# tt_um_senolgulgonul_segrx

[config.mk]
export PLATFORM = sky130hd
export DESIGN_NAME = tt_um_senolgulgonul_segrx
export DESIGN_NICKNAME = d
export VERILOG_FILES = /design/src/rtl/segrx_pkg.sv /design/src/rtl/seg_stabilizer.sv /design/src/rtl/tt_um_senolgulgonul_segrx.sv
export SDC_FILE = /design/constraint.sdc
export NUM_CORES = 1
export LEC_CHECK = 0
export CORE_UTILIZATION = 35
export CTS_CLUSTER_DIAMETER = 120
export DETAILED_ROUTE_END_ITERATION = 6
export PLACE_DENSITY_LB_ADDON = 0.2
export SLEW_MARGIN = 20
export SYNTH_ARGS = -nofsm -noshare
export SYNTH_HDL_FRONTEND = slang
export SYNTH_SLANG_ARGS = --single-unit
[constraint.sdc]
create_clock -name clk -period 7.16 [get_ports clk]
set_input_delay 1.432 -clock clk [delete_from_list [all_inputs] [get_ports clk]]
set_output_delay 1.432 -clock clk [all_outputs]
set_load 0.05 [all_outputs]
[src/rtl/segrx_pkg.sv]
// rtl/segrx_pkg.sv - symbol codes, segment patterns, decode and expected sequence
package segrx_pkg;

   typedef enum logic [2:0] {
      SYM_UNK = 3'd0,
      SYM_S   = 3'd1,
      SYM_E   = 3'd2,
      SYM_N   = 3'd3,
      SYM_O   = 3'd4,
      SYM_L   = 3'd5,
      SYM_G   = 3'd6,
      SYM_U   = 3'd7
   } sym_t;

   // Segment order is a..g from bit6 down to bit0, active high.
   localparam logic [6:0] SEG_BLANK = 7'b0000000;
   localparam logic [6:0] SEG_S     = 7'b1011011;
   localparam logic [6:0] SEG_E     = 7'b1001111;
   localparam logic [6:0] SEG_N     = 7'b0010101;
   localparam logic [6:0] SEG_O     = 7'b1111110;
   localparam logic [6:0] SEG_L     = 7'b0001110;
   localparam logic [6:0] SEG_G     = 7'b1011111;
   localparam logic [6:0] SEG_U     = 7'b0111110;

   localparam logic [3:0] SEQ_LAST  = 4'd12;

   function automatic sym_t exp_sym(input logic [3:0] idx);
      case (idx)
         4'd0:    exp_sym = SYM_S;
         4'd1:    exp_sym = SYM_E;
         4'd2:    exp_sym = SYM_N;
         4'd3:    exp_sym = SYM_O;
         4'd4:    exp_sym = SYM_L;
         4'd5:    exp_sym = SYM_G;
         4'd6:    exp_sym = SYM_U;
         4'd7:    exp_sym = SYM_L;
         4'd8:    exp_sym = SYM_G;
         4'd9:    exp_sym = SYM_O;
         4'd10:   exp_sym = SYM_N;
         4'd11:   exp_sym = SYM_U;
         4'd12:   exp_sym = SYM_L;
         default: exp_sym = SYM_UNK;
      endcase
   endfunction

   function automatic sym_t seg_decode(input logic [6:0] pat);
      case (pat)
         SEG_S:   seg_decode = SYM_S;
         SEG_E:   seg_decode = SYM_E;
         SEG_N:   seg_decode = SYM_N;
         SEG_O:   seg_decode = SYM_O;
         SEG_L:   seg_decode = SYM_L;
         SEG_G:   seg_decode = SYM_G;
         SEG_U:   seg_decode = SYM_U;
         default: seg_decode = SYM_UNK;
      endcase
   endfunction

endpackage

[src/rtl/seg_stabilizer.sv]
// rtl/seg_stabilizer.sv - synchronizes the segment bus and pulses accept once per stable pattern
module seg_stabilizer #(
   parameter int STABLE_CYCLES = 4
) (
   input  logic       clk,
   input  logic       rst_n,
   input  logic [6:0] seg_in,
   output logic [6:0] pat,
   output logic       accept
);

   logic [6:0] s1;
   logic [6:0] s2;
   logic [6:0] prev;
   logic [3:0] cnt;

   always_ff @(posedge clk or negedge rst_n) begin
      if (!rst_n) begin
         s1   <= '0;
         s2   <= '0;
         prev <= '0;
         cnt  <= '0;
      end else begin
         s1   <= seg_in;
         s2   <= s1;
         prev <= s2;
         if (s2 != prev)
            cnt <= '0;
         else if (cnt != 4'(STABLE_CYCLES))
            cnt <= cnt + 4'd1;
      end
   end

   // Saturating cnt means the match below is seen exactly once per stable run.
   assign accept = (s2 == prev) && (cnt == 4'(STABLE_CYCLES - 1));
   assign pat    = s2;

endmodule

[src/rtl/tt_um_senolgulgonul_segrx.sv]
// rtl/tt_um_senolgulgonul_segrx.sv - 7-segment receiver: filters, decodes and tracks the letter sequence
module tt_um_senolgulgonul_segrx
   import segrx_pkg::*;
#(
   parameter int STABLE_CYCLES = 4
) (
   input  logic [7:0] ui_in,
   output logic [7:0] uo_out,
   input  logic [7:0] uio_in,
   output logic [7:0] uio_out,
   output logic [7:0] uio_oe,
   input  logic       ena,
   input  logic       clk,
   input  logic       rst_n
);

   logic [6:0] pat;
   logic       accept;
   logic [6:0] last_pat;
   sym_t       sym;
   sym_t       code;
   logic [3:0] idx;
   logic [5:0] count;
   logic       done;
   logic       mism;
   logic       unk;
   logic       unused_ok;

   seg_stabilizer #(.STABLE_CYCLES(STABLE_CYCLES)) u_stab (
      .clk    (clk),
      .rst_n  (rst_n),
      .seg_in (ui_in[6:0]),
      .pat    (pat),
      .accept (accept)
   );

   assign code = seg_decode(pat);

   always_ff @(posedge clk or negedge rst_n) begin
      if (!rst_n) begin
         last_pat <= '0;
         sym      <= SYM_UNK;
         idx      <= '0;
         count    <= '0;
         done     <= 1'b0;
         mism     <= 1'b0;
         unk      <= 1'b0;
      end else begin
         done <= 1'b0;
         if (accept) begin
            if (pat == SEG_BLANK) begin
               last_pat <= '0;
            end else if (pat != last_pat) begin
               last_pat <= pat;
               sym      <= code;
               if (code == SYM_UNK) begin
                  unk <= 1'b1;
                  idx <= '0;
               end else if (code == exp_sym(idx)) begin
                  if (idx == SEQ_LAST) begin
                     idx   <= '0;
                     count <= count + 6'd1;
                     done  <= 1'b1;
                  end else begin
                     idx <= idx + 4'd1;
                  end
               end else begin
                  // An out-of-place S is itself a valid sequence start.
                  mism <= 1'b1;
                  idx  <= (code == SYM_S) ? 4'd1 : 4'd0;
               end
            end
         end
      end
   end

   assign uo_out    = {done, sym, idx};
   assign uio_out   = {unk, mism, count};
   assign uio_oe    = 8'hFF;
   assign unused_ok = &{1'b0, ena, ui_in[7], uio_in};

endmodule
==> tt_um_senolgulgonul_segrx/class_map.png <==
(6 px per um)
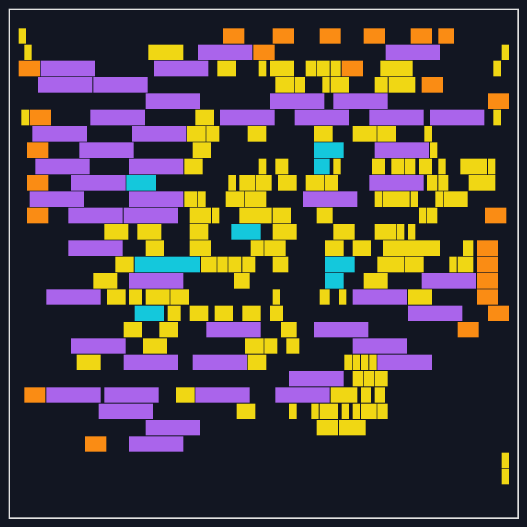
[remaining logic cells] yellow | cells: 140 | share of their area: 40%
[remaining buffers and delay cells] orange | cells: 24 | share of their area: 9.2%
[clock drivers and dummy loads] cyan | cells: 8 | share of their area: 4.4%
[registers] purple | cells: 48 | share of their area: 46%

==> notes.md <==
Notes from the flow run.

Synthesis:
- The synthesized netlist was found by Yosys to have 200 cells.
- For reference, the top cells by count after synthesis are 48 x dfrtp_1, 13 x xor2_1, 11 x buf_4.
- The cell-mix breakdown from Yosys lists the simple-gate area share as 15.1%.
- The run puts the synthesized chip area reported by yosys at 0.00239 mm2.

Critical path:
- The run puts the count of buffering cells on the critical path with inverters included at 1.
- The timing report gives the biggest stage delay along the critical path as 0.87 ns.

Detailed routing:
- The routed design has 3770 um of wire.
- The run gives the total DRC errors in the routed layout as 4.

Power:
- The run gives the sequential cell fraction of total power as 55.3%.

Final timing:
- The final max-slew violation count recorded for this run is 0.
- Subtracting the final worst setup slack from the clock period gives 3.14 ns.

Global route:
- The run puts the met3 demand-to-capacity share in global routing at 2.95%.
- The run puts the routing usage on met2 at 18.0%.

Run status:
- The run finished, with violations left.
- The final reports fail on design-rule violations.

Final layout:
- Per the final report, the share of cell area in non-clock buffers is 8.85%.
- The run gives the logic area as 0.00100 mm2.

Floorplanning:
- According to the I/O placement log, the pin count is 43.

Flow run:
- The run puts the total tool warning count at 39.
-- power by group through the flow --
stage	Clock [uW]	Combinational, uW	Sequential (uW)
2_1_floorplan	0	28.0	285
3_3_place_gp	0	29.5	290
3_5_place_dp	0	29.4	290
4_1_cts	206	29.5	284
5_1_grt	221	32.6	285
6_report	201	28.9	284
-- final timing paths --
| path | from | to | slack (ns) | cells past startpoint |
|---|---|---|---|---|
| max in group asynchronous | rst_n | idx[3]$_DFFE_PN0P_ | 5.64 | 1 |
| worst min register to register | u_stab.s1[2]$_DFF_PN0_ | u_stab.pat[2]$_DFF_PN0_ | 0.35 | 0 |
| min in group asynchronous | rst_n | count[1]$_DFFE_PN0P_ | 1.11 | 1 |
| worst max-delay path | idx[0]$_DFFE_PN0P_ | uo_out[0] | 4.02 | 1 |
| worst max register to register | u_stab.pat[5]$_DFF_PN0_ | idx[3]$_DFFE_PN0P_ | 4.32 | 7 |
| worst min-delay path | u_stab.s1[2]$_DFF_PN0_ | u_stab.pat[2]$_DFF_PN0_ | 0.35 | 0 |

# sha256_mem_reader

==> sha256_mem_reader/m3.png <==
(1 px per um)
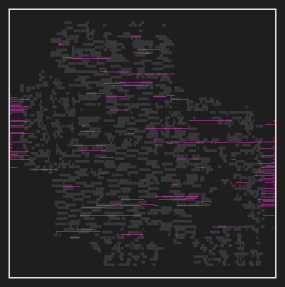
==> sha256_mem_reader/placed.png <==
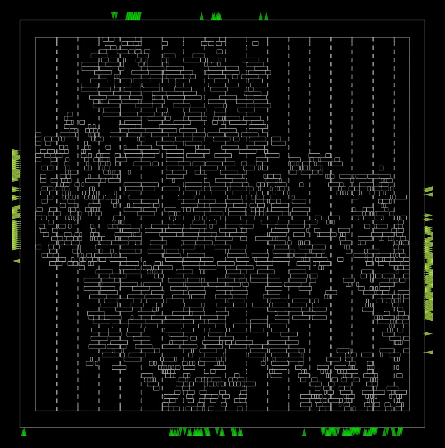
==> sha256_mem_reader/sizing.png <==
(1.5 px per um)
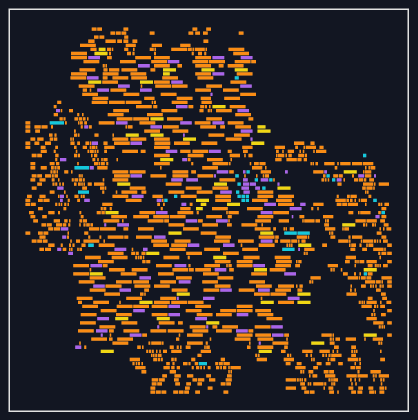
[config.mk]
export PLATFORM = sky130hd
export DESIGN_NAME = sha256_mem_reader
export DESIGN_NICKNAME = d
export VERILOG_FILES = /design/src/rtl/snicker_axi_pkg.sv /design/src/rtl/sync_fifo.sv /design/src/rtl/sha256_mem_reader.sv
export SDC_FILE = /design/constraint.sdc
export NUM_CORES = 1
export LEC_CHECK = 0
export CORE_AREA = 10 10 255 257
export DETAILED_ROUTE_END_ITERATION = 10
export DIE_AREA = 0 0 265 267
export PLACE_DENSITY_LB_ADDON = 0.15
export SKIP_LAST_GASP = 1
export SLEW_MARGIN = 20
export SYNTH_ARGS = -nofsm -noshare
export SYNTH_HDL_FRONTEND = slang
export SYNTH_SLANG_ARGS = --single-unit
[constraint.sdc]
create_clock -name clk_axi -period 21.4 [get_ports clk_axi]
set_clock_uncertainty 0.15 [all_clocks]
set_input_delay 4.28 -clock clk_axi [delete_from_list [all_inputs] [get_ports clk_axi]]
set_output_delay 4.28 -clock clk_axi [all_outputs]
set_load 0.05 [all_outputs]
[src/rtl/snicker_axi_pkg.sv]
// AXI4-Lite definitions shared by the snickerbits memory path.
package snicker_axi_pkg;

    localparam logic [1:0] RESP_OKAY   = 2'b00;
    localparam logic [1:0] RESP_EXOKAY = 2'b01;
    localparam logic [1:0] RESP_SLVERR = 2'b10;
    localparam logic [1:0] RESP_DECERR = 2'b11;

    localparam logic [2:0] ARPROT_DEFAULT = 3'b000;

    typedef struct packed {
        logic [31:0] addr;
        logic [2:0]  prot;
    } axil_ar_t;

    typedef struct packed {
        logic [31:0] data;
        logic [1:0]  resp;
    } axil_r_t;

    function automatic logic resp_is_err(input logic [1:0] resp);
        return resp != RESP_OKAY;
    endfunction

endpackage

[src/rtl/sync_fifo.sv]
// Synchronous FIFO with registered flags; push while full is
// accepted when a pop happens in the same cycle.
module sync_fifo #(
    parameter int WIDTH = 32,
    parameter int DEPTH = 8
) (
    input  logic             clk_axi,
    input  logic             rst,
    input  logic             i_push,
    input  logic [WIDTH-1:0] i_din,
    input  logic             i_pop,
    output logic [WIDTH-1:0] o_dout,
    output logic             o_full,
    output logic             o_empty
);

    localparam int AW = $clog2(DEPTH);

    logic [WIDTH-1:0] r_mem [DEPTH];
    logic [AW-1:0]    r_wr;
    logic [AW-1:0]    r_rd;
    logic [AW:0]      r_cnt;
    logic             r_full;
    logic             r_empty;
    logic             w_wr;
    logic             w_rd;
    logic [AW:0]      w_cnt_nxt;

    assign w_rd      = i_pop && !r_empty;
    assign w_wr      = i_push && (!r_full || w_rd);
    assign w_cnt_nxt = r_cnt + (AW+1)'(w_wr) - (AW+1)'(w_rd);

    always_ff @(posedge clk_axi) begin
        if (w_wr)
            r_mem[r_wr] <= i_din;
    end

    always_ff @(posedge clk_axi) begin
        if (rst) begin
            r_wr    <= '0;
            r_rd    <= '0;
            r_cnt   <= '0;
            r_full  <= 1'b0;
            r_empty <= 1'b1;
        end else begin
            if (w_wr)
                r_wr <= r_wr + AW'(1);
            if (w_rd)
                r_rd <= r_rd + AW'(1);
            r_cnt   <= w_cnt_nxt;
            r_full  <= w_cnt_nxt == (AW+1)'(DEPTH);
            r_empty <= w_cnt_nxt == '0;
        end
    end

    assign o_dout  = r_mem[r_rd];
    assign o_full  = r_full;
    assign o_empty = r_empty;

endmodule

[src/rtl/sha256_mem_reader.sv]
// Turns sha256 fire-and-forget word reads into AXI4-Lite reads,
// queueing requests and capping reads in flight.
module sha256_mem_reader
    import snicker_axi_pkg::*;
#(
    parameter int REQ_DEPTH       = 8,
    parameter int MAX_OUTSTANDING = 4,
    parameter int ADDR_W          = 32
) (
    input  logic              clk_axi,
    input  logic              rst,
    input  logic [ADDR_W-1:0] base_addr,
    input  logic              mem_addr_vld,
    input  logic [31:0]       mem_addr,
    output logic              mem_data_vld,
    output logic [31:0]       mem_data,
    output logic [ADDR_W-1:0] m_axi_araddr,
    output logic [2:0]        m_axi_arprot,
    output logic              m_axi_arvalid,
    input  logic              m_axi_arready,
    input  logic [31:0]       m_axi_rdata,
    input  logic [1:0]        m_axi_rresp,
    input  logic              m_axi_rvalid,
    output logic              m_axi_rready,
    output logic              busy,
    output logic              err_overflow,
    output logic              err_resp
);

    localparam logic [3:0] MAX_OS = 4'(MAX_OUTSTANDING);

    logic [ADDR_W-1:0] w_req_addr;
    logic [ADDR_W-1:0] w_head;
    logic              w_full;
    logic              w_empty;
    logic              w_pop;
    logic              w_push;
    logic              w_bypass;
    logic              w_can_load;
    logic              w_ar_hs;
    logic              w_r_hs;
    logic [3:0]        w_outst_nxt;
    logic              w_unused_lsb;
    axil_r_t           w_r;

    logic [3:0]        r_outst;
    logic              r_arvalid;
    logic [ADDR_W-1:0] r_araddr;
    logic              r_mdv;
    logic [31:0]       r_md;
    logic              r_ovf;
    logic              r_rerr;

    assign w_unused_lsb = ^mem_addr[1:0];
    assign w_req_addr   = base_addr + ADDR_W'({mem_addr[31:2], 2'b00});
    assign w_r          = '{data: m_axi_rdata, resp: m_axi_rresp};

    // A beat with nothing outstanding is a slave fault; drop it.
    assign w_ar_hs     = r_arvalid && m_axi_arready;
    assign w_r_hs      = m_axi_rvalid && m_axi_rready && (r_outst != 4'd0);
    assign w_outst_nxt = r_outst + {3'b000, w_ar_hs} - {3'b000, w_r_hs};

    // The loaded AR counts against the cap from the cycle it is pending.
    assign w_can_load = (!r_arvalid || w_ar_hs) && (w_outst_nxt < MAX_OS);
    assign w_pop      = w_can_load && !w_empty;
    assign w_bypass   = w_can_load && w_empty && mem_addr_vld;
    assign w_push     = mem_addr_vld && !w_bypass;

    sync_fifo #(
        .WIDTH (ADDR_W),
        .DEPTH (REQ_DEPTH)
    ) u_fifo (
        .clk_axi (clk_axi),
        .rst     (rst),
        .i_push  (w_push),
        .i_din   (w_req_addr),
        .i_pop   (w_pop),
        .o_dout  (w_head),
        .o_full  (w_full),
        .o_empty (w_empty)
    );

    always_ff @(posedge clk_axi) begin
        if (rst) begin
            r_outst   <= 4'd0;
            r_arvalid <= 1'b0;
            r_araddr  <= '0;
            r_mdv     <= 1'b0;
            r_md      <= 32'd0;
            r_ovf     <= 1'b0;
            r_rerr    <= 1'b0;
        end else begin
            r_outst <= w_outst_nxt;
            if (w_ar_hs)
                r_arvalid <= 1'b0;
            if (w_pop) begin
                r_arvalid <= 1'b1;
                r_araddr  <= w_head;
            end else if (w_bypass) begin
                r_arvalid <= 1'b1;
                r_araddr  <= w_req_addr;
            end
            r_mdv <= w_r_hs;
            if (w_r_hs)
                r_md <= w_r.data;
            if (mem_addr_vld && w_full && !w_pop)
                r_ovf <= 1'b1;
            if (w_r_hs && resp_is_err(w_r.resp))
                r_rerr <= 1'b1;
        end
    end

    assign m_axi_araddr  = r_araddr;
    assign m_axi_arprot  = ARPROT_DEFAULT;
    assign m_axi_arvalid = r_arvalid;
    assign m_axi_rready  = !rst;
    assign mem_data_vld  = r_mdv;
    assign mem_data      = r_md;
    assign err_overflow  = r_ovf;
    assign err_resp      = r_rerr;
    assign busy = !w_empty || (r_outst != 4'd0) || r_arvalid || r_mdv;

endmodule

==> notes.md <==
Notes from the flow run.

Synthesis:
- Yosys mapped a number of flops with a built-in enable equal to 256.
- By count the netlist is led by 256 x edfxtp_1, 123 x nand2_1, 87 x dfxtp_1.
- For this run, the register share of the synthesized area comes to 63.4%.

Final timing:
- The run puts the total setup violations reported at the end of the flow at 0.
- For reference, the final report shows the hold violation count at 0.

Detailed routing:
- In this run the top signal layer used is met4.
- The routed layout reports a DRC error count of 0.
- Per the detail_route log, met3 wirelength is 1920 um.

Clock network:
- The run gives the number of hold buffers added after cts as 0.
- The CTS report gives the tree buffer count as 40.

Run status:
- The flow ran to the end, and the final reports show no timing, DRC or antenna violations.

Power:
- The run gives the sequential cell fraction of total power as 37.9%.
- The run puts the net switching share of the total power at 36.1%.
- The run puts the total leakage power at 0.00613 uW.
- Power spread over the standard cell area amounts to 127 mW/mm2.

Global route:
- Entering global routing, the biggest net connects 66 pins.
- The run puts the initial antenna violation count at 0.

Flow run:
- The run puts the number of max-cap violations at 0.

Critical path:
- By startpoint and endpoint, the worst setup path is classified as input port to primary output.
About sha256_mem_reader/m3.png:
share of all routed wire: 4.6%
nets with wire on the layer: 111

About sha256_mem_reader/placed.png:
tally of filler cells in the layout: 5966
number of well taps: 782
sequential share of cell area: 50.4%

About sha256_mem_reader/sizing.png:
[x6 and larger] yellow | cells: 47 | share: 3.8%
[x2] purple | cells: 110 | share: 8.8%
[x1 and smaller] orange | cells: 1064 | share: 85%
[x3 and x4] cyan | cells: 29 | share: 2.3%

-- area by class of cell --
| class | instances | share of cell area (%) |
|---|---|---|
| inverters | 25 | 0.501 |
| multi-input cells | 619 | 27.5 |
| clock buffers | 55 | 6.03 |
| flip-flops and latches | 343 | 50.4 |
| clock inverters | 18 | 0.554 |
| repair buffers | 190 | 9.87 |
| well taps | 782 | 5.22 |
-- power groups by stage --
stage / sequential [uW] / clock [uW] / combinational, uW
final: 903 / 643 / 835
after CTS: 907 / 669 / 858
after global routing: 915 / 695 / 922
after global placement: 918 / 0 / 850
after floorplan: 994 / 0 / 476
after detailed placement: 920 / 0 / 855
-- path summary, 6_finish.rpt --
path | start | slack (ns) | endpoint | depth (start not counted)
worst min-delay path | err_resp$_SDFFE_PP0P_ | 0.30 | err_resp$_SDFFE_PP0P_ | 2
worst max register to register | r_outst[2]$_SDFF_PP0_ | 16.00 | u_fifo.o_empty$_SDFF_PP1_ | 24
worst max-delay path | rst | 11.20 | m_axi_rready | 4
worst min register to register | err_resp$_SDFFE_PP0P_ | 0.30 | err_resp$_SDFFE_PP0P_ | 2

# hazard_sb

==> config.mk <==
export PLATFORM = sky130hd
export DESIGN_NAME = hazard_sb
export DESIGN_NICKNAME = d
export VERILOG_FILES = /design/src/rtl/hazard_sb.sv
export SDC_FILE = /design/constraint.sdc
export NUM_CORES = 1
export LEC_CHECK = 0
export CORE_MARGIN = 5
export CORE_UTILIZATION = 30
export DETAILED_ROUTE_END_ITERATION = 10
export GPL_ROUTABILITY_DRIVEN = 1
export HOLD_SLACK_MARGIN = 0.1
export PLACE_DENSITY = 0.53
export SLEW_MARGIN = 40
export SYNTH_ARGS = -nofsm -noshare
export SYNTH_HDL_FRONTEND = slang
export SYNTH_SLANG_ARGS = --single-unit
==> constraint.sdc <==
create_clock -name clk_in -period 3.2 [get_ports clk_in]
set_input_delay 0.32 -clock clk_in [delete_from_list [all_inputs] [get_ports clk_in]]
set_output_delay 0.32 -clock clk_in [all_outputs]
set_load 0.01 [all_outputs]
==> src/rtl/hazard_sb.sv <==
// Hazard unit for the F/D/A/C/WB pipeline: forwarding, load-use, MUL scoreboard
// and a cache-miss freeze FSM. Pure control; no datapath values pass through.
package hazard_sb_pkg;
    typedef enum logic [1:0] {FROM_ALU = 2'd0, FROM_CACHE = 2'd1, FROM_PC4 = 2'd2} result_src_e;
    typedef enum logic       {PC_PLUS4 = 1'b0, FROM_A = 1'b1} pc_src_e;
    typedef enum logic [1:0] {NONE = 2'd0, FROM_C = 2'd1, FROM_WB = 2'd2} fwd_src_e;
endpackage

module hazard_sb
    import hazard_sb_pkg::*;
#(
    parameter int unsigned REG_BITS = 5,
    parameter int unsigned NUM_REGS = 32,
    parameter int unsigned MUL_LAT  = 4
) (
    input  logic                clk_in,
    input  logic                rst_n_in,
    input  logic [REG_BITS-1:0] rs1_D_in,
    input  logic [REG_BITS-1:0] rs2_D_in,
    input  logic [REG_BITS-1:0] rd_D_in,
    input  logic                reg_write_D_in,
    input  logic                is_mul_D_in,
    input  logic [REG_BITS-1:0] rs1_A_in,
    input  logic [REG_BITS-1:0] rs2_A_in,
    input  logic [REG_BITS-1:0] rd_A_in,
    input  result_src_e         result_src_A_in,
    input  logic [REG_BITS-1:0] rd_C_in,
    input  logic [REG_BITS-1:0] rd_WB_in,
    input  logic                reg_write_C_in,
    input  logic                reg_write_WB_in,
    input  pc_src_e             pc_src_in,
    input  logic                icache_miss_in,
    input  logic                icache_ready_in,
    input  logic                dcache_miss_in,
    input  logic                dcache_ready_in,
    output fwd_src_e            fwd_src1_out,
    output fwd_src_e            fwd_src2_out,
    output logic                stall_F_out,
    output logic                stall_D_out,
    output logic                stall_A_out,
    output logic                stall_C_out,
    output logic                flush_D_out,
    output logic                flush_A_out,
    output logic                flush_WB_out,
    output logic [NUM_REGS-1:0] sb_busy_out
);
    localparam int unsigned CNT_BITS = $clog2(MUL_LAT + 1);

    typedef enum logic [1:0] {IDLE = 2'd0, DMISS = 2'd1, IMISS = 2'd2} state_e;

    state_e              state_q, state_d;
    logic                imiss_pend_q, imiss_pend_d;
    logic [CNT_BITS-1:0] cnt [NUM_REGS];
    logic                lu, sb_hit, hz, branch, issue;

    // Operand forwarding into A; C is younger than WB so it wins.
    always_comb begin
        fwd_src1_out = NONE;
        fwd_src2_out = NONE;
        if (rs1_A_in != '0 && reg_write_C_in && rs1_A_in == rd_C_in)
            fwd_src1_out = FROM_C;
        else if (rs1_A_in != '0 && reg_write_WB_in && rs1_A_in == rd_WB_in)
            fwd_src1_out = FROM_WB;
        if (rs2_A_in != '0 && reg_write_C_in && rs2_A_in == rd_C_in)
            fwd_src2_out = FROM_C;
        else if (rs2_A_in != '0 && reg_write_WB_in && rs2_A_in == rd_WB_in)
            fwd_src2_out = FROM_WB;
    end

    always_comb begin
        sb_busy_out = '0;
        for (int unsigned r = 0; r < NUM_REGS; r++)
            sb_busy_out[r] = (cnt[r] != '0);
    end

    always_comb begin
        lu = (result_src_A_in == FROM_CACHE) && (rd_A_in != '0) &&
             (rs1_D_in == rd_A_in || rs2_D_in == rd_A_in);
        sb_hit = (rs1_D_in != '0 && sb_busy_out[rs1_D_in]) ||
                 (rs2_D_in != '0 && sb_busy_out[rs2_D_in]) ||
                 (reg_write_D_in && rd_D_in != '0 && sb_busy_out[rd_D_in]);
        hz     = lu || sb_hit;
        branch = (pc_src_in == FROM_A);
    end

    // Stall/flush decode; a frozen D-miss overrides everything including branches.
    always_comb begin
        stall_F_out  = 1'b0;
        stall_D_out  = 1'b0;
        stall_A_out  = 1'b0;
        stall_C_out  = 1'b0;
        flush_D_out  = 1'b0;
        flush_A_out  = 1'b0;
        flush_WB_out = 1'b0;
        if (state_q == DMISS) begin
            stall_F_out  = 1'b1;
            stall_D_out  = 1'b1;
            stall_A_out  = 1'b1;
            stall_C_out  = 1'b1;
            flush_WB_out = 1'b1;
        end else begin
            stall_F_out = (state_q == IMISS) || hz;
            stall_D_out = hz;
            flush_A_out = hz;
            flush_D_out = (state_q == IMISS);
            if (branch) begin
                stall_F_out = 1'b0;
                flush_D_out = 1'b1;
                flush_A_out = 1'b1;
            end
            if (flush_D_out)
                stall_D_out = 1'b0;
        end
    end

    // A MUL leaves D only when D is not held and is not turned into a bubble in A.
    always_comb begin
        issue = is_mul_D_in && reg_write_D_in && (rd_D_in != '0) &&
                !stall_D_out && !flush_A_out;
    end

    always_ff @(posedge clk_in or negedge rst_n_in) begin
        if (!rst_n_in) begin
            for (int unsigned r = 0; r < NUM_REGS; r++)
                cnt[r] <= '0;
        end else begin
            for (int unsigned r = 0; r < NUM_REGS; r++) begin
                if (issue && rd_D_in == REG_BITS'(r))
                    cnt[r] <= CNT_BITS'(MUL_LAT);
                else if (cnt[r] != '0)
                    cnt[r] <= cnt[r] - CNT_BITS'(1);
            end
        end
    end

    always_ff @(posedge clk_in or negedge rst_n_in) begin
        if (!rst_n_in) begin
            state_q      <= IDLE;
            imiss_pend_q <= 1'b0;
        end else begin
            state_q      <= state_d;
            imiss_pend_q <= imiss_pend_d;
        end
    end

    // Miss sequencing; an I-miss seen while D is frozen is replayed after the refill.
    always_comb begin
        state_d      = state_q;
        imiss_pend_d = imiss_pend_q;
        case (state_q)
            IDLE: begin
                if (dcache_miss_in) begin
                    state_d      = DMISS;
                    imiss_pend_d = icache_miss_in;
                end else if (icache_miss_in) begin
                    state_d = IMISS;
                end
            end
            DMISS: begin
                if (dcache_ready_in) begin
                    state_d      = (imiss_pend_q || icache_miss_in) ? IMISS : IDLE;
                    imiss_pend_d = 1'b0;
                end else if (icache_miss_in) begin
                    imiss_pend_d = 1'b1;
                end
            end
            IMISS: begin
                if (dcache_miss_in) begin
                    state_d      = DMISS;
                    imiss_pend_d = !icache_ready_in;
                end else if (icache_ready_in) begin
                    state_d = IDLE;
                end
            end
            default: state_d = IDLE;
        endcase
    end
endmodule

==> hazard_sb/class_map.png <==
(3 px per um)
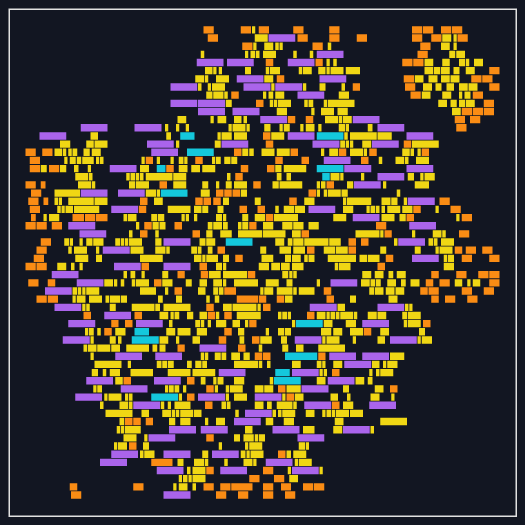
[remaining buffers and delay cells] orange | cells: 215 | share of their area: 19%
[remaining logic cells] yellow | cells: 679 | share of their area: 52%
[registers] purple | cells: 99 | share of their area: 25%
[clock drivers and dummy loads] cyan | cells: 15 | share of their area: 3.2%

==> notes.md <==
Notes from the flow run.

Final layout:
- The run gives the finished layout cell area as 0.0102 mm2.
- The run gives the number of fill cells as 2507.
- The run puts the proportion of final cell area spent on non-clock buffers at 18.5%.
- The run gives the proportion of cell area occupied by registers as 24.3%.
- Per the cell usage report, the commonest logic cells after layout are 114 x buf_4, 113 x nor2_1, 99 x dfrtp_1, 91 x clkdlybuf4s50_1, 63 x inv_1.
- The run puts the number of combinational gates with multiple inputs at 584.

Global route:
- The run puts the met3 demand-to-capacity share in global routing at 2.83%.
- The run puts the sum of overflow across all layers after global routing at 0.

Critical path:
- The run gives the worst reg2reg path endpoint as cnt[28]$_DFFE_PN0P_.
- For reference, the most critical setup path is categorized as flop to primary output.

Detailed routing:
- For this run, the detailed router's first-pass iteration total came to 5.
- The run gives the routed wire length on met3 as 887 um.

Synthesis:
- The run gives the Yosys warning count as 0.
- In the Yosys report the total cell count is 823.
- The run puts the synthesized chip area reported by yosys at 0.00753 mm2.
- The commonest cells after synthesis are 113 x nor2_1, 99 x dfrtp_1, 93 x inv_1.

Power:
- The run puts the combinational cell fraction of total power at 60.4%.
- The run gives the power group with the largest share as combinational cells.

Floorplanning:
- At the floorplan stage, the core utilization is reported as 30.2%.
- Tap insertion was completed with 330 tapcells.

Run status:
- The run finished with clean final reports.

Hold path:
- Checking hold timing, the worst path is listed with class flop to flop.

Place:
- RePlAce ended its routability-driven mode at a weighted congestion of 0.919.
==> hazard_sb/sizing.png <==
(2 px per um)
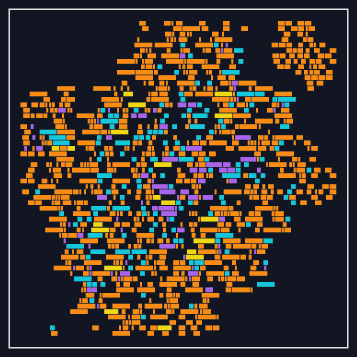
[x2] purple | cells: 77 | share: 7.6%
[x6 and larger] yellow | cells: 19 | share: 1.9%
[x3 and x4] cyan | cells: 146 | share: 14%
[x1 and smaller] orange | cells: 766 | share: 76%

==> through the flow <==
| step | setup slack [ns] | power (uW) | hold WS [ns] |
|---|---|---|---|
| CTS | 0.00203 | 8560 | 0.521 |
| global placement | -0.107 | 7040 | 0.415 |
| detailed placement | -0.0590 | 7130 | 0.415 |
| global route | -0.0413 | 9600 | 0.553 |
| floorplan | 0.333 | 5490 | 0.0244 |
| finish | 0.106 | 8730 | 0.516 |
==> state kept, by name, summed over array words and instances, names as in the netlist <==
name,cells
cnt,96
state_q,2
imiss_pend_q,1
==> critical path, cell delays in order, from the launching register on <==
cell      delay [ns]
dfrtp_1         0.40
inv_2           0.06
ha_2            0.16
and2b_1         0.15
inv_2           0.06
mux4_2          0.47
nor3b_2         0.19
a2111o_1        0.17
nand4_4         0.15
buf_6           0.17
nor4b_4         0.20
nor2_1          0.07
buf_2           0.15
==> kinds of logic after synthesis <==
logic type               synth area share (%)
AND-OR/OR-AND                            9.55
XOR/XNOR                                 7.21
adder cells (fa/ha/maj)                  11.3
buffers and inverters                    7.49
flip-flops                               32.9
multiplexers                             9.37
AND/OR/NAND/NOR                          22.2

# noise_keyer

==> noise_keyer/class_map.png <==
(3 px per um)
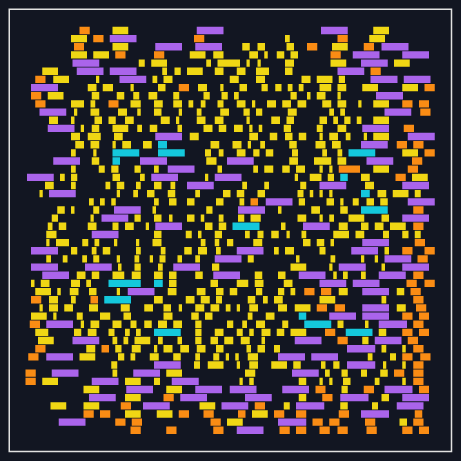
<file path="src/rtl/noise_keyer_pkg.sv">
// Shared types and constants for the noise keyer: FSM encoding, the idle DAC
// pattern and the level helpers used by the mask generator.
package noise_keyer_pkg;

  localparam int LVL_W     = 5;
  localparam int LEVEL_MAX = 16;
  localparam logic [15:0] STATIC_PATTERN = 16'hAAAA;

  typedef enum logic [2:0] {
    S_OFF       = 3'd0,
    S_RAMP_UP   = 3'd1,
    S_ON        = 3'd2,
    S_RAMP_DOWN = 3'd3,
    S_GAP       = 3'd4
  } keyer_state_e;

  function automatic logic [LVL_W-1:0] clamp_level(input logic [LVL_W-1:0] lvl);
    return (lvl > LVL_W'(LEVEL_MAX)) ? LVL_W'(LEVEL_MAX) : lvl;
  endfunction

  // Thermometer mask: bit i carries noise when i < lvl.
  function automatic logic [15:0] noise_mask(input logic [LVL_W-1:0] lvl);
    logic [15:0] m;
    m = '0;
    for (int i = 0; i < 16; i++) m[i] = (i < int'(lvl));
    return m;
  endfunction

endpackage

</file>
<file path="src/rtl/keyer_step_gen.sv">
// Ramp-step prescaler: pulses step once every DIV clocks, restartable so each
// FSM state begins with a full step period.
module keyer_step_gen #(
  parameter int DIV = 50
) (
  input  logic sclk,
  input  logic rst_n,
  input  logic restart,
  output logic step
);

  localparam int W = (DIV > 1) ? $clog2(DIV) : 1;
  localparam logic [W-1:0] LAST = W'(DIV - 1);

  logic [W-1:0] cnt_reg;

  always_ff @(posedge sclk or negedge rst_n) begin
    if (!rst_n)                         cnt_reg <= '0;
    else if (restart || cnt_reg == LAST) cnt_reg <= '0;
    else                                cnt_reg <= cnt_reg + 1'b1;
  end

  assign step = (cnt_reg == LAST);

endmodule

</file>
<file path="src/rtl/noise_keyer.sv">
// Noise burst keyer feeding the 16-bit resistor DAC. Define NOISE_KEYER_RAMP_EN
// for stepped amplitude ramps; otherwise ramps collapse to a single cycle.
module noise_keyer
  import noise_keyer_pkg::*;
#(
  parameter int RAMP_DIV = 50,
  parameter int CNT_W    = 24
) (
  input  logic             sclk,
  input  logic             rst_n,
  input  logic [15:0]      noise_in,
  input  logic             enable,
  input  logic [4:0]       level,
  input  logic [CNT_W-1:0] on_cycles,
  input  logic [CNT_W-1:0] off_cycles,
  output logic [15:0]      dac,
  output logic [4:0]       cur_level,
  output logic [2:0]       state,
  output logic             burst_start
);

  keyer_state_e     state_reg, state_next;
  logic [LVL_W-1:0] lvl_reg, lvl_next, target_reg, live_target, lvl_inc;
  logic [CNT_W-1:0] cnt_reg, cnt_next, on_reg, off_reg;
  logic             load;
  logic [15:0]      mask;

  assign live_target = clamp_level(level);
  assign lvl_inc     = lvl_reg + 5'd1;
  assign mask        = noise_mask(lvl_reg);
  assign cur_level   = lvl_reg;
  assign state       = state_reg;

`ifdef NOISE_KEYER_RAMP_EN
  logic step;
  keyer_step_gen #(.DIV(RAMP_DIV)) u_step (
    .sclk    (sclk),
    .rst_n   (rst_n),
    .restart (state_next != state_reg),
    .step    (step)
  );
`else
  logic div_unused;
  assign div_unused = (RAMP_DIV > 0);
`endif

  always_comb begin
    state_next = state_reg;
    lvl_next   = lvl_reg;
    cnt_next   = cnt_reg;
    load       = 1'b0;
    case (state_reg)
      S_OFF: begin
        lvl_next = '0;
        if (enable) begin
          state_next = S_RAMP_UP;
          load       = 1'b1;
        end
      end
      S_RAMP_UP: begin
        // Dropping enable wins over a coincident step so the ramp-down starts level.
        if (!enable) state_next = S_RAMP_DOWN;
`ifdef NOISE_KEYER_RAMP_EN
        else if (step) begin
          if (lvl_reg < target_reg) lvl_next = lvl_inc;
          if (lvl_inc >= target_reg) state_next = S_ON;
        end
`else
        else begin
          lvl_next   = target_reg;
          state_next = S_ON;
        end
`endif
      end
      S_ON: begin
        if (!enable) state_next = S_RAMP_DOWN;
        else if (on_reg == '0) begin
`ifdef NOISE_KEYER_RAMP_EN
          if (step) begin
            if (lvl_reg < live_target)      lvl_next = lvl_inc;
            else if (lvl_reg > live_target) lvl_next = lvl_reg - 5'd1;
          end
`else
          lvl_next = live_target;
`endif
        end
        else if (cnt_reg == on_reg - 1'b1) state_next = S_RAMP_DOWN;
        else cnt_next = cnt_reg + 1'b1;
      end
      S_RAMP_DOWN: begin
`ifdef NOISE_KEYER_RAMP_EN
        if (lvl_reg == '0) state_next = enable ? S_GAP : S_OFF;
        else if (step)     lvl_next = lvl_reg - 5'd1;
`else
        lvl_next   = '0;
        state_next = enable ? S_GAP : S_OFF;
`endif
      end
      S_GAP: begin
        lvl_next = '0;
        if (!enable) state_next = S_OFF;
        else if (off_reg == '0 || cnt_reg == off_reg - 1'b1) begin
          state_next = S_RAMP_UP;
          load       = 1'b1;
        end
        else cnt_next = cnt_reg + 1'b1;
      end
      default: state_next = S_OFF;
    endcase
    if (state_next != state_reg) cnt_next = '0;
  end

  always_ff @(posedge sclk or negedge rst_n) begin
    if (!rst_n) begin
      state_reg   <= S_OFF;
      lvl_reg     <= '0;
      cnt_reg     <= '0;
      target_reg  <= '0;
      on_reg      <= '0;
      off_reg     <= '0;
      burst_start <= 1'b0;
      dac         <= STATIC_PATTERN;
    end else begin
      state_reg   <= state_next;
      lvl_reg     <= lvl_next;
      cnt_reg     <= cnt_next;
      burst_start <= load;
      dac         <= (noise_in & mask) | (STATIC_PATTERN & ~mask);
      if (load) begin
        target_reg <= live_target;
        on_reg     <= on_cycles;
        off_reg    <= off_cycles;
      end
    end
  end

endmodule

</file>
<file path="config.mk">
export PLATFORM = sky130hd
export DESIGN_NAME = noise_keyer
export DESIGN_NICKNAME = d
export VERILOG_FILES = /design/src/rtl/noise_keyer_pkg.sv /design/src/rtl/keyer_step_gen.sv /design/src/rtl/noise_keyer.sv
export SDC_FILE = /design/constraint.sdc
export NUM_CORES = 1
export LEC_CHECK = 0
export ABC_AREA = 0
export ABC_CLOCK_PERIOD_IN_PS = 5900
export CELL_PAD_IN_SITES_DETAIL_PLACEMENT = 2
export CELL_PAD_IN_SITES_GLOBAL_PLACEMENT = 2
export CORE_MARGIN = 4
export CORE_UTILIZATION = 35
export DETAILED_ROUTE_END_ITERATION = 10
export HOLD_SLACK_MARGIN = 0.12
export PLACE_DENSITY_LB_ADDON = 0.1
export SETUP_SLACK_MARGIN = 0.05
export SYNTH_ARGS = -nofsm -noshare
export SYNTH_HDL_FRONTEND = slang
export SYNTH_SLANG_ARGS = --single-unit
</file>
<file path="constraint.sdc">
create_clock -name sclk -period 5.9 [get_ports sclk]
set_input_delay 1.77 -clock sclk [delete_from_list [all_inputs] [get_ports sclk]]
set_output_delay 1.77 -clock sclk [all_outputs]
set_load 0.05 [all_outputs]
</file>
==> notes.md <==
Notes from the flow run.

Power:
- The internal portion of the total power is 2190 uW.
- The highest supply drop recorded on VDD is 173 uV.

Final layout:
- The filler cells instantiated in the layout total 1974.
- In the layout the commonest cells are 95 x clkdlybuf4s50_1, 94 x dfrtp_1, 53 x mux2_4, 39 x xnor2_1.
- The run puts the antenna diode count at 0.
- The run puts the logic area at 0.00387 mm2.

Synthesis:
- The run gives the mux contribution to synthesized area as 12.9%.
- The run gives the synthesized instance count as 665.
- The synthesized design contains 0 enable-type register cells.
- The run gives the synthesized flop and latch total as 102.
- Of the synthesized area, sequential elements account for 37.9%.
- Among all flip-flop cells after synthesis, the most frequent one is dfrtp_1.

Detailed routing:
- The run gives the total DRC errors in the routed layout as 0.

Floorplanning:
- At the floorplan stage, the core utilization is reported as 35.9%.
- In this run the count of I/O pins placed on the die edge is 97.
- The run puts the die boundary height at 147 um.

Final timing:
- OpenROAD reports that the post-layout worst path occupies 77.3% of the period.
- The run gives the count of final hold-check violations as 0.

Run status:
- The run finished with clean final reports.

Clock network:
- TritonCTS created 9 clock buffers.
- CTS saw 102 sinks.
- Post-CTS timing repair inserted 0 buffers for setup.

Global route:
- The run gives the initial antenna violation count as 0.
- The total overflow left after global routing is 0.

Hold path:
- The run gives the worst hold-check path type as flop to flop.

Critical path:
- Setup slack on the worst reg-to-reg path comes out at 1.34 ns.
- Looking at the reg2reg group, the worst path starts from on_reg[9]$_DFFE_PN0P_.
- Per STA, the startpoint of the critical path is on_reg[9]$_DFFE_PN0P_.

Place:
- Port buffering added 96 buffers.
Notes on noise_keyer/class_map.png above:
[remaining buffers and delay cells] orange | cells: 101 | share of their area: 13%
[registers] purple | cells: 102 | share of their area: 33%
[remaining logic cells] yellow | cells: 520 | share of their area: 50%
[clock drivers and dummy loads] cyan | cells: 16 | share of their area: 3.9%

## routing by layer
layer | wire length [um] | share of wire [%] | GRT usage [%]
met1 | 10500 | 48 | 27.7
met2 | 10400 | 47 | 34.2
met3 | 612 | 2.8 | 3.33
met4 | 466 | 2.1 | 6.06
met5 | 0 | 0 | 0
## worst max-delay path, stage by stage (launching register included)
cell	delay, ns
dfrtp_1	0.47
nor4_1	0.75
nand4_1	0.45
or4_1	0.59
a2111oi_0	0.42
nand4_1	0.19
o41ai_1	0.55
a211o_1	0.80
o21ba_1	0.24
## Yosys cell counts (6+ instances only)
library cell	count
a21boi_0	8
a21oi_1	36
a22oi_1	7
and2_1	7
and3_1	6
clkbuf_1	27
dfrtp_1	94
dfstp_2	8
inv_1	11
mux2_4	53
nand2_1	30
nand3_1	25
nand4_1	10
nor2_1	36
nor2b_1	9
nor3_1	16
nor4_1	12
o21ai_0	7
o21ai_1	8
o31ai_1	23
o41ai_1	6
or3_1	15
or4_1	31
xnor2_1	39
xor2_1	26
## area by class of cell
type	instances	share of cell area, %
clock buffer	9	2.77
clock inverter	7	0.971
inverter	12	0.555
multi-input combinational	508	47.7
sequential	102	31.6
tap	260	4.01
timing repair buffer	101	12.4

# uart_tx_fifo

==> uart_tx_fifo/sizing.png <==
(3 px per um)
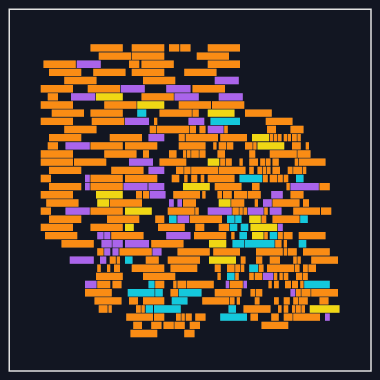
==> uart_tx_fifo/m3.png <==
(2 px per um)
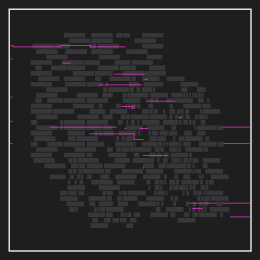
==> uart_tx_fifo/ff_map.png <==
(3 px per um) Other sequential cells in the stronger gray, the rest of the logic in the fainter gray.
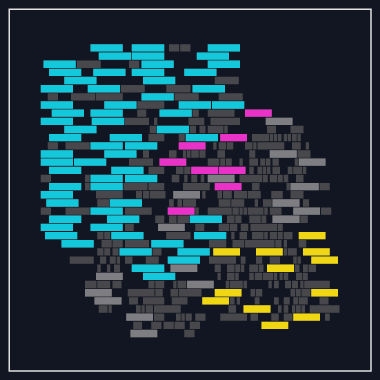
--- config.mk ---
export PLATFORM = sky130hd
export DESIGN_NAME = uart_tx_fifo
export DESIGN_NICKNAME = d
export VERILOG_FILES = /design/src/rtl/uart_tx_fifo.sv
export SDC_FILE = /design/constraint.sdc
export NUM_CORES = 1
export LEC_CHECK = 0
export CAP_MARGIN = 40
export CORE_MARGIN = 10
export CORE_UTILIZATION = 46
export CTS_BUF_LIST = sky130_fd_sc_hd__clkbuf_16
export DETAILED_ROUTE_END_ITERATION = 10
export GPL_ROUTABILITY_DRIVEN = 1
export GPL_TIMING_DRIVEN = 0
export PLACE_DENSITY = 0.67
export SYNTH_ARGS = -nofsm -noshare
export SYNTH_HDL_FRONTEND = slang
export SYNTH_SLANG_ARGS = --single-unit
--- constraint.sdc ---
create_clock -name clk -period 2.4 [get_ports clk]
set_input_delay 0.48 -clock clk [delete_from_list [all_inputs] [get_ports clk]]
set_output_delay 0.48 -clock clk [all_outputs]
set_load 0.01 [all_outputs]
--- src/rtl/uart_tx_fifo.sv ---
// Buffered 8N1 UART transmitter: valid/ready byte intake into a small FIFO,
// serialised LSB first at a fixed number of clock cycles per bit.
module uart_tx_fifo #(
    parameter int CLK_FREQ       = 30_000_000,
    parameter int BAUD           = 9600,
    parameter int CYCLES_PER_BIT = 3125,
    parameter int FIFO_DEPTH     = 8
) (
    input  logic                             clk,
    input  logic                             rst_n,
    input  logic [7:0]                       tx_data,
    input  logic                             tx_valid,
    output logic                             tx_ready,
    output logic                             tx,
    output logic                             busy,
    output logic                             done,
    output logic [$clog2(FIFO_DEPTH+1)-1:0]  fifo_count
);
    localparam int CNT_W  = $clog2(CYCLES_PER_BIT);
    localparam int PTR_W  = $clog2(FIFO_DEPTH);
    localparam int CNT_FW = $clog2(FIFO_DEPTH + 1);

    localparam logic [CNT_W-1:0]  BIT_LAST  = CNT_W'(CYCLES_PER_BIT - 1);
    localparam logic [CNT_FW-1:0] FIFO_FULL = CNT_FW'(FIFO_DEPTH);

    localparam logic [1:0] S_IDLE  = 2'd0;
    localparam logic [1:0] S_START = 2'd1;
    localparam logic [1:0] S_DATA  = 2'd2;
    localparam logic [1:0] S_STOP  = 2'd3;

    generate
        if (CYCLES_PER_BIT < 2 || FIFO_DEPTH < 2 || (FIFO_DEPTH & (FIFO_DEPTH - 1)) != 0
            || CLK_FREQ <= 0 || BAUD <= 0) begin : g_param_check
            $error("uart_tx_fifo: invalid parameter set");
        end
    endgenerate

    logic [7:0]       mem [FIFO_DEPTH];
    logic [PTR_W-1:0] wr_ptr;
    logic [PTR_W-1:0] rd_ptr;
    logic [1:0]       state;
    logic [CNT_W-1:0] bit_cnt;
    logic [2:0]       bit_idx;
    logic [7:0]       shift;
    logic             push;
    logic             pop;
    logic             bit_end;
    logic             queued;

    // A pop only happens when a new frame starts: from IDLE, or on the last STOP cycle.
    always_comb begin
        queued  = (fifo_count != '0);
        bit_end = (bit_cnt == BIT_LAST);
        push    = tx_valid && tx_ready;
        pop     = queued && ((state == S_IDLE) || ((state == S_STOP) && bit_end));
    end

    always_comb begin
        tx_ready = (fifo_count != FIFO_FULL);
        busy     = (state != S_IDLE) || queued;
    end

    always_ff @(posedge clk) begin
        if (push) begin
            mem[wr_ptr] <= tx_data;
        end
    end

    always_ff @(posedge clk or negedge rst_n) begin
        if (!rst_n) begin
            wr_ptr     <= '0;
            rd_ptr     <= '0;
            fifo_count <= '0;
        end else begin
            if (push) begin
                wr_ptr <= wr_ptr + PTR_W'(1);
            end
            if (pop) begin
                rd_ptr <= rd_ptr + PTR_W'(1);
            end
            if (push && !pop) begin
                fifo_count <= fifo_count + CNT_FW'(1);
            end else if (pop && !push) begin
                fifo_count <= fifo_count - CNT_FW'(1);
            end
        end
    end

    always_ff @(posedge clk or negedge rst_n) begin
        if (!rst_n) begin
            state   <= S_IDLE;
            bit_cnt <= '0;
            bit_idx <= '0;
            shift   <= '0;
            tx      <= 1'b1;
            done    <= 1'b0;
        end else begin
            done <= 1'b0;
            case (state)
                S_IDLE: begin
                    tx <= 1'b1;
                    if (pop) begin
                        shift   <= mem[rd_ptr];
                        state   <= S_START;
                        bit_cnt <= '0;
                        tx      <= 1'b0;
                    end
                end
                S_START: begin
                    if (bit_end) begin
                        state   <= S_DATA;
                        bit_cnt <= '0;
                        bit_idx <= '0;
                        tx      <= shift[0];
                    end else begin
                        bit_cnt <= bit_cnt + CNT_W'(1);
                    end
                end
                S_DATA: begin
                    if (bit_end) begin
                        bit_cnt <= '0;
                        if (bit_idx == 3'd7) begin
                            state <= S_STOP;
                            tx    <= 1'b1;
                        end else begin
                            bit_idx <= bit_idx + 3'd1;
                            shift   <= shift >> 1;
                            tx      <= shift[1];
                        end
                    end else begin
                        bit_cnt <= bit_cnt + CNT_W'(1);
                    end
                end
                default: begin
                    if (bit_end) begin
                        done    <= 1'b1;
                        bit_cnt <= '0;
                        if (pop) begin
                            shift <= mem[rd_ptr];
                            state <= S_START;
                            tx    <= 1'b0;
                        end else begin
                            state <= S_IDLE;
                            tx    <= 1'b1;
                        end
                    end else begin
                        bit_cnt <= bit_cnt + CNT_W'(1);
                    end
                end
            endcase
        end
    end
endmodule

==> notes.md <==
Notes from the flow run.

Critical path:
- STA puts the critical path data required time at 2.62 ns.
- STA lists the endpoint of the worst register-to-register path as fifo_count[3]$_DFFE_PN0P_.

Final timing:
- In the final report, the number of hold violations comes to 0.
- The run puts the worst setup margin at -0.0141 ns.
- The run gives the total setup violations reported at the end of the flow as 2.

Detailed routing:
- The run gives the iteration tally of the first detailed-router pass as 4.
- The run gives the routed wire length on met3 as 273 um.
- The script parses the final routing iteration and logs DRC violations as 0.

Final layout:
- Once layout is done, the placed cells without fillers occupy 0.00550 mm2.
- The run gives the number of non-clock inverters in the layout as 10.

Clock network:
- Per the post-CTS timing run, clock transition at the registers of the reported paths is 0.08 ns.
- The run puts the number of buffers on the longest clock path at 2.
- Clock tree synthesis found a total of 101 sinks.
- The run puts the post-CTS repair timing setup buffer count at 8.

Global route:
- The run gives the via count of the first global-routing pass as 2817.
- For met2 alone, demand over resource in global routing was 20.9%.
- The run gives the most heavily used metal layer in global routing as met2.

Power:
- The leakage component of the power was reported as 0.00198 uW.

Place:
- The run puts the tally of buffers added on design ports at 18.

Run status:
- The final reports fail on negative setup slack.
- The run finished, with violations left.

Synthesis:
- The run puts the async set or reset register ratio after synthesis at 36.6%.
- The area recorded from the Yosys report for this design is 0.00461 mm2.

Floorplanning:
- During tapcell insertion the tool placed 133 well taps.
## Picture notes: uart_tx_fifo/sizing.png
[x6 and larger] yellow | cells: 18 | share: 4.9%
[x1 and smaller] orange | cells: 276 | share: 75%
[x2] purple | cells: 47 | share: 13%
[x3 and x4] cyan | cells: 28 | share: 7.6%

## Picture notes: uart_tx_fifo/m3.png
nets with wire on the layer: 18
longest straight run: 33.1 um
main direction: horizontal
wire length on this layer: 273 um
share of all routed wire: 3.0%

## Picture notes: uart_tx_fifo/ff_map.png
[mem] cyan | flops: 64
[shift] magenta | flops: 8 | where: center
[bit_cnt] yellow | flops: 12 | where: south-east

-- cell usage after synthesis (all sizes together) (4+ instances only) --
cell | number | area (um2)
edfxtp | 64 | 1920
nand3 | 9 | 45.0
inv | 10 | 37.5
ha | 14 | 175
clkbuf | 8 | 31.3
a211oi | 7 | 52.6
mux2 | 5 | 56.3
mux4 | 16 | 360
o31ai | 5 | 37.5
o21ai | 19 | 95.1
buf | 8 | 52.6
nor2 | 21 | 78.8
a2111oi | 7 | 118
a22o | 6 | 52.6
nor3 | 5 | 25.0
dfrtp | 36 | 901
nand2 | 24 | 90.1
xnor2 | 6 | 52.6
o22ai | 8 | 50.1
nor2b | 9 | 56.3
nand2b | 4 | 25.0
-- cells by family (layout without fill, tap and decap cells) --
logic type	count (synthesis)	after routing	share of synthesized area (%)
adders and majority gates	15	15	4.24
DFF	101	101	61.8
AOI/OAI and AO/OA	66	66	11.3
and+or+nand+nor	83	83	8.99
buffers and inverters	26	73	2.63
muxes	22	22	9.26
xor gates and xnor gates	9	9	1.71
-- report_power, final --
group / internal (uW) / leakage, uW / switching (uW)
sequential: 2090 / 0.00106 / 154
combinational: 353 / 0.000770 / 356
clock: 754 / 0.000152 / 725

# pll_rst_seq

$ cat src/rtl/pll_rst_seq.sv
// pll_rst_seq: synchronises PLL lock, holds sys_rst until lock is stable, then times the SDRAM power-up wait.
// Lock loss re-asserts reset within SYNC_STAGES+1 edges; define PLL_RST_SEQ_LOSS_CNT_EN to add lock_loss_cnt.
module pll_rst_seq #(
  parameter int unsigned SYNC_STAGES       = 2,
  parameter int unsigned STABLE_CYCLES     = 1024,
  parameter int unsigned SDRAM_WAIT_CYCLES = 20000,
  parameter int unsigned CNT_W             = 16
) (
  input  logic       clk,
  input  logic       rst,
  input  logic       locked_in,
  output logic       sys_rst,
  output logic       sdram_ready,
  output logic [1:0] state_o
`ifdef PLL_RST_SEQ_LOSS_CNT_EN
  ,
  output logic [7:0] lock_loss_cnt
`endif
);

  typedef enum logic [1:0] {
    IDLE       = 2'd0,
    STABLE     = 2'd1,
    WAIT_SDRAM = 2'd2,
    READY      = 2'd3
  } state_e;

  localparam logic [CNT_W-1:0] STABLE_LAST = CNT_W'(STABLE_CYCLES - 1);
  localparam logic [CNT_W-1:0] WAIT_LAST   = CNT_W'(SDRAM_WAIT_CYCLES - 1);

  if (SYNC_STAGES < 2) begin : g_chk_sync
    $error("pll_rst_seq: SYNC_STAGES must be at least 2");
  end
  if (STABLE_CYCLES < 1 || SDRAM_WAIT_CYCLES < 1) begin : g_chk_cycles
    $error("pll_rst_seq: STABLE_CYCLES and SDRAM_WAIT_CYCLES must be at least 1");
  end
  if (((STABLE_CYCLES - 1) >> CNT_W) != 0 || ((SDRAM_WAIT_CYCLES - 1) >> CNT_W) != 0) begin : g_chk_cnt_w
    $error("pll_rst_seq: CNT_W too narrow for the configured cycle counts");
  end

  logic [SYNC_STAGES-1:0] sync_q;
  logic                   locked_s;
  state_e                 state_q, state_d;
  logic [CNT_W-1:0]       cnt_q, cnt_d;
  logic                   sys_rst_q;
  logic                   sdram_ready_q;

  // Only the first stage sees the asynchronous lock flag.
  always_ff @(posedge clk or posedge rst) begin
    if (rst) begin
      sync_q <= '0;
    end else begin
      sync_q <= {sync_q[SYNC_STAGES-2:0], locked_in};
    end
  end

  assign locked_s = sync_q[SYNC_STAGES-1];

  // Lock loss is tested before terminal count so it always wins.
  always_comb begin
    state_d = state_q;
    cnt_d   = '0;
    case (state_q)
      IDLE: begin
        if (locked_s) begin
          state_d = STABLE;
        end
      end
      STABLE: begin
        if (!locked_s) begin
          state_d = IDLE;
        end else if (cnt_q == STABLE_LAST) begin
          state_d = WAIT_SDRAM;
        end else begin
          cnt_d = cnt_q + 1'b1;
        end
      end
      WAIT_SDRAM: begin
        if (!locked_s) begin
          state_d = IDLE;
        end else if (cnt_q == WAIT_LAST) begin
          state_d = READY;
        end else begin
          cnt_d = cnt_q + 1'b1;
        end
      end
      READY: begin
        if (!locked_s) begin
          state_d = IDLE;
        end
      end
      default: begin
        state_d = IDLE;
      end
    endcase
  end

  // Outputs decode the next state so they move on the same edge as state_o.
  always_ff @(posedge clk or posedge rst) begin
    if (rst) begin
      state_q       <= IDLE;
      cnt_q         <= '0;
      sys_rst_q     <= 1'b1;
      sdram_ready_q <= 1'b0;
    end else begin
      state_q       <= state_d;
      cnt_q         <= cnt_d;
      sys_rst_q     <= (state_d == IDLE) || (state_d == STABLE);
      sdram_ready_q <= (state_d == READY);
    end
  end

  assign sys_rst     = sys_rst_q;
  assign sdram_ready = sdram_ready_q;
  assign state_o     = state_q;

`ifdef PLL_RST_SEQ_LOSS_CNT_EN
  logic [7:0] loss_cnt_q;
  logic       lock_drop;

  assign lock_drop = (state_q != IDLE) && !locked_s;

  always_ff @(posedge clk or posedge rst) begin
    if (rst) begin
      loss_cnt_q <= '0;
    end else if (lock_drop && (loss_cnt_q != 8'hFF)) begin
      loss_cnt_q <= loss_cnt_q + 8'd1;
    end
  end

  assign lock_loss_cnt = loss_cnt_q;
`endif

endmodule

$ cat config.mk
export PLATFORM = sky130hd
export DESIGN_NAME = pll_rst_seq
export DESIGN_NICKNAME = d
export VERILOG_FILES = /design/src/rtl/pll_rst_seq.sv
export SDC_FILE = /design/constraint.sdc
export NUM_CORES = 1
export LEC_CHECK = 0
export CORE_UTILIZATION = 55
export DETAILED_ROUTE_END_ITERATION = 12
export HOLD_SLACK_MARGIN = 0.02
export PLACE_DENSITY_LB_ADDON = 0.25
export SYNTH_ARGS = -nofsm -noshare
export SYNTH_HDL_FRONTEND = slang
export SYNTH_SLANG_ARGS = --single-unit
$ cat constraint.sdc
create_clock -name clk -period 2.5 [get_ports clk]
set_clock_uncertainty 0.2 [all_clocks]
set_input_delay 0.75 -clock clk [delete_from_list [all_inputs] [get_ports clk]]
set_output_delay 0.75 -clock clk [all_outputs]
set_load 0.02 [all_outputs]
==> pll_rst_seq/m3.png <==
(6 px per um)
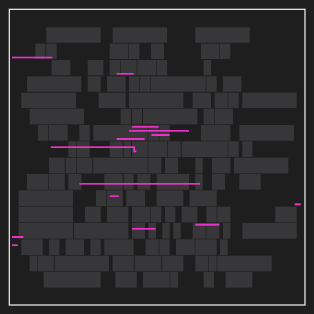
wire length on this layer: 75.9 um
nets with wire on the layer: 11

==> pll_rst_seq/class_map.png <==
(10 px per um)
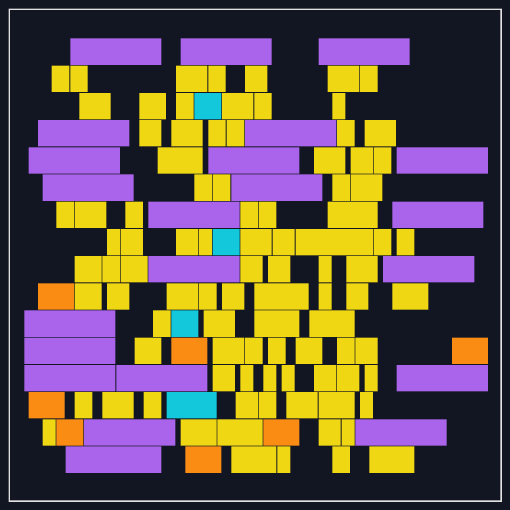
[registers] purple | cells: 22 | share of their area: 43%
[remaining logic cells] yellow | cells: 93 | share of their area: 49%
[clock drivers and dummy loads] cyan | cells: 4 | share of their area: 2.8%
[remaining buffers and delay cells] orange | cells: 7 | share of their area: 5.2%

==> notes.md <==
Notes from the flow run.

Global route:
- The run gives the routing usage on met2 as 41.2%.

Critical path:
- The critical path is of the flop to primary output type.
- STA classifies the critical path startpoint as a flop.
- The number of cells on the worst reg-to-reg path is 5.
- The run puts the data required time of the worst path at 1.55 ns.
- The run gives the dominant delay contributor by cell family on the critical path as buffers and inverters.
- The most critical setup path has its endpoint at sys_rst.

Detailed routing:
- Per the detail_route report, the via count comes to 953.

Clock network:
- The run gives the number of hold buffers added after cts as 0.
- Once the clock tree was built, the resizer swapped 0 gates to a different size.
- The run gives the TritonCTS buffer count as 3.

Place:
- The run gives the standard cell area after detailed placement as 0.00129 mm2.

Synthesis:
- The run gives the Yosys warning count as 0.
- The run gives the async set or reset register ratio after synthesis as 100%.

Final timing:
- The transition time recorded at the tightest slew-check pin is 0.663 ns.
- The run puts the minimum clock period at 2.39 ns.

Final layout:
- The run puts the antenna diode count at 0.
- The flow measured a signed area growth from synthesis to layout of 9.25%.
- Ranking logic cells in the layout by count gives the top entries 21 x dfrtp_1, 15 x a21oi_1, 10 x nand3_1, 7 x xnor2_1.

Floorplanning:
- The run gives the number of cell rows as 16.

Hold path:
- The run gives the capture endpoint of the worst hold path as sync_q[1]$_DFF_PP0_.
- The worst hold path passes through 0 cells.
- STA reports the tightest min-delay check as being of type flop to flop.

Run status:
- The run finished with clean final reports.
metrics by stage:
stage	setup slack, ns	cells
after floorplan	0.650	118
after global placement	0.468	149
after detailed placement	0.469	149
after CTS	0.113	153
after global routing	0.0675	153
final	0.114	153
area by class of cell:
class	count	area (um2)
clock buffers	4	36.3
fillers	175	692
inverters	4	15.0
multi-input cells	89	626
flip-flops and latches	22	552
well taps	27	33.8
repair buffers	7	67.6
cells by family (layout without fill, tap and decap cells):
group / after synthesis / after routing / synth area share (%)
compound gates: 28 / 28 / 15.4
flops: 22 / 22 / 45.3
simple gates: 43 / 43 / 21.5
buf+inv: 7 / 15 / 3.29
xor+xnor: 13 / 13 / 9.35
fa+ha+maj: 5 / 5 / 5.14
synthesized netlist by cell type (all sizes together), types with 2 or more instances:
cell	instances	share of area [%]
nor4	5	3.8
and3	3	1.6
nand2b	2	1.0
dfrtp	21	43
nor2	4	1.2
inv	4	1.2
nor3	3	1.2
xnor2	7	5.0
nand4	5	2.6
xor2	6	4.3
and4	2	1.5
buf	3	2.1
a21oi	15	6.2
nand3	10	4.1
nand2	5	1.5
ha	5	5.1
power by group:
part           switching (uW)  internal, uW
combinational             103          68.3
clock                     114          89.1
sequential               19.3           370
total                     236           527

# clock_monitor

==> src/rtl/clock_monitor.sv <==
// Clock-under-test monitor: counts synchronized MON_IN rising edges per window and flags
// out-of-range frequency and stuck clocks. Define CLOCK_MONITOR_DUTY_EN to add a duty-cycle check.
module clock_monitor #(
  parameter int unsigned WINDOW      = 100,
  parameter int unsigned CNT_W       = 16,
  parameter int unsigned MIN_EDGES   = 20,
  parameter int unsigned MAX_EDGES   = 30,
  parameter int unsigned STUCK_LIMIT = 64
`ifdef CLOCK_MONITOR_DUTY_EN
  ,
  parameter int unsigned DUTY_MIN_PCT = 40,
  parameter int unsigned DUTY_MAX_PCT = 60
`endif
) (
  input  logic             CLK,
  input  logic             RST_N,
  input  logic             EN,
  input  logic             MON_IN,
  input  logic             CLR_FAULT,
  output logic [CNT_W-1:0] EDGE_COUNT,
  output logic             COUNT_VALID,
  output logic             FREQ_OK,
  output logic             FAULT,
  output logic             STUCK
`ifdef CLOCK_MONITOR_DUTY_EN
  ,
  output logic [CNT_W-1:0] HIGH_COUNT
`endif
);

  localparam int unsigned WIN_W = (WINDOW > 1) ? $clog2(WINDOW) : 1;
  localparam int unsigned STK_W = $clog2(STUCK_LIMIT + 1);

  localparam logic [1:0] S_IDLE    = 2'd0;
  localparam logic [1:0] S_MEASURE = 2'd1;
  localparam logic [1:0] S_REPORT  = 2'd2;

  localparam logic [CNT_W-1:0] CNT_MAX = '1;

  logic             s1_q, s2_q, s3_q;
  logic             rise_c, any_edge_c;
  logic [1:0]       state_q, state_d;
  logic [WIN_W-1:0] win_q, win_d;
  logic [CNT_W-1:0] edge_q, edge_d, edge_final_c;
  logic [CNT_W-1:0] edge_count_q, edge_count_d;
  logic             count_valid_q, count_valid_d;
  logic             freq_ok_q, freq_ok_d;
  logic             fault_q, fault_d;
  logic [STK_W-1:0] stk_q, stk_d;
  logic             stuck_q, stuck_d;
  logic             win_last_c, report_c, in_range_c, window_ok_c, report_fail_c;

  // Two-flop synchronizer plus one flop of history for edge detection
  always_ff @(posedge CLK or negedge RST_N) begin
    if (!RST_N) begin
      s1_q <= 1'b0;
      s2_q <= 1'b0;
      s3_q <= 1'b0;
    end else begin
      s1_q <= MON_IN;
      s2_q <= s1_q;
      s3_q <= s2_q;
    end
  end

  assign rise_c     = s2_q & ~s3_q;
  assign any_edge_c = s2_q ^ s3_q;

  // Edge count including this cycle's rise, saturating
  always_comb begin
    edge_final_c = edge_q;
    if (rise_c && (edge_q != CNT_MAX)) begin
      edge_final_c = edge_q + 1'b1;
    end
  end

  assign win_last_c = (win_q == WIN_W'(WINDOW - 1));
  assign report_c   = (state_q == S_MEASURE) && EN && win_last_c;
  assign in_range_c = (edge_final_c >= CNT_W'(MIN_EDGES)) && (edge_final_c <= CNT_W'(MAX_EDGES));

`ifdef CLOCK_MONITOR_DUTY_EN
  localparam int unsigned DW = CNT_W + 7;
  localparam logic [DW-1:0] DUTY_LO = DW'(DUTY_MIN_PCT * WINDOW);
  localparam logic [DW-1:0] DUTY_HI = DW'(DUTY_MAX_PCT * WINDOW);

  logic [CNT_W-1:0] high_q, high_d, high_final_c;
  logic [CNT_W-1:0] high_count_q, high_count_d;
  logic [DW-1:0]    high_scaled_c;
  logic             duty_ok_c;

  always_comb begin
    high_final_c = high_q;
    if (s2_q && (high_q != CNT_MAX)) begin
      high_final_c = high_q + 1'b1;
    end
  end

  // Percent comparison done wide enough that count*100 never overflows
  assign high_scaled_c = DW'(high_final_c) * DW'(100);
  assign duty_ok_c     = (high_scaled_c >= DUTY_LO) && (high_scaled_c <= DUTY_HI);
  assign window_ok_c   = in_range_c & duty_ok_c;

  always_comb begin
    high_d       = '0;
    high_count_d = high_count_q;
    if ((state_q == S_MEASURE) && EN) begin
      if (win_last_c) begin
        high_count_d = high_final_c;
      end else begin
        high_d = high_final_c;
      end
    end
  end

  always_ff @(posedge CLK or negedge RST_N) begin
    if (!RST_N) begin
      high_q       <= '0;
      high_count_q <= '0;
    end else begin
      high_q       <= high_d;
      high_count_q <= high_count_d;
    end
  end

  assign HIGH_COUNT = high_count_q;
`else
  assign window_ok_c = in_range_c;
`endif

  // Window FSM; report registers load on the last MEASURE cycle so they are visible during REPORT
  always_comb begin
    state_d       = state_q;
    win_d         = '0;
    edge_d        = '0;
    edge_count_d  = edge_count_q;
    count_valid_d = 1'b0;
    freq_ok_d     = freq_ok_q;
    report_fail_c = 1'b0;
    case (state_q)
      S_IDLE: begin
        if (EN) begin
          state_d = S_MEASURE;
        end
      end
      S_MEASURE: begin
        if (!EN) begin
          state_d = S_IDLE;
        end else if (report_c) begin
          state_d       = S_REPORT;
          edge_count_d  = edge_final_c;
          count_valid_d = 1'b1;
          freq_ok_d     = window_ok_c;
          report_fail_c = ~window_ok_c;
        end else begin
          win_d  = win_q + 1'b1;
          edge_d = edge_final_c;
        end
      end
      S_REPORT: begin
        state_d = EN ? S_MEASURE : S_IDLE;
      end
      default: begin
        state_d = S_IDLE;
      end
    endcase
  end

  // Stuck detector runs independently of the window FSM
  always_comb begin
    stk_d = stk_q;
    if (!EN || any_edge_c) begin
      stk_d = '0;
    end else if (stk_q != STK_W'(STUCK_LIMIT)) begin
      stk_d = stk_q + 1'b1;
    end
    stuck_d = (stk_d == STK_W'(STUCK_LIMIT));
  end

  // Sticky fault: a set condition wins over a simultaneous clear
  always_comb begin
    fault_d = fault_q;
    if (report_fail_c || stuck_q) begin
      fault_d = 1'b1;
    end else if (CLR_FAULT) begin
      fault_d = 1'b0;
    end
  end

  always_ff @(posedge CLK or negedge RST_N) begin
    if (!RST_N) begin
      state_q       <= S_IDLE;
      win_q         <= '0;
      edge_q        <= '0;
      edge_count_q  <= '0;
      count_valid_q <= 1'b0;
      freq_ok_q     <= 1'b0;
      fault_q       <= 1'b0;
      stk_q         <= '0;
      stuck_q       <= 1'b0;
    end else begin
      state_q       <= state_d;
      win_q         <= win_d;
      edge_q        <= edge_d;
      edge_count_q  <= edge_count_d;
      count_valid_q <= count_valid_d;
      freq_ok_q     <= freq_ok_d;
      fault_q       <= fault_d;
      stk_q         <= stk_d;
      stuck_q       <= stuck_d;
    end
  end

  assign EDGE_COUNT  = edge_count_q;
  assign COUNT_VALID = count_valid_q;
  assign FREQ_OK     = freq_ok_q;
  assign FAULT       = fault_q;
  assign STUCK       = stuck_q;

endmodule

==> config.mk <==
export PLATFORM = sky130hd
export DESIGN_NAME = clock_monitor
export DESIGN_NICKNAME = d
export VERILOG_FILES = /design/src/rtl/clock_monitor.sv
export SDC_FILE = /design/constraint.sdc
export NUM_CORES = 1
export LEC_CHECK = 0
export ABC_AREA = 0
export CORE_AREA = 2 2 73 75
export DETAILED_ROUTE_END_ITERATION = 10
export DIE_AREA = 0 0 75 77
export GPL_TIMING_DRIVEN = 1
export HOLD_SLACK_MARGIN = 0.06
export PLACE_DENSITY = 0.78
export SYNTH_ARGS = -nofsm -noshare
export SYNTH_HDL_FRONTEND = slang
export SYNTH_SLANG_ARGS = --single-unit
==> constraint.sdc <==
create_clock -name CLK -period 4 [get_ports CLK]
set_clock_uncertainty 0.2 [all_clocks]
set_input_delay 1.2 -clock CLK [delete_from_list [all_inputs] [get_ports CLK]]
set_output_delay 1.2 -clock CLK [all_outputs]
set_load 0.005 [all_outputs]
==> clock_monitor/placed.png <==
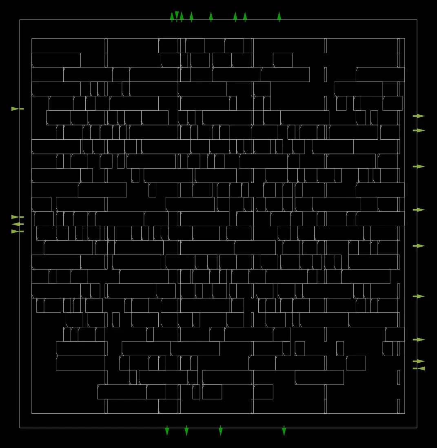
Layout Utilization: 60.5%
number of core rows: 26
placeable core area: 0.00498 mm2
sequential share of cell area: 45.7%

==> notes.md <==
Notes from the flow run.

Synthesis:
- The run gives the async set or reset register ratio after synthesis as 100%.
- The run gives the biggest area consumer among synthesized cells as dfrtp_1.
- The synthesis run identifies the leading combinational cell family as simple AND/OR/NAND/NOR gates.
- The run puts the number of distinct library cells after synthesis at 49.

Final layout:
- The run gives the fraction of layout instances using a drive strength above 1 as 7.94%.

Floorplanning:
- The run gives the die area as 0.00578 mm2.

Detailed routing:
- The run gives the total DRC errors in the routed layout as 0.

Critical path:
- The run gives the cell with the most instances on the worst path as inv_1.
- Looking at the reg2reg group, the worst path starts from s3_q$_DFF_PN0_.

Final timing:
- Setup repair after global routing left no endpoint under its margin.

Global route:
- The run puts the combined global-route utilization of all metal layers at 18.3%.
- The run puts the met3 demand-to-capacity share in global routing at 3.94%.
- Entering global routing, the biggest net connects 37 pins.

Clock network:
- The run gives the number of clock sinks as 55.

Place:
- The run puts the standard cell area after detailed placement at 0.00292 mm2.

Run status:
- The flow ran to the end, and the final reports show no timing, DRC or antenna violations.
==> worst max path at each step <==
stage                                 end  depth (start not counted)
2_1_floorplan         FREQ_OK$_DFFE_PN0P_                          6
3_3_place_gp    EDGE_COUNT[6]$_DFFE_PN0P_                          7
3_5_place_dp         edge_q[14]$_DFF_PN0_                          5
4_1_cts        EDGE_COUNT[12]$_DFFE_PN0P_                          7
5_1_grt              edge_q[11]$_DFF_PN0_                          5
6_report              FREQ_OK$_DFFE_PN0P_                          6
==> critical path, delay by kind of cell <==
kind / cells / cell delay (ns)
buf+inv: 3 / 0.71
mux: 1 / 0.31
simple gates: 2 / 0.58
==> power groups by stage <==
stage	clock network (uW)	registers [uW]	logic, uW
2_1_floorplan	0	577	20.8
6_report	319	567	39.8
3_3_place_gp	0	578	40.2
4_1_cts	331	567	41.5
3_5_place_dp	0	578	41.4
5_1_grt	356	568	47.1
==> cells by family (layout without fill, tap and decap cells) <==
kind of cell,count (synthesis),in the layout
XOR/XNOR,21,21
flip-flops,55,55
multiplexers,6,6
AND/OR/NAND/NOR,112,112
AND-OR/OR-AND,36,36
adder cells (fa/ha/maj),5,5
buffers and inverters,20,42

# fetch_sequencer_flat

**config.mk**
```make
export PLATFORM = sky130hd
export DESIGN_NAME = fetch_sequencer_flat
export DESIGN_NICKNAME = d
export VERILOG_FILES = /design/src/rtl/fetch_sequencer_if.sv /design/src/rtl/fetch_sequencer.sv /design/src/flat_wrapper.sv
export SDC_FILE = /design/constraint.sdc
export NUM_CORES = 1
export LEC_CHECK = 0
export ABC_AREA = 1
export CAP_MARGIN = 10
export CORE_MARGIN = 4
export CORE_UTILIZATION = 49
export DETAILED_ROUTE_END_ITERATION = 10
export GPL_TIMING_DRIVEN = 0
export PLACE_DENSITY = 0.89
export REMOVE_ABC_BUFFERS = 1
export SETUP_SLACK_MARGIN = 0.02
export SLEW_MARGIN = 20
export SYNTH_ARGS = -nofsm -noshare
export SYNTH_HDL_FRONTEND = slang
export SYNTH_SLANG_ARGS = --single-unit
```
**constraint.sdc**
```tcl
create_clock -name CLK -period 1.75 [get_ports CLK]
set_input_delay 0.175 -clock CLK [delete_from_list [all_inputs] [get_ports CLK]]
set_output_delay 0.175 -clock CLK [all_outputs]
set_load 0.05 [all_outputs]
```
**src/rtl/fetch_sequencer_if.sv**
```systemverilog
// Handshake and status bundle between the fetch sequencer and the core/memory/debug logic.
// The master side is the sequencer; the slave side is the core/memory/debug environment.
interface fetch_sequencer_if #(
    parameter int unsigned CNT_WIDTH = 16
);
    logic                 MEM_RDY;
    logic                 EXT_BUSY;
    logic                 INHIBIT_INC;
    logic                 DEBUG_HALT_REQ;
    logic                 DEBUG_STEP;
    logic                 DEBUG_RUN;
    logic                 FETCH;
    logic                 MEM_REQ;
    logic                 EXECUTE;
    logic                 COMMIT;
    logic                 PC_INC;
    logic                 HALTED;
    logic [2:0]           PHASE;
    logic [CNT_WIDTH-1:0] INSTR_COUNT;

    modport master (
        input  MEM_RDY, EXT_BUSY, INHIBIT_INC, DEBUG_HALT_REQ, DEBUG_STEP, DEBUG_RUN,
        output FETCH, MEM_REQ, EXECUTE, COMMIT, PC_INC, HALTED, PHASE, INSTR_COUNT
    );

    modport slave (
        output MEM_RDY, EXT_BUSY, INHIBIT_INC, DEBUG_HALT_REQ, DEBUG_STEP, DEBUG_RUN,
        input  FETCH, MEM_REQ, EXECUTE, COMMIT, PC_INC, HALTED, PHASE, INSTR_COUNT
    );
endinterface

```
**src/rtl/fetch_sequencer.sv**
```systemverilog
// Instruction phase sequencer: IDLE/FETCH/WAIT/EXECUTE/COMMIT/HALT with debug halt,
// single-step and resume at instruction boundaries, plus a retired-instruction counter.
module fetch_sequencer #(
    parameter int unsigned WAIT_STATES = 0,
    parameter int unsigned CNT_WIDTH   = 16
) (
    input  logic              CLK,
    input  logic              RESET,
    fetch_sequencer_if.master bus
);
    typedef enum logic [2:0] {
        ST_IDLE    = 3'd0,
        ST_FETCH   = 3'd1,
        ST_WAIT    = 3'd2,
        ST_EXECUTE = 3'd3,
        ST_COMMIT  = 3'd4,
        ST_HALT    = 3'd5
    } state_e;

    localparam logic [3:0] WAIT_LOAD = 4'(WAIT_STATES);

    state_e               state_q, state_d;
    logic [3:0]           wait_cnt_q, wait_cnt_d;
    logic [3:0]           wait_dec_s;
    logic                 halt_pending_q, halt_pending_d;
    logic                 step_flag_q, step_flag_d;
    logic [CNT_WIDTH-1:0] instr_count_q, instr_count_d;
    logic                 fetch_q, fetch_d;
    logic                 execute_q, execute_d;
    logic                 commit_q, commit_d;
    logic                 halted_q, halted_d;
    logic [2:0]           phase_q, phase_d;

    // Next-state, wait counter, debug flags and retire counter.
    always_comb begin
        state_d        = state_q;
        wait_cnt_d     = wait_cnt_q;
        halt_pending_d = halt_pending_q;
        step_flag_d    = step_flag_q;
        instr_count_d  = instr_count_q;
        wait_dec_s     = (wait_cnt_q == 4'd0) ? 4'd0 : (wait_cnt_q - 4'd1);

        if ((state_q != ST_HALT) && bus.DEBUG_HALT_REQ) begin
            halt_pending_d = 1'b1;
        end else begin
            halt_pending_d = halt_pending_q;
        end

        case (state_q)
            ST_IDLE: begin
                if (bus.DEBUG_HALT_REQ) begin
                    state_d = ST_HALT;
                end else begin
                    state_d = ST_FETCH;
                end
            end
            ST_FETCH: begin
                wait_cnt_d = WAIT_LOAD;
                if ((WAIT_LOAD == 4'd0) && bus.MEM_RDY) begin
                    state_d = ST_EXECUTE;
                end else begin
                    state_d = ST_WAIT;
                end
            end
            ST_WAIT: begin
                // The decremented value gates the exit, so WAIT_STATES=N yields N WAIT cycles.
                wait_cnt_d = wait_dec_s;
                if ((wait_dec_s == 4'd0) && bus.MEM_RDY) begin
                    state_d = ST_EXECUTE;
                end else begin
                    state_d = ST_WAIT;
                end
            end
            ST_EXECUTE: begin
                state_d = ST_COMMIT;
            end
            ST_COMMIT: begin
                if (!bus.EXT_BUSY) begin
                    instr_count_d = instr_count_q + CNT_WIDTH'(1);
                    if (halt_pending_d || step_flag_q) begin
                        state_d = ST_HALT;
                    end else begin
                        state_d = ST_FETCH;
                    end
                end else begin
                    state_d = ST_COMMIT;
                end
            end
            ST_HALT: begin
                if (bus.DEBUG_HALT_REQ) begin
                    state_d = ST_HALT;
                end else if (bus.DEBUG_RUN) begin
                    state_d     = ST_FETCH;
                    step_flag_d = 1'b0;
                end else if (bus.DEBUG_STEP) begin
                    state_d     = ST_FETCH;
                    step_flag_d = 1'b1;
                end else begin
                    state_d = ST_HALT;
                end
            end
            default: begin
                state_d = ST_IDLE;
            end
        endcase

        if ((state_d == ST_HALT) && (state_q != ST_HALT)) begin
            halt_pending_d = 1'b0;
            step_flag_d    = 1'b0;
        end else begin
            halt_pending_d = halt_pending_d;
            step_flag_d    = step_flag_d;
        end
    end

    // Output decode from the next state so every output strobe comes straight off a flop.
    always_comb begin
        fetch_d   = (state_d == ST_FETCH) || (state_d == ST_WAIT);
        execute_d = (state_d == ST_EXECUTE);
        commit_d  = (state_d == ST_COMMIT);
        halted_d  = (state_d == ST_HALT);
        phase_d   = state_d;
    end

    // State and output registers.
    always_ff @(posedge CLK or posedge RESET) begin
        if (RESET) begin
            state_q        <= ST_IDLE;
            wait_cnt_q     <= 4'd0;
            halt_pending_q <= 1'b0;
            step_flag_q    <= 1'b0;
            instr_count_q  <= '0;
            fetch_q        <= 1'b0;
            execute_q      <= 1'b0;
            commit_q       <= 1'b0;
            halted_q       <= 1'b0;
            phase_q        <= 3'd0;
        end else begin
            state_q        <= state_d;
            wait_cnt_q     <= wait_cnt_d;
            halt_pending_q <= halt_pending_d;
            step_flag_q    <= step_flag_d;
            instr_count_q  <= instr_count_d;
            fetch_q        <= fetch_d;
            execute_q      <= execute_d;
            commit_q       <= commit_d;
            halted_q       <= halted_d;
            phase_q        <= phase_d;
        end
    end

    assign bus.FETCH       = fetch_q;
    assign bus.MEM_REQ     = fetch_q;
    assign bus.EXECUTE     = execute_q;
    assign bus.COMMIT      = commit_q;
    assign bus.HALTED      = halted_q;
    assign bus.PHASE       = phase_q;
    assign bus.INSTR_COUNT = instr_count_q;
    // PC_INC is the one output allowed to follow EXT_BUSY/INHIBIT_INC within the cycle.
    assign bus.PC_INC      = commit_q && !bus.EXT_BUSY && !bus.INHIBIT_INC;
endmodule
```
**src/flat_wrapper.sv**
```systemverilog
// flat-port wrapper written by rule: the top's interface ports become plain ports
module fetch_sequencer_flat 
#(
    parameter int unsigned WAIT_STATES = 0,
    parameter int unsigned CNT_WIDTH   = 16
)
  (CLK, RESET, bus_MEM_RDY, bus_EXT_BUSY, bus_INHIBIT_INC, bus_DEBUG_HALT_REQ, bus_DEBUG_STEP, bus_DEBUG_RUN, bus_FETCH, bus_MEM_REQ, bus_EXECUTE, bus_COMMIT, bus_PC_INC, bus_HALTED, bus_PHASE, bus_INSTR_COUNT);
  fetch_sequencer_if #(.CNT_WIDTH(CNT_WIDTH)) bus_i ();
  input  logic CLK;
  input  logic RESET;
  input wire logic [$bits(bus_i.MEM_RDY)-1:0] bus_MEM_RDY;
  input wire logic [$bits(bus_i.EXT_BUSY)-1:0] bus_EXT_BUSY;
  input wire logic [$bits(bus_i.INHIBIT_INC)-1:0] bus_INHIBIT_INC;
  input wire logic [$bits(bus_i.DEBUG_HALT_REQ)-1:0] bus_DEBUG_HALT_REQ;
  input wire logic [$bits(bus_i.DEBUG_STEP)-1:0] bus_DEBUG_STEP;
  input wire logic [$bits(bus_i.DEBUG_RUN)-1:0] bus_DEBUG_RUN;
  output wire logic [$bits(bus_i.FETCH)-1:0] bus_FETCH;
  output wire logic [$bits(bus_i.MEM_REQ)-1:0] bus_MEM_REQ;
  output wire logic [$bits(bus_i.EXECUTE)-1:0] bus_EXECUTE;
  output wire logic [$bits(bus_i.COMMIT)-1:0] bus_COMMIT;
  output wire logic [$bits(bus_i.PC_INC)-1:0] bus_PC_INC;
  output wire logic [$bits(bus_i.HALTED)-1:0] bus_HALTED;
  output wire logic [$bits(bus_i.PHASE)-1:0] bus_PHASE;
  output wire logic [$bits(bus_i.INSTR_COUNT)-1:0] bus_INSTR_COUNT;
  assign bus_i.MEM_RDY = bus_MEM_RDY;
  assign bus_i.EXT_BUSY = bus_EXT_BUSY;
  assign bus_i.INHIBIT_INC = bus_INHIBIT_INC;
  assign bus_i.DEBUG_HALT_REQ = bus_DEBUG_HALT_REQ;
  assign bus_i.DEBUG_STEP = bus_DEBUG_STEP;
  assign bus_i.DEBUG_RUN = bus_DEBUG_RUN;
  assign bus_FETCH = bus_i.FETCH;
  assign bus_MEM_REQ = bus_i.MEM_REQ;
  assign bus_EXECUTE = bus_i.EXECUTE;
  assign bus_COMMIT = bus_i.COMMIT;
  assign bus_PC_INC = bus_i.PC_INC;
  assign bus_HALTED = bus_i.HALTED;
  assign bus_PHASE = bus_i.PHASE;
  assign bus_INSTR_COUNT = bus_i.INSTR_COUNT;
  fetch_sequencer #(.WAIT_STATES(WAIT_STATES), .CNT_WIDTH(CNT_WIDTH)) u_core (.CLK(CLK), .RESET(RESET), .bus(bus_i));
endmodule
```
==> fetch_sequencer_flat/ff_map.png <==
(6 px per um) Other sequential cells in the stronger gray, the rest of the logic in the fainter gray.
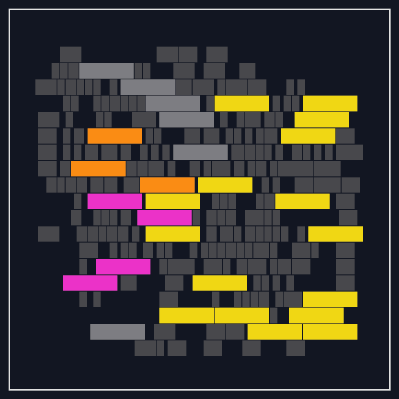
[u_core.bus.INSTR_COUNT] yellow | flops: 16
[u_core.wait_cnt_q] magenta | flops: 4
[u_core.state_q] orange | flops: 3

==> notes.md <==
Notes from the flow run.

Run status:
- The run finished with clean final reports.

Final layout:
- The run puts the number of non-clock inverters in the layout at 27.
- Registers take 726 um2.
- The fraction of final cell area spent on non-clock buffers in this run is 17.1%.
- The number of antenna diodes in the final layout is 0.

Synthesis:
- The run gives the number of distinct library cells after synthesis as 22.
- The run gives the async set or reset register ratio after synthesis as 100%.
- Per the synthesis report, the dominant area consumer among library cells is dfrtp_1.
- For reference, the top logic cell family by area is simple AND/OR/NAND/NOR gates.
- The run gives the synthesized flop and latch total as 29.
- The run puts the register share after synthesis at 48.7%.

Place:
- Per the gpl log, the routability congestion estimate is 0.876.
- The run gives the standard cell area after detailed placement as 0.00184 mm2.

Critical path:
- The run gives the worst-path cell with the longest stage delay as clkdlybuf4s50_1.
- For reference, the most critical setup path is categorized as flop to primary output.
- The timing report attributes the biggest portion of critical-path delay to buffers and inverters.
- The run gives the arrival time at the worst endpoint as 1.49 ns.

Clock network:
- The run puts the number of clock sinks at 29.
- The run gives the TritonCTS clock tree as built.
- The run puts the TritonCTS buffer count at 5.

Global route:
- The run gives the combined global-route utilization of all metal layers as 16.3%.
- The run puts the initial antenna violation count at 0.
- The run puts the sum of overflow across all layers after global routing at 0.

Final timing:
- The run gives the number of max-slew violations in the final report as 0.

Power:
- The flow reported a cell area power density of 1430 mW/mm2.
- The run puts the post-layout total power at 2700 uW.

Floorplanning:
- The run puts the die boundary height at 63.2 um.
- Measured along the x axis, the die boundary spans 63.2 um.

Detailed routing:
- The run gives the routed wire length on met3 as 121 um.
==> fetch_sequencer_flat/class_map.png <==
(8 px per um)
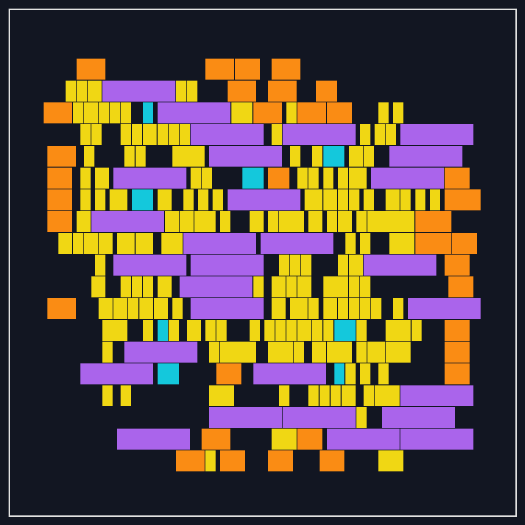
[clock drivers and dummy loads] cyan | cells: 8 | share of their area: 2.6%
[remaining logic cells] yellow | cells: 158 | share of their area: 41%
[remaining buffers and delay cells] orange | cells: 34 | share of their area: 17%
[registers] purple | cells: 29 | share of their area: 39%

## power by group
group / internal [uW] / switching (uW)
clock: 160 / 226
combinational: 390 / 951
sequential: 820 / 157
total: 1370 / 1330
## cells in the final DEF (no fill, tap or decap), drive strengths merged
cell type,n
dfrtp,29
o21ai,5
nor2,24
nand4,4
o22ai,1
ha,1
dlygate4sd2,17
inv,27
clkbuf,8
nand3b,2
nand2,53
a22o,1
dlymetal6s2s,3
xnor2,6
buf,2
nor3,10
nand3,15
xor2,5
nor3b,1
a21oi,3
clkdlybuf4s50,12
## stage by stage
| stage | std cells | utilization (%) |
|---|---|---|
| final | 260 | 66.7 |
| after global routing | 260 | 66.7 |
| after CTS | 258 | 65.9 |
| after detailed placement | 250 | 64.9 |
| after global placement | 250 | 64.9 |
| after floorplan | 187 | - |
## routing by layer
metal  global-route usage [%]  vias up
li1                         -      672
met1                     19.8      616
met2                     27.5       28
met3                     3.91        7
met4                     6.74        0
met5                        0        -
## timing repair
item,in CTS,in global routing
endpoints found under the setup margin,17,12
resized,17,3
hold buffers,0,0
buffers inserted,0,2
pin swaps,0,1

# ram_dp_be

==> ram_dp_be/class_map.png <==
(1 px per um)
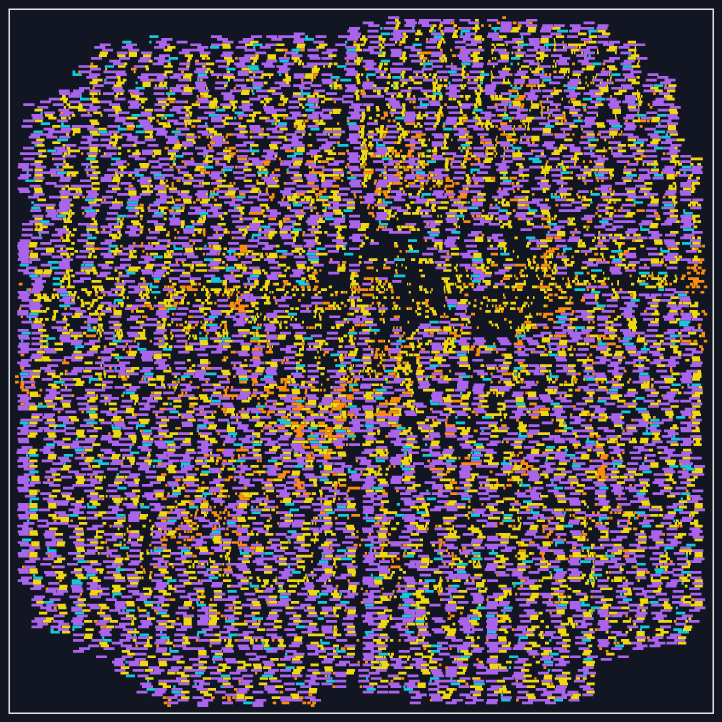
==> ram_dp_be/placed.png <==
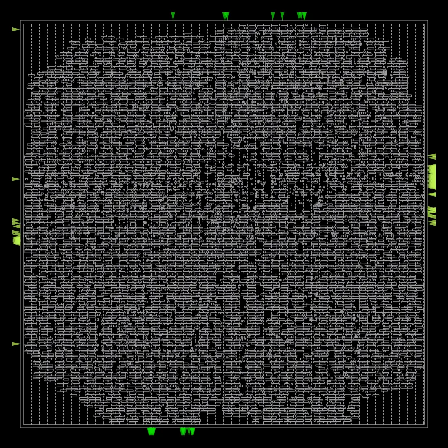
--- src/rtl/ram_pkg.sv ---
// Shared definitions for ram_dp_be: read-mode constants, init FSM states and
// the byte-lane merge used by both the write path and the write-first bypass.
package ram_pkg;

    localparam int unsigned RAM_READ_FIRST  = 32'd0;
    localparam int unsigned RAM_WRITE_FIRST = 32'd1;

    // Widest word the merge helper handles; callers zero-extend into it.
    localparam int unsigned RAM_MAX_DW      = 32'd512;
    localparam int unsigned RAM_MAX_LANE_W  = 32'd9;

    typedef enum logic [0:0] {
        RAM_ST_INIT  = 1'b0,
        RAM_ST_READY = 1'b1
    } ram_init_state_e;

    function automatic logic [RAM_MAX_DW-1:0] ram_byte_merge(
        input logic [RAM_MAX_DW-1:0] old_word,
        input logic [RAM_MAX_DW-1:0] new_word,
        input logic [RAM_MAX_DW-1:0] be,
        input int unsigned           byte_w
    );
        logic [RAM_MAX_DW-1:0]     merged;
        logic [RAM_MAX_LANE_W-1:0] lane;
        merged = '0;
        for (int i = 0; i < RAM_MAX_DW; i++) begin
            lane = RAM_MAX_LANE_W'(32'(i) / byte_w);
            if (be[lane]) begin
                merged[i] = new_word[i];
            end else begin
                merged[i] = old_word[i];
            end
        end
        return merged;
    endfunction

endpackage

--- src/rtl/ram_init_sweep.sv ---
// Post-reset clear sequencer: walks every address once (INIT), then parks in
// READY. init_busy drops on the same edge READY is entered.
module ram_init_sweep
    import ram_pkg::*;
#(
    parameter int unsigned ADDR_WIDTH = 32'd7
) (
    input  logic                  i_clk,
    input  logic                  i_rst,
    output logic                  o_init_we,
    output logic [ADDR_WIDTH-1:0] o_init_addr,
    output logic                  o_init_busy
);

    localparam logic [ADDR_WIDTH-1:0] ONE       = {{(ADDR_WIDTH-1){1'b0}}, 1'b1};
    localparam logic [ADDR_WIDTH-1:0] LAST_ADDR = {ADDR_WIDTH{1'b1}};

    ram_init_state_e       r_state;
    logic [ADDR_WIDTH-1:0] r_cnt;
    logic                  r_busy;

    // Sweep state, address counter and busy flag.
    always_ff @(posedge i_clk or posedge i_rst) begin
        if (i_rst) begin
            r_state <= RAM_ST_INIT;
            r_cnt   <= '0;
            r_busy  <= 1'b1;
        end else begin
            case (r_state)
                RAM_ST_INIT: begin
                    r_cnt <= r_cnt + ONE;
                    if (r_cnt == LAST_ADDR) begin
                        r_state <= RAM_ST_READY;
                        r_busy  <= 1'b0;
                    end
                end
                RAM_ST_READY: begin
                    r_busy <= 1'b0;
                end
                default: begin
                    r_state <= RAM_ST_INIT;
                    r_cnt   <= '0;
                    r_busy  <= 1'b1;
                end
            endcase
        end
    end

    assign o_init_we   = (r_state == RAM_ST_INIT);
    assign o_init_addr = r_cnt;
    assign o_init_busy = r_busy;

endmodule

--- src/rtl/ram_dp_be.sv ---
// Simple dual-port RAM with byte enables, selectable collision mode and a
// post-reset clear sweep. Define RAM_OUTREG_EN for an extra output stage.
module ram_dp_be
    import ram_pkg::*;
#(
    parameter  int unsigned DATA_WIDTH = 32'd32,
    parameter  int unsigned ADDR_WIDTH = 32'd7,
    parameter  int unsigned BYTE_WIDTH = 32'd8,
    parameter  int unsigned READ_MODE  = RAM_READ_FIRST,
    localparam int unsigned NUM_BYTES  = DATA_WIDTH / BYTE_WIDTH
) (
    input  logic                  clk,
    input  logic                  rst,
    input  logic                  we,
    input  logic [ADDR_WIDTH-1:0] waddr,
    input  logic [NUM_BYTES-1:0]  wbe,
    input  logic [DATA_WIDTH-1:0] d,
    input  logic                  re,
    input  logic [ADDR_WIDTH-1:0] raddr,
    output logic [DATA_WIDTH-1:0] q,
    output logic                  q_valid,
    output logic                  init_busy
);

    localparam int unsigned DEPTH = 32'd1 << ADDR_WIDTH;

    if ((DATA_WIDTH % BYTE_WIDTH) != 32'd0) begin : g_bad_byte_width
        $fatal(1, "ram_dp_be: DATA_WIDTH must be a multiple of BYTE_WIDTH");
    end
    if (DATA_WIDTH > RAM_MAX_DW) begin : g_bad_data_width
        $fatal(1, "ram_dp_be: DATA_WIDTH exceeds RAM_MAX_DW");
    end

    logic [DATA_WIDTH-1:0] r_mem [DEPTH];
    logic [DATA_WIDTH-1:0] r_q;
    logic                  r_q_valid;

    logic                  w_init_we;
    logic [ADDR_WIDTH-1:0] w_init_addr;
    logic                  w_busy;
    logic [DATA_WIDTH-1:0] w_merged;
    logic                  w_mem_we;
    logic [ADDR_WIDTH-1:0] w_mem_addr;
    logic [DATA_WIDTH-1:0] w_mem_wdata;
    logic [DATA_WIDTH-1:0] w_rd_word;

    ram_init_sweep #(
        .ADDR_WIDTH (ADDR_WIDTH)
    ) u_init_sweep (
        .i_clk       (clk),
        .i_rst       (rst),
        .o_init_we   (w_init_we),
        .o_init_addr (w_init_addr),
        .o_init_busy (w_busy)
    );

    assign w_merged = DATA_WIDTH'(ram_byte_merge(RAM_MAX_DW'(r_mem[waddr]),
                                                 RAM_MAX_DW'(d),
                                                 RAM_MAX_DW'(wbe),
                                                 BYTE_WIDTH));

    // The sweep owns the write port while INIT; user writes are dropped.
    always_comb begin
        w_mem_we    = 1'b0;
        w_mem_addr  = waddr;
        w_mem_wdata = w_merged;
        if (w_init_we) begin
            w_mem_we    = 1'b1;
            w_mem_addr  = w_init_addr;
            w_mem_wdata = '0;
        end else begin
            w_mem_we    = we;
            w_mem_addr  = waddr;
            w_mem_wdata = w_merged;
        end
    end

    // Same-address bypass for write-first mode.
    always_comb begin
        w_rd_word = r_mem[raddr];
        if ((READ_MODE == RAM_WRITE_FIRST) && we && (waddr == raddr)) begin
            w_rd_word = w_merged;
        end else begin
            w_rd_word = r_mem[raddr];
        end
    end

    // Storage array, not reset; cleared by the sweep instead.
    always_ff @(posedge clk) begin
        if (w_mem_we) begin
            r_mem[w_mem_addr] <= w_mem_wdata;
        end
    end

    // Read register and valid strobe; q holds between accepted reads.
    always_ff @(posedge clk or posedge rst) begin
        if (rst) begin
            r_q       <= '0;
            r_q_valid <= 1'b0;
        end else if (!w_busy && re) begin
            r_q       <= w_rd_word;
            r_q_valid <= 1'b1;
        end else begin
            r_q_valid <= 1'b0;
        end
    end

`ifdef RAM_OUTREG_EN
    logic [DATA_WIDTH-1:0] r_q_out;
    logic                  r_q_valid_out;

    // Extra output stage; collision outcome was already fixed at r_q.
    always_ff @(posedge clk or posedge rst) begin
        if (rst) begin
            r_q_out       <= '0;
            r_q_valid_out <= 1'b0;
        end else begin
            r_q_out       <= r_q;
            r_q_valid_out <= r_q_valid;
        end
    end

    assign q       = r_q_out;
    assign q_valid = r_q_valid_out;
`else
    assign q       = r_q;
    assign q_valid = r_q_valid;
`endif

    assign init_busy = w_busy;

endmodule

--- config.mk ---
export PLATFORM = sky130hd
export DESIGN_NAME = ram_dp_be
export DESIGN_NICKNAME = d
export VERILOG_FILES = /design/src/rtl/ram_pkg.sv /design/src/rtl/ram_init_sweep.sv /design/src/rtl/ram_dp_be.sv
export SDC_FILE = /design/constraint.sdc
export NUM_CORES = 2
export LEC_CHECK = 0
export ABC_AREA = 0
export CAP_MARGIN = 30
export CORE_MARGIN = 5
export CORE_UTILIZATION = 40
export DETAILED_ROUTE_END_ITERATION = 8
export GPL_TIMING_DRIVEN = 0
export PLACE_DENSITY_LB_ADDON = 0.08
export SETUP_SLACK_MARGIN = 0.15
export SYNTH_ARGS = -nofsm -noshare
export SYNTH_HDL_FRONTEND = slang
export SYNTH_SLANG_ARGS = --single-unit
--- constraint.sdc ---
create_clock -name clk -period 15.4 [get_ports clk]
set_input_delay 3.08 -clock clk [delete_from_list [all_inputs] [get_ports clk]]
set_output_delay 3.08 -clock clk [all_outputs]
set_load 0.01 [all_outputs]
==> notes.md <==
Notes from the flow run.

Synthesis:
- Sorting the synthesized cells by how often they occur yields 4096 x edfxtp_1, 1883 x mux4_2, 811 x mux2i_1.
- The run puts the share of the synthesized netlist area taken by xor and xnor gates at 0.0274%.
- The run gives the synthesized instance count as 9698.
- The run gives the register share after synthesis as 64.7%.
- For reference, the top cells by area after synthesis are edfxtp_1 64%, mux4_2 22%, mux2i_1 4.2%.

Critical path:
- For reference, the most critical setup path is categorized as input port to flop.
- On the critical path the data arrives at 11.31 ns.
- The run gives the nature of the critical path endpoint as a flop.
- The run puts the count of buffering cells on the critical path with inverters included at 16.

Final layout:
- By instance count after routing, the leading logic cell type is edfxtp_1.
- The post-route netlist has 36.5% of its cells at a drive strength greater than 1.
- The layout report lists the combined flip-flop and latch area as 0.124 mm2.
- Ranking logic cells in the layout by count gives the top entries 4096 x edfxtp_1, 1883 x mux4_2, 811 x mux2i_1, 503 x buf_4, 470 x clkbuf_1.
- The run gives the relative area change from synthesis to final layout as 18.8%.

Detailed routing:
- Dividing the detail-routed via count by the number of cells gives 6.79.
- The run gives the sum of met2 wire segment lengths after detailed routing as 403000 um.
- The run puts the routed wire length on met3 at 95400 um.

Power:
- In this run the power density over the cells is 109 mW/mm2.
- The analysis reports a worst IR drop on VDD of 98.7 uV.

Final timing:
- The run puts the slew at the pin with the worst max-slew slack at 1.23 ns.
- Static timing analysis puts the maximum clock frequency at 0.0960 GHz.
- The run puts the total setup violations reported at the end of the flow at 0.

Run status:
- The flow ran to the end, and the final reports show no timing, DRC or antenna violations.

Floorplanning:
- Once the floorplan was initialized, standard cells occupied 40.1% of the core.

Flow run:
- The report counts max-capacitance violations totalling 0.

Place:
- The run puts the total instance count after detailed placement at 17138.
About ram_dp_be/class_map.png:
[registers] purple | cells: 4138 | share of their area: 56%
[remaining logic cells] yellow | cells: 4784 | share of their area: 30%
[clock drivers and dummy loads] cyan | cells: 861 | share of their area: 6.7%
[remaining buffers and delay cells] orange | cells: 1831 | share of their area: 7.1%

About ram_dp_be/placed.png:
count of sequential standard cells: 4138
placeable core area: 0.478 mm2
Layout Utilization: 47.6%

==> where the power goes <==
group,total [uW],switching (uW),internal [uW]
clock,11000,4820,6190
sequential,12200,27.2,12200
combinational,1660,1170,485
total,24900,6020,18900
==> path summary, 6_finish.rpt <==
check / cells after the start / endpoint / from
max in group asynchronous: 3 / q[26]$_DFFE_PP0P_ / rst
min in group asynchronous: 2 / q_valid$_DFF_PP0_ / rst
min reg2reg: 1 / u_init_sweep.o_init_addr[4]$_DFFE_PP0N_ / u_init_sweep.o_init_addr[4]$_DFFE_PP0N_
min: 1 / u_init_sweep.o_init_addr[4]$_DFFE_PP0N_ / u_init_sweep.o_init_addr[4]$_DFFE_PP0N_
max: 18 / r_mem[29][27]$_DFFE_PP_ / waddr[3]
max reg2reg: 16 / r_mem[29][27]$_DFFE_PP_ / u_init_sweep.r_state$_DFF_PP0_
==> through the flow <==
step	total power (uW)	utilization, %
final	24900	47.6
after global routing	25400	47.6
after CTS	24900	47.6
after detailed placement	14100	44.5
after global placement	14000	41.9
after floorplan	13200	-

# ifu_fetch

==> ifu_fetch/ff_map.png <==
(3 px per um) Other sequential cells in the stronger gray, the rest of the logic in the fainter gray.
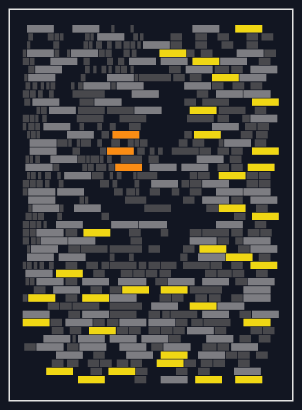
==> ifu_fetch/class_map.png <==
(4 px per um)
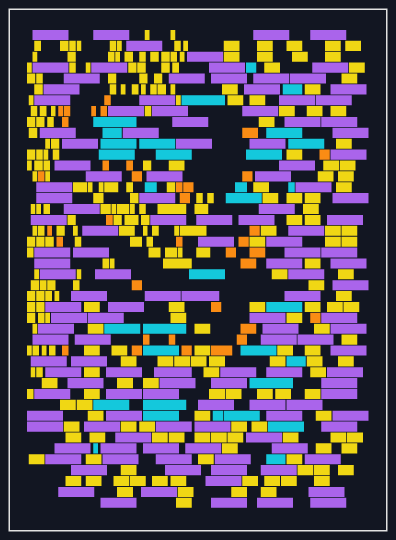
==> ifu_fetch/sizing.png <==
(3 px per um)
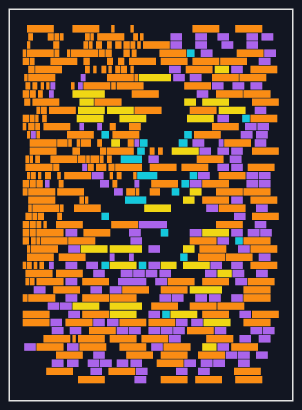
[config.mk]
export PLATFORM = sky130hd
export DESIGN_NAME = ifu_fetch
export DESIGN_NICKNAME = d
export VERILOG_FILES = /design/src/rtl/ifu_fetch.sv
export SDC_FILE = /design/constraint.sdc
export NUM_CORES = 1
export LEC_CHECK = 0
export CAP_MARGIN = 30
export CORE_AREA = 4 4 90 126
export CTS_CLUSTER_SIZE = 10
export DETAILED_ROUTE_END_ITERATION = 7
export DIE_AREA = 0 0 94 130
export DONT_BUFFER_PORTS = 1
export GPL_TIMING_DRIVEN = 0
export PLACE_DENSITY = 0.74
export SYNTH_ARGS = -nofsm -noshare
export SYNTH_HDL_FRONTEND = slang
export SYNTH_SLANG_ARGS = --single-unit
[constraint.sdc]
create_clock -name clk -period 1.9 [get_ports clk]
set_input_delay 0.475 -clock clk [delete_from_list [all_inputs] [get_ports clk]]
set_output_delay 0.475 -clock clk [all_outputs]
set_load 0.03 [all_outputs]
[src/rtl/ifu_fetch.sv]
`default_nettype none
// ---------------------------------------------------------------------------
// ifu_fetch : multicycle single-issue instruction fetch (imem AR/R -> decode)
// Revision  : 1.0
// ---------------------------------------------------------------------------
module ifu_fetch #(
  parameter int               XLEN     = 32,
  parameter logic [XLEN-1:0]  RESET_PC = 32'h8000_0000
) (
  input  logic            clk,
  input  logic            rst_n,
  output logic [XLEN-1:0] imem_araddr,
  output logic            imem_arvalid,
  input  logic            imem_arready,
  input  logic [31:0]     imem_rdata,
  input  logic [1:0]      imem_rresp,
  input  logic            imem_rvalid,
  output logic            imem_rready,
  output logic            inst_valid,
  input  logic            inst_ready,
  output logic [31:0]     inst,
  output logic [XLEN-1:0] inst_pc,
  output logic            inst_fault,
  output logic            inst_misalign,
  input  logic            next_pc_valid,
  input  logic [XLEN-1:0] next_pc,
  output logic            next_pc_ready
);

  typedef enum logic [2:0] {
    S_BOOT = 3'd0,
    S_REQ  = 3'd1,
    S_WAIT = 3'd2,
    S_OUT  = 3'd3,
    S_NEXT = 3'd4
  } state_t;

  state_t          state;
  logic [XLEN-1:0] pc;
  logic            rsp_err;

  assign rsp_err = (imem_rresp != 2'b00);

  always_ff @(posedge clk or negedge rst_n) begin
    if (!rst_n) begin
      state         <= S_BOOT;
      pc            <= RESET_PC;
      imem_araddr   <= RESET_PC;
      imem_arvalid  <= 1'b0;
      imem_rready   <= 1'b0;
      inst_valid    <= 1'b0;
      inst          <= '0;
      inst_pc       <= '0;
      inst_fault    <= 1'b0;
      inst_misalign <= 1'b0;
      next_pc_ready <= 1'b0;
    end else begin
      case (state)
        S_BOOT: begin
          imem_arvalid <= 1'b1;
          imem_araddr  <= pc;
          state        <= S_REQ;
        end
        S_REQ: begin
          if (imem_arready) begin
            imem_arvalid <= 1'b0;
            imem_rready  <= 1'b1;
            state        <= S_WAIT;
          end
        end
        S_WAIT: begin
          if (imem_rvalid) begin
            imem_rready <= 1'b0;
            inst_fault  <= rsp_err;
            inst        <= rsp_err ? 32'h0 : imem_rdata;
            inst_pc     <= pc;
            inst_valid  <= 1'b1;
            state       <= S_OUT;
          end
        end
        S_OUT: begin
          if (inst_ready) begin
            inst_valid    <= 1'b0;
            next_pc_ready <= 1'b1;
            state         <= S_NEXT;
          end
        end
        S_NEXT: begin
          if (next_pc_valid) begin
            next_pc_ready <= 1'b0;
            pc            <= next_pc;
            inst_fault    <= 1'b0;
            if (next_pc[1:0] == 2'b00) begin
              inst_misalign <= 1'b0;
              imem_arvalid  <= 1'b1;
              imem_araddr   <= next_pc;
              state         <= S_REQ;
            end else begin
              // Misaligned target never reaches the bus; report it straight to decode.
              inst_misalign <= 1'b1;
              inst          <= 32'h0;
              inst_pc       <= next_pc;
              inst_valid    <= 1'b1;
              state         <= S_OUT;
            end
          end
        end
        default: state <= S_BOOT;
      endcase
    end
  end

  a_ar_exclusive: assert property (@(posedge clk) disable iff (!rst_n)
    imem_arvalid |-> !(imem_rready || inst_valid || next_pc_ready));
  a_ar_stable: assert property (@(posedge clk) disable iff (!rst_n)
    (imem_arvalid && !imem_arready) |=> (imem_arvalid && $stable(imem_araddr)));
  a_out_stable: assert property (@(posedge clk) disable iff (!rst_n)
    (inst_valid && !inst_ready) |=> (inst_valid && $stable(inst) && $stable(inst_pc)));
  a_valid_ready_excl: assert property (@(posedge clk) disable iff (!rst_n)
    !(inst_valid && next_pc_ready));

endmodule
`default_nettype wire

==> notes.md <==
Notes from the flow run.

Run status:
- The run finished, with violations left.
- The checks that failed: negative hold slack.

Final timing:
- For this run, the top clock speed supported by timing is 0.545 GHz.
- Per the final timing report, the hold violations number 135.
- The run puts the worst-case hold slack at -0.230 ns.
- The run gives the minimum clock period as 1.83 ns.

Synthesis:
- The run gives the area fraction of the dominant cell type after synthesis as 58.8%.
- The run gives the combinational family with the most area after synthesis as multiplexers.
- The run gives the share of the synthesized netlist area taken by xor and xnor gates as 0%.
- Dividing the synthesized area by the synthesized cell count gives 13.4 um2.

Final layout:
- The run gives the cell type taking the most area as sequential cells.
- The run gives the layout sequential cell count as 137.
- Measured on the final layout, the clock distribution area share stands at 9.99%.
- Per the cell usage report, the commonest logic cells after layout are 135 x dfrtp_1, 129 x mux2_2, 36 x o21ai_0, 34 x inv_1, 32 x nand4_1.
- The run puts the logic area at 0.00208 mm2.
- Once layout is complete, the utilization of the core stands at 65.7%.

Place:
- The run gives the standard cell area after detailed placement as 0.00593 mm2.
- The run puts the tally of buffers added on design ports at 0.

Detailed routing:
- The run puts the average wire per cell in the routed design at 20.6 um.
- The iteration count recorded for the first detailed-route pass is 4.

Clock network:
- The run gives the clock root buffer master as clkbuf_16.

Critical path:
- STA classifies the critical path startpoint as a flop.
- The run gives the dominant delay contributor by cell family on the critical path as buffers and inverters.
- The worst setup path is of the flop to flop kind.

Flow run:
- In this run the tools logged warnings totalling 32.

Global route:
- The run gives the sum of overflow across all layers after global routing as 0.
## Picture notes: ifu_fetch/ff_map.png
[inst_pc] yellow | flops: 32 | where: all over the die
[state] orange | flops: 3
not colored: 102

## Picture notes: ifu_fetch/class_map.png
[remaining buffers and delay cells] orange | cells: 36 | share of their area: 3.8%
[registers] purple | cells: 137 | share of their area: 52%
[remaining logic cells] yellow | cells: 261 | share of their area: 34%
[clock drivers and dummy loads] cyan | cells: 32 | share of their area: 10%

## Picture notes: ifu_fetch/sizing.png
[x3 and x4] cyan | cells: 20 | share: 4.3%
[x1 and smaller] orange | cells: 265 | share: 57%
[x2] purple | cells: 149 | share: 32%
[x6 and larger] yellow | cells: 32 | share: 6.9%

[final timing paths]
check | start | end | slack [ns] | cells after the start
min in group clk | next_pc_valid | state[2]$_DFFE_PN0P_ | 0.19 | 1
worst min register to register | pc[0]$_DFFE_PN0P_ | pc[0]$_DFFE_PN0P_ | 0.50 | 1
max in group asynchronous | rst_n | imem_araddr[31]$_DFFE_PN1P_ | 1.82 | 0
worst max register to register | state[2]$_DFFE_PN0P_ | inst_pc[17]$_DFFE_PN0P_ | 0.07 | 5
worst max-delay path | state[2]$_DFFE_PN0P_ | inst_pc[17]$_DFFE_PN0P_ | 0.07 | 5
worst min-delay path | rst_n | inst_pc[16]$_DFFE_PN0P_ | -0.23 | 0
[power by group]
part | leakage (uW) | internal [uW] | switching, uW
sequential | 0.00178 | 4070 | 2370
combinational | 0.000985 | 1640 | 1190
clock | 0.000323 | 2480 | 1180
[what timing repair did]
item                                   CTS  global route
setup endpoints to repair              122            94
buffers inserted                         4             2
endpoints found under the hold margin  137           137
pin swaps                                1             2
gates resized                           23            13
cloned                                   0             1
[logic make-up after synthesis]
logic type / after synthesis
muxes: 129
buffers and inverters: 64
DFF: 137
AOI/OAI and AO/OA: 51
and+or+nand+nor: 47

# eth_mac_tx

==> src/rtl/eth_pkg.sv <==
// Shared Ethernet MAC definitions: transmit FSM states, framing bytes,
// CRC-32 constants and default framing parameters.
package eth_pkg;

  typedef enum logic [2:0] {
    ST_IDLE = 3'd0,
    ST_PRE  = 3'd1,
    ST_SFD  = 3'd2,
    ST_DATA = 3'd3,
    ST_PAD  = 3'd4,
    ST_FCS  = 3'd5,
    ST_ERR  = 3'd6,
    ST_IFG  = 3'd7
  } tx_state_t;

  localparam logic [7:0]  PREAMBLE_BYTE = 8'h55;
  localparam logic [7:0]  SFD_BYTE      = 8'hD5;
  localparam logic [31:0] CRC_POLY      = 32'hEDB88320;
  localparam logic [31:0] CRC_INIT      = 32'hFFFFFFFF;

  localparam int DEFAULT_MIN_LEN      = 60;
  localparam int DEFAULT_PREAMBLE_LEN = 7;
  localparam int DEFAULT_IFG_CYCLES   = 12;

endpackage

==> src/rtl/crc32_d8.sv <==
// Combinational CRC-32 (reflected, 0xEDB88320) advance by one data byte.
// Shared by the MAC transmitter and receiver; the CRC register lives in the caller.
module crc32_d8
  import eth_pkg::*;
(
  input  logic [31:0] crc,
  input  logic [7:0]  data,
  output logic [31:0] crc_next
);

  always_comb begin
    crc_next = crc ^ {24'h000000, data};
    for (int i = 0; i < 8; i++) begin
      crc_next = crc_next[0] ? ((crc_next >> 1) ^ CRC_POLY) : (crc_next >> 1);
    end
  end

endmodule

==> src/rtl/eth_mac_tx.sv <==
// GMII-style transmit framer: preamble, SFD, payload, zero pad, FCS, IFG.
// Handshake: a byte is accepted on a cycle where in_valid && out_ready.
module eth_mac_tx
  import eth_pkg::*;
#(
  parameter int MIN_LEN      = DEFAULT_MIN_LEN,
  parameter int PREAMBLE_LEN = DEFAULT_PREAMBLE_LEN,
  parameter int IFG_CYCLES   = DEFAULT_IFG_CYCLES
) (
  input  logic       in_clk,
  input  logic       in_rst_n,
  input  logic       in_valid,
  input  logic [7:0] in_data,
  input  logic       in_last,
  output logic       out_ready,
  output logic       out_txen,
  output logic [7:0] out_txd,
  output logic       out_txer,
  output logic       out_busy,
  output tx_state_t  out_state
);

  localparam logic [10:0] MIN_CNT  = 11'(MIN_LEN);
  localparam logic [7:0]  PRE_LAST = 8'(PREAMBLE_LEN - 1);
  localparam logic [7:0]  IFG_LAST = 8'(IFG_CYCLES - 1);
  localparam logic [7:0]  FCS_LAST = 8'd3;

  tx_state_t   state, state_n;
  logic [10:0] byte_cnt, byte_cnt_n, byte_cnt_inc;
  logic [7:0]  phase_cnt, phase_cnt_n;
  logic        last_seen, last_seen_n;
  logic [31:0] crc, crc_n, crc_upd;
  logic [7:0]  crc_byte;
  logic        txen_n, txer_n;
  logic [7:0]  txd_n;
  logic        accept, underrun;

  // Ready drops once the in_last byte is taken, while that byte is still on the wire.
  assign out_ready    = ((state == ST_SFD) || (state == ST_DATA)) && !last_seen;
  assign accept       = out_ready && in_valid;
  assign underrun     = out_ready && !in_valid;
  assign out_state    = state;
  assign crc_byte     = accept ? in_data : 8'h00;
  assign byte_cnt_inc = (byte_cnt == 11'h7FF) ? byte_cnt : byte_cnt + 11'd1;

  crc32_d8 u_crc (
    .crc      (crc),
    .data     (crc_byte),
    .crc_next (crc_upd)
  );

  always_comb begin
    state_n     = state;
    byte_cnt_n  = byte_cnt;
    phase_cnt_n = phase_cnt;
    last_seen_n = last_seen;
    crc_n       = crc;
    txen_n      = 1'b0;
    txer_n      = 1'b0;
    txd_n       = 8'h00;
    case (state)
      ST_IDLE: begin
        byte_cnt_n  = 11'd0;
        phase_cnt_n = 8'd0;
        last_seen_n = 1'b0;
        crc_n       = CRC_INIT;
        if (in_valid) begin
          state_n = ST_PRE;
          txen_n  = 1'b1;
          txd_n   = PREAMBLE_BYTE;
        end
      end
      ST_PRE: begin
        txen_n = 1'b1;
        if (phase_cnt == PRE_LAST) begin
          state_n = ST_SFD;
          txd_n   = SFD_BYTE;
        end else begin
          phase_cnt_n = phase_cnt + 8'd1;
          txd_n       = PREAMBLE_BYTE;
        end
      end
      ST_SFD, ST_DATA, ST_PAD: begin
        txen_n = 1'b1;
        if (underrun) begin
          state_n = ST_ERR;
          txer_n  = 1'b1;
        end else if (accept) begin
          state_n     = ST_DATA;
          txd_n       = in_data;
          crc_n       = crc_upd;
          byte_cnt_n  = byte_cnt_inc;
          last_seen_n = in_last;
        end else if (byte_cnt < MIN_CNT) begin
          // Payload finished short: keep emitting zeros into the CRC.
          state_n    = ST_PAD;
          crc_n      = crc_upd;
          byte_cnt_n = byte_cnt_inc;
        end else begin
          state_n     = ST_FCS;
          phase_cnt_n = 8'd0;
          txd_n       = ~crc[7:0];
        end
      end
      ST_FCS: begin
        if (phase_cnt == FCS_LAST) begin
          state_n     = ST_IFG;
          phase_cnt_n = 8'd0;
        end else begin
          // The CRC register is consumed LSB first by shifting it down.
          txen_n      = 1'b1;
          txd_n       = ~crc[15:8];
          crc_n       = {8'hFF, crc[31:8]};
          phase_cnt_n = phase_cnt + 8'd1;
        end
      end
      ST_ERR: begin
        state_n     = ST_IFG;
        phase_cnt_n = 8'd0;
      end
      ST_IFG: begin
        if (phase_cnt == IFG_LAST) begin
          state_n = ST_IDLE;
        end else begin
          phase_cnt_n = phase_cnt + 8'd1;
        end
      end
      default: state_n = ST_IDLE;
    endcase
  end

  always_ff @(posedge in_clk) begin
    if (!in_rst_n) begin
      state     <= ST_IDLE;
      byte_cnt  <= 11'd0;
      phase_cnt <= 8'd0;
      last_seen <= 1'b0;
      crc       <= CRC_INIT;
      out_txen  <= 1'b0;
      out_txd   <= 8'h00;
      out_txer  <= 1'b0;
      out_busy  <= 1'b0;
    end else begin
      state     <= state_n;
      byte_cnt  <= byte_cnt_n;
      phase_cnt <= phase_cnt_n;
      last_seen <= last_seen_n;
      crc       <= crc_n;
      out_txen  <= txen_n;
      out_txd   <= txd_n;
      out_txer  <= txer_n;
      out_busy  <= (state_n != ST_IDLE);
    end
  end

endmodule

==> config.mk <==
export PLATFORM = sky130hd
export DESIGN_NAME = eth_mac_tx
export DESIGN_NICKNAME = d
export VERILOG_FILES = /design/src/rtl/eth_pkg.sv /design/src/rtl/crc32_d8.sv /design/src/rtl/eth_mac_tx.sv
export SDC_FILE = /design/constraint.sdc
export NUM_CORES = 1
export LEC_CHECK = 0
export CORE_UTILIZATION = 35
export CTS_BUF_LIST = sky130_fd_sc_hd__clkbuf_8
export DETAILED_ROUTE_END_ITERATION = 16
export MAX_ROUTING_LAYER = met4
export PLACE_DENSITY_LB_ADDON = 0.1
export SYNTH_ARGS = -nofsm -noshare
export SYNTH_HDL_FRONTEND = slang
export SYNTH_SLANG_ARGS = --single-unit
export TNS_END_PERCENT = 50
==> constraint.sdc <==
create_clock -name in_clk -period 2.05 [get_ports in_clk]
set_input_delay 0.41 -clock in_clk [delete_from_list [all_inputs] [get_ports in_clk]]
set_output_delay 0.41 -clock in_clk [all_outputs]
set_load 0.01 [all_outputs]
==> eth_mac_tx/ff_map.png <==
(3 px per um) Other sequential cells in the stronger gray, the rest of the logic in the fainter gray.
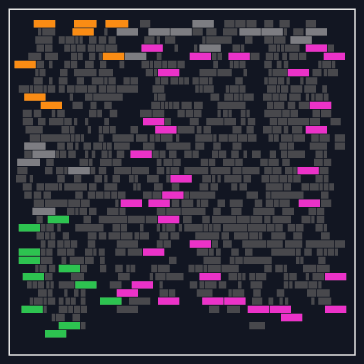
[crc] magenta | flops: 32
[byte_cnt] green | flops: 11 | where: south-west
[phase_cnt] orange | flops: 8 | where: north-west

==> eth_mac_tx/m3.png <==
(2 px per um)
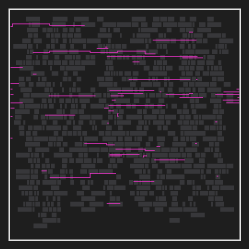
share of all routed wire: 3.6%
wire length on this layer: 549 um

==> notes.md <==
Notes from the flow run.

Final layout:
- The largest registers in the layout are crc x32, byte_cnt x11.
- Counting flops per register, the top entry is crc.
- The run puts the relative area change from synthesis to final layout at 53.2%.
- The run gives the fraction of standard cell area in multi-input logic as 50.8%.
- The run gives the number of clock buffers in the layout as 11.
- The run gives the logic area as 0.00346 mm2.

Hold path:
- The run gives the hold path depth as 2.

Synthesis:
- The run puts the share of the synthesized netlist area taken by xor and xnor gates at 15.3%.
- The run puts the number of cells in the yosys synthesis report at 541.
- The run gives the number of distinct library cells after synthesis as 72.

Global route:
- The run puts the maximum number of pins on one net before global-route repair at 34.

Floorplanning:
- Tap insertion was completed with 168 tapcells.
- The run puts the area of the core region at 0.0122 mm2.
- The run gives the number of top-level pins as 27.
- The run puts the floorplan-stage core utilization at 36.4%.

Run status:
- The final reports fail on negative setup slack.
- The flow ran to the end, but the final reports show violations.

Power:
- The run puts the net switching share of the total power at 28.8%.

Clock network:
- The run gives the source-to-sink clock delay at the later pin of the worst-skew pair as 0.37 ns.
- The run puts the number of buffers on the longest clock path at 2.

Detailed routing:
- The script logs the mean routed wire length per placed instance as 17.5 um.

Final timing:
- The run gives the worst setup margin as -0.156 ns.
- The run gives the total setup violations reported at the end of the flow as 32.

Critical path:
- For reference, the most critical setup path is categorized as flop to flop.
-- synthesized netlist by cell type (3+ instances only) --
cell type   n  area (um2)
nor4_1      4        25.0
buf_4       3        22.5
nor3_1     14        70.1
and4_1      4        35.0
o211ai_1    6        45.0
o211a_1     4        40.0
o21ai_1     4        20.0
a32oi_1     3        26.3
ha_1        3        37.5
nand2_1    65         244
nand4_1     4        25.0
nor2_1     66         248
xor2_1     20         175
o311ai_0    9        78.8
o221ai_1    3        26.3
and2_1      5        31.3
nor3b_1     5        37.5
buf_6       3        33.8
inv_1      10        37.5
nand3_1    14        70.1
o22a_1      3        26.3
a211o_1     3        26.3
o22ai_1     5        31.3
a21oi_1    27         135
nand2b_1   11        68.8
and3_1      7        43.8
xnor2_1    28         245
dfxtp_1    66        1320
or3_1       7        43.8
mux2i_1     7        70.1
xnor3_1     8         180
o32ai_1     3        26.3
buf_2      11        55.1
a211oi_1    6        45.0
nor2b_1     4        25.0
o311ai_1    4        35.0
o21ai_0    29         145
o31ai_1     3        22.5
a21boi_0    3        22.5
clkbuf_1   14        52.6


==> notes/layouts.md <==
Pictures saved along the way, in no particular order.

The metal 3 layer.
panel A
(1 px per um)
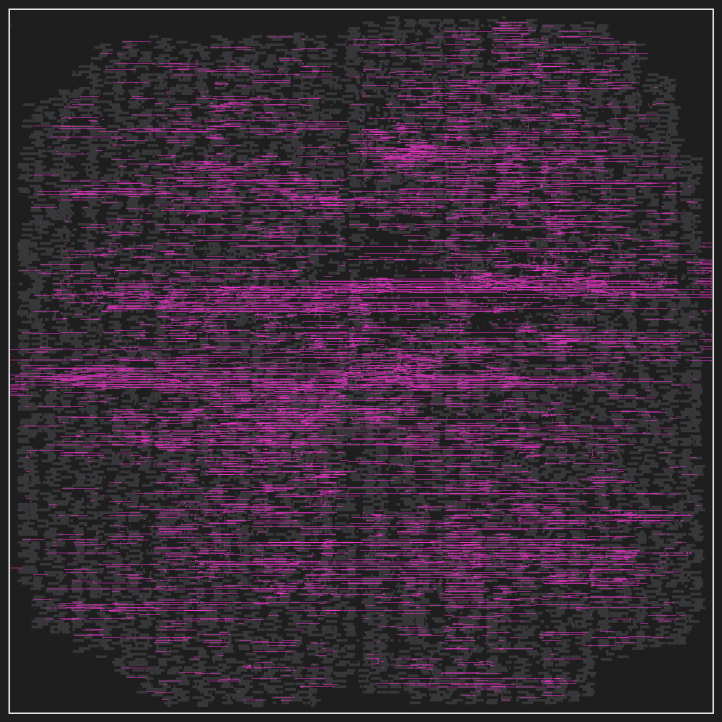
panel B
(4 px per um)
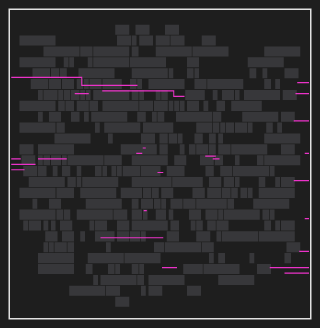
panel C
(4 px per um)
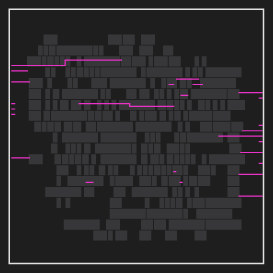
panel D
(3 px per um)
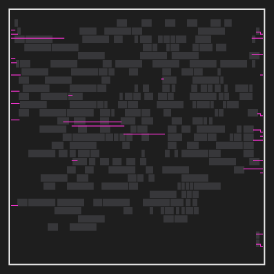
panel E
(1.5 px per um)
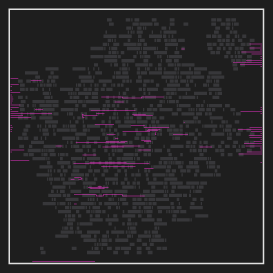
panel F
(2 px per um)
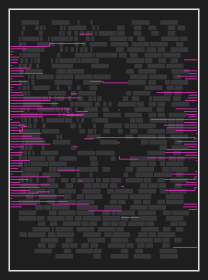
- largest die: panel A
- smallest die: panel C
ram_dp_be: panel A
ifu_fetch: panel F
clock_monitor: panel B
fetch_sequencer_flat: panel C
tt_um_senolgulgonul_segrx: panel D
hazard_sb: panel E


==> notes/layouts.md <==
Pictures saved along the way, in no particular order.

Sizing map.
(a)
(2 px per um)
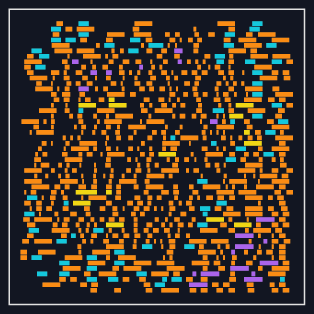
(b)
(8 px per um)
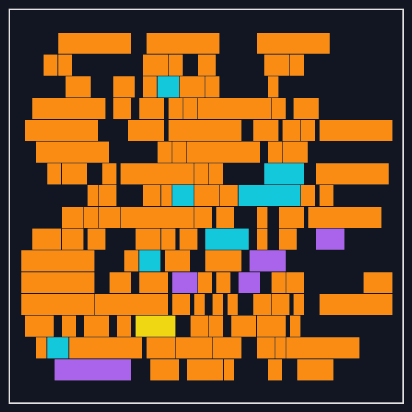
(c)
(3 px per um)
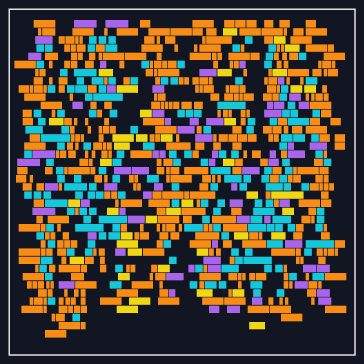
(d)
(4 px per um)
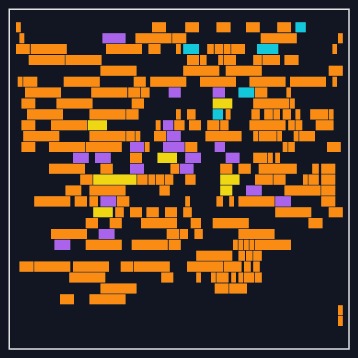
(e)
(4 px per um)
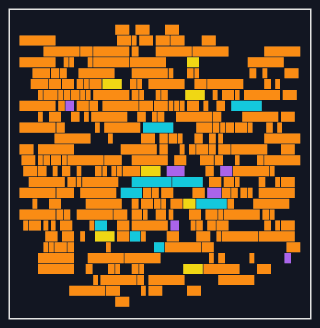
(f)
(6 px per um)
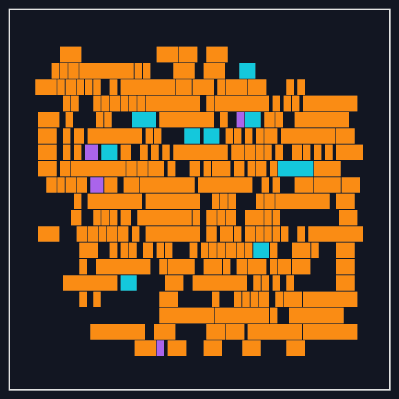
- (f) = fetch_sequencer_flat
- (b) = pll_rst_seq
- (e) = clock_monitor
- (a) = noise_keyer
- (d) = tt_um_senolgulgonul_segrx
- (c) = eth_mac_tx
The one with the fewest cells is (b).

Key to (e):
[x6 and larger] yellow | cells: 7 | share: 2.5%
[x2] purple | cells: 6 | share: 2.2%
[x3 and x4] cyan | cells: 9 | share: 3.2%
[x1 and smaller] orange | cells: 255 | share: 92%

Power and IR drop assume default switching activity.
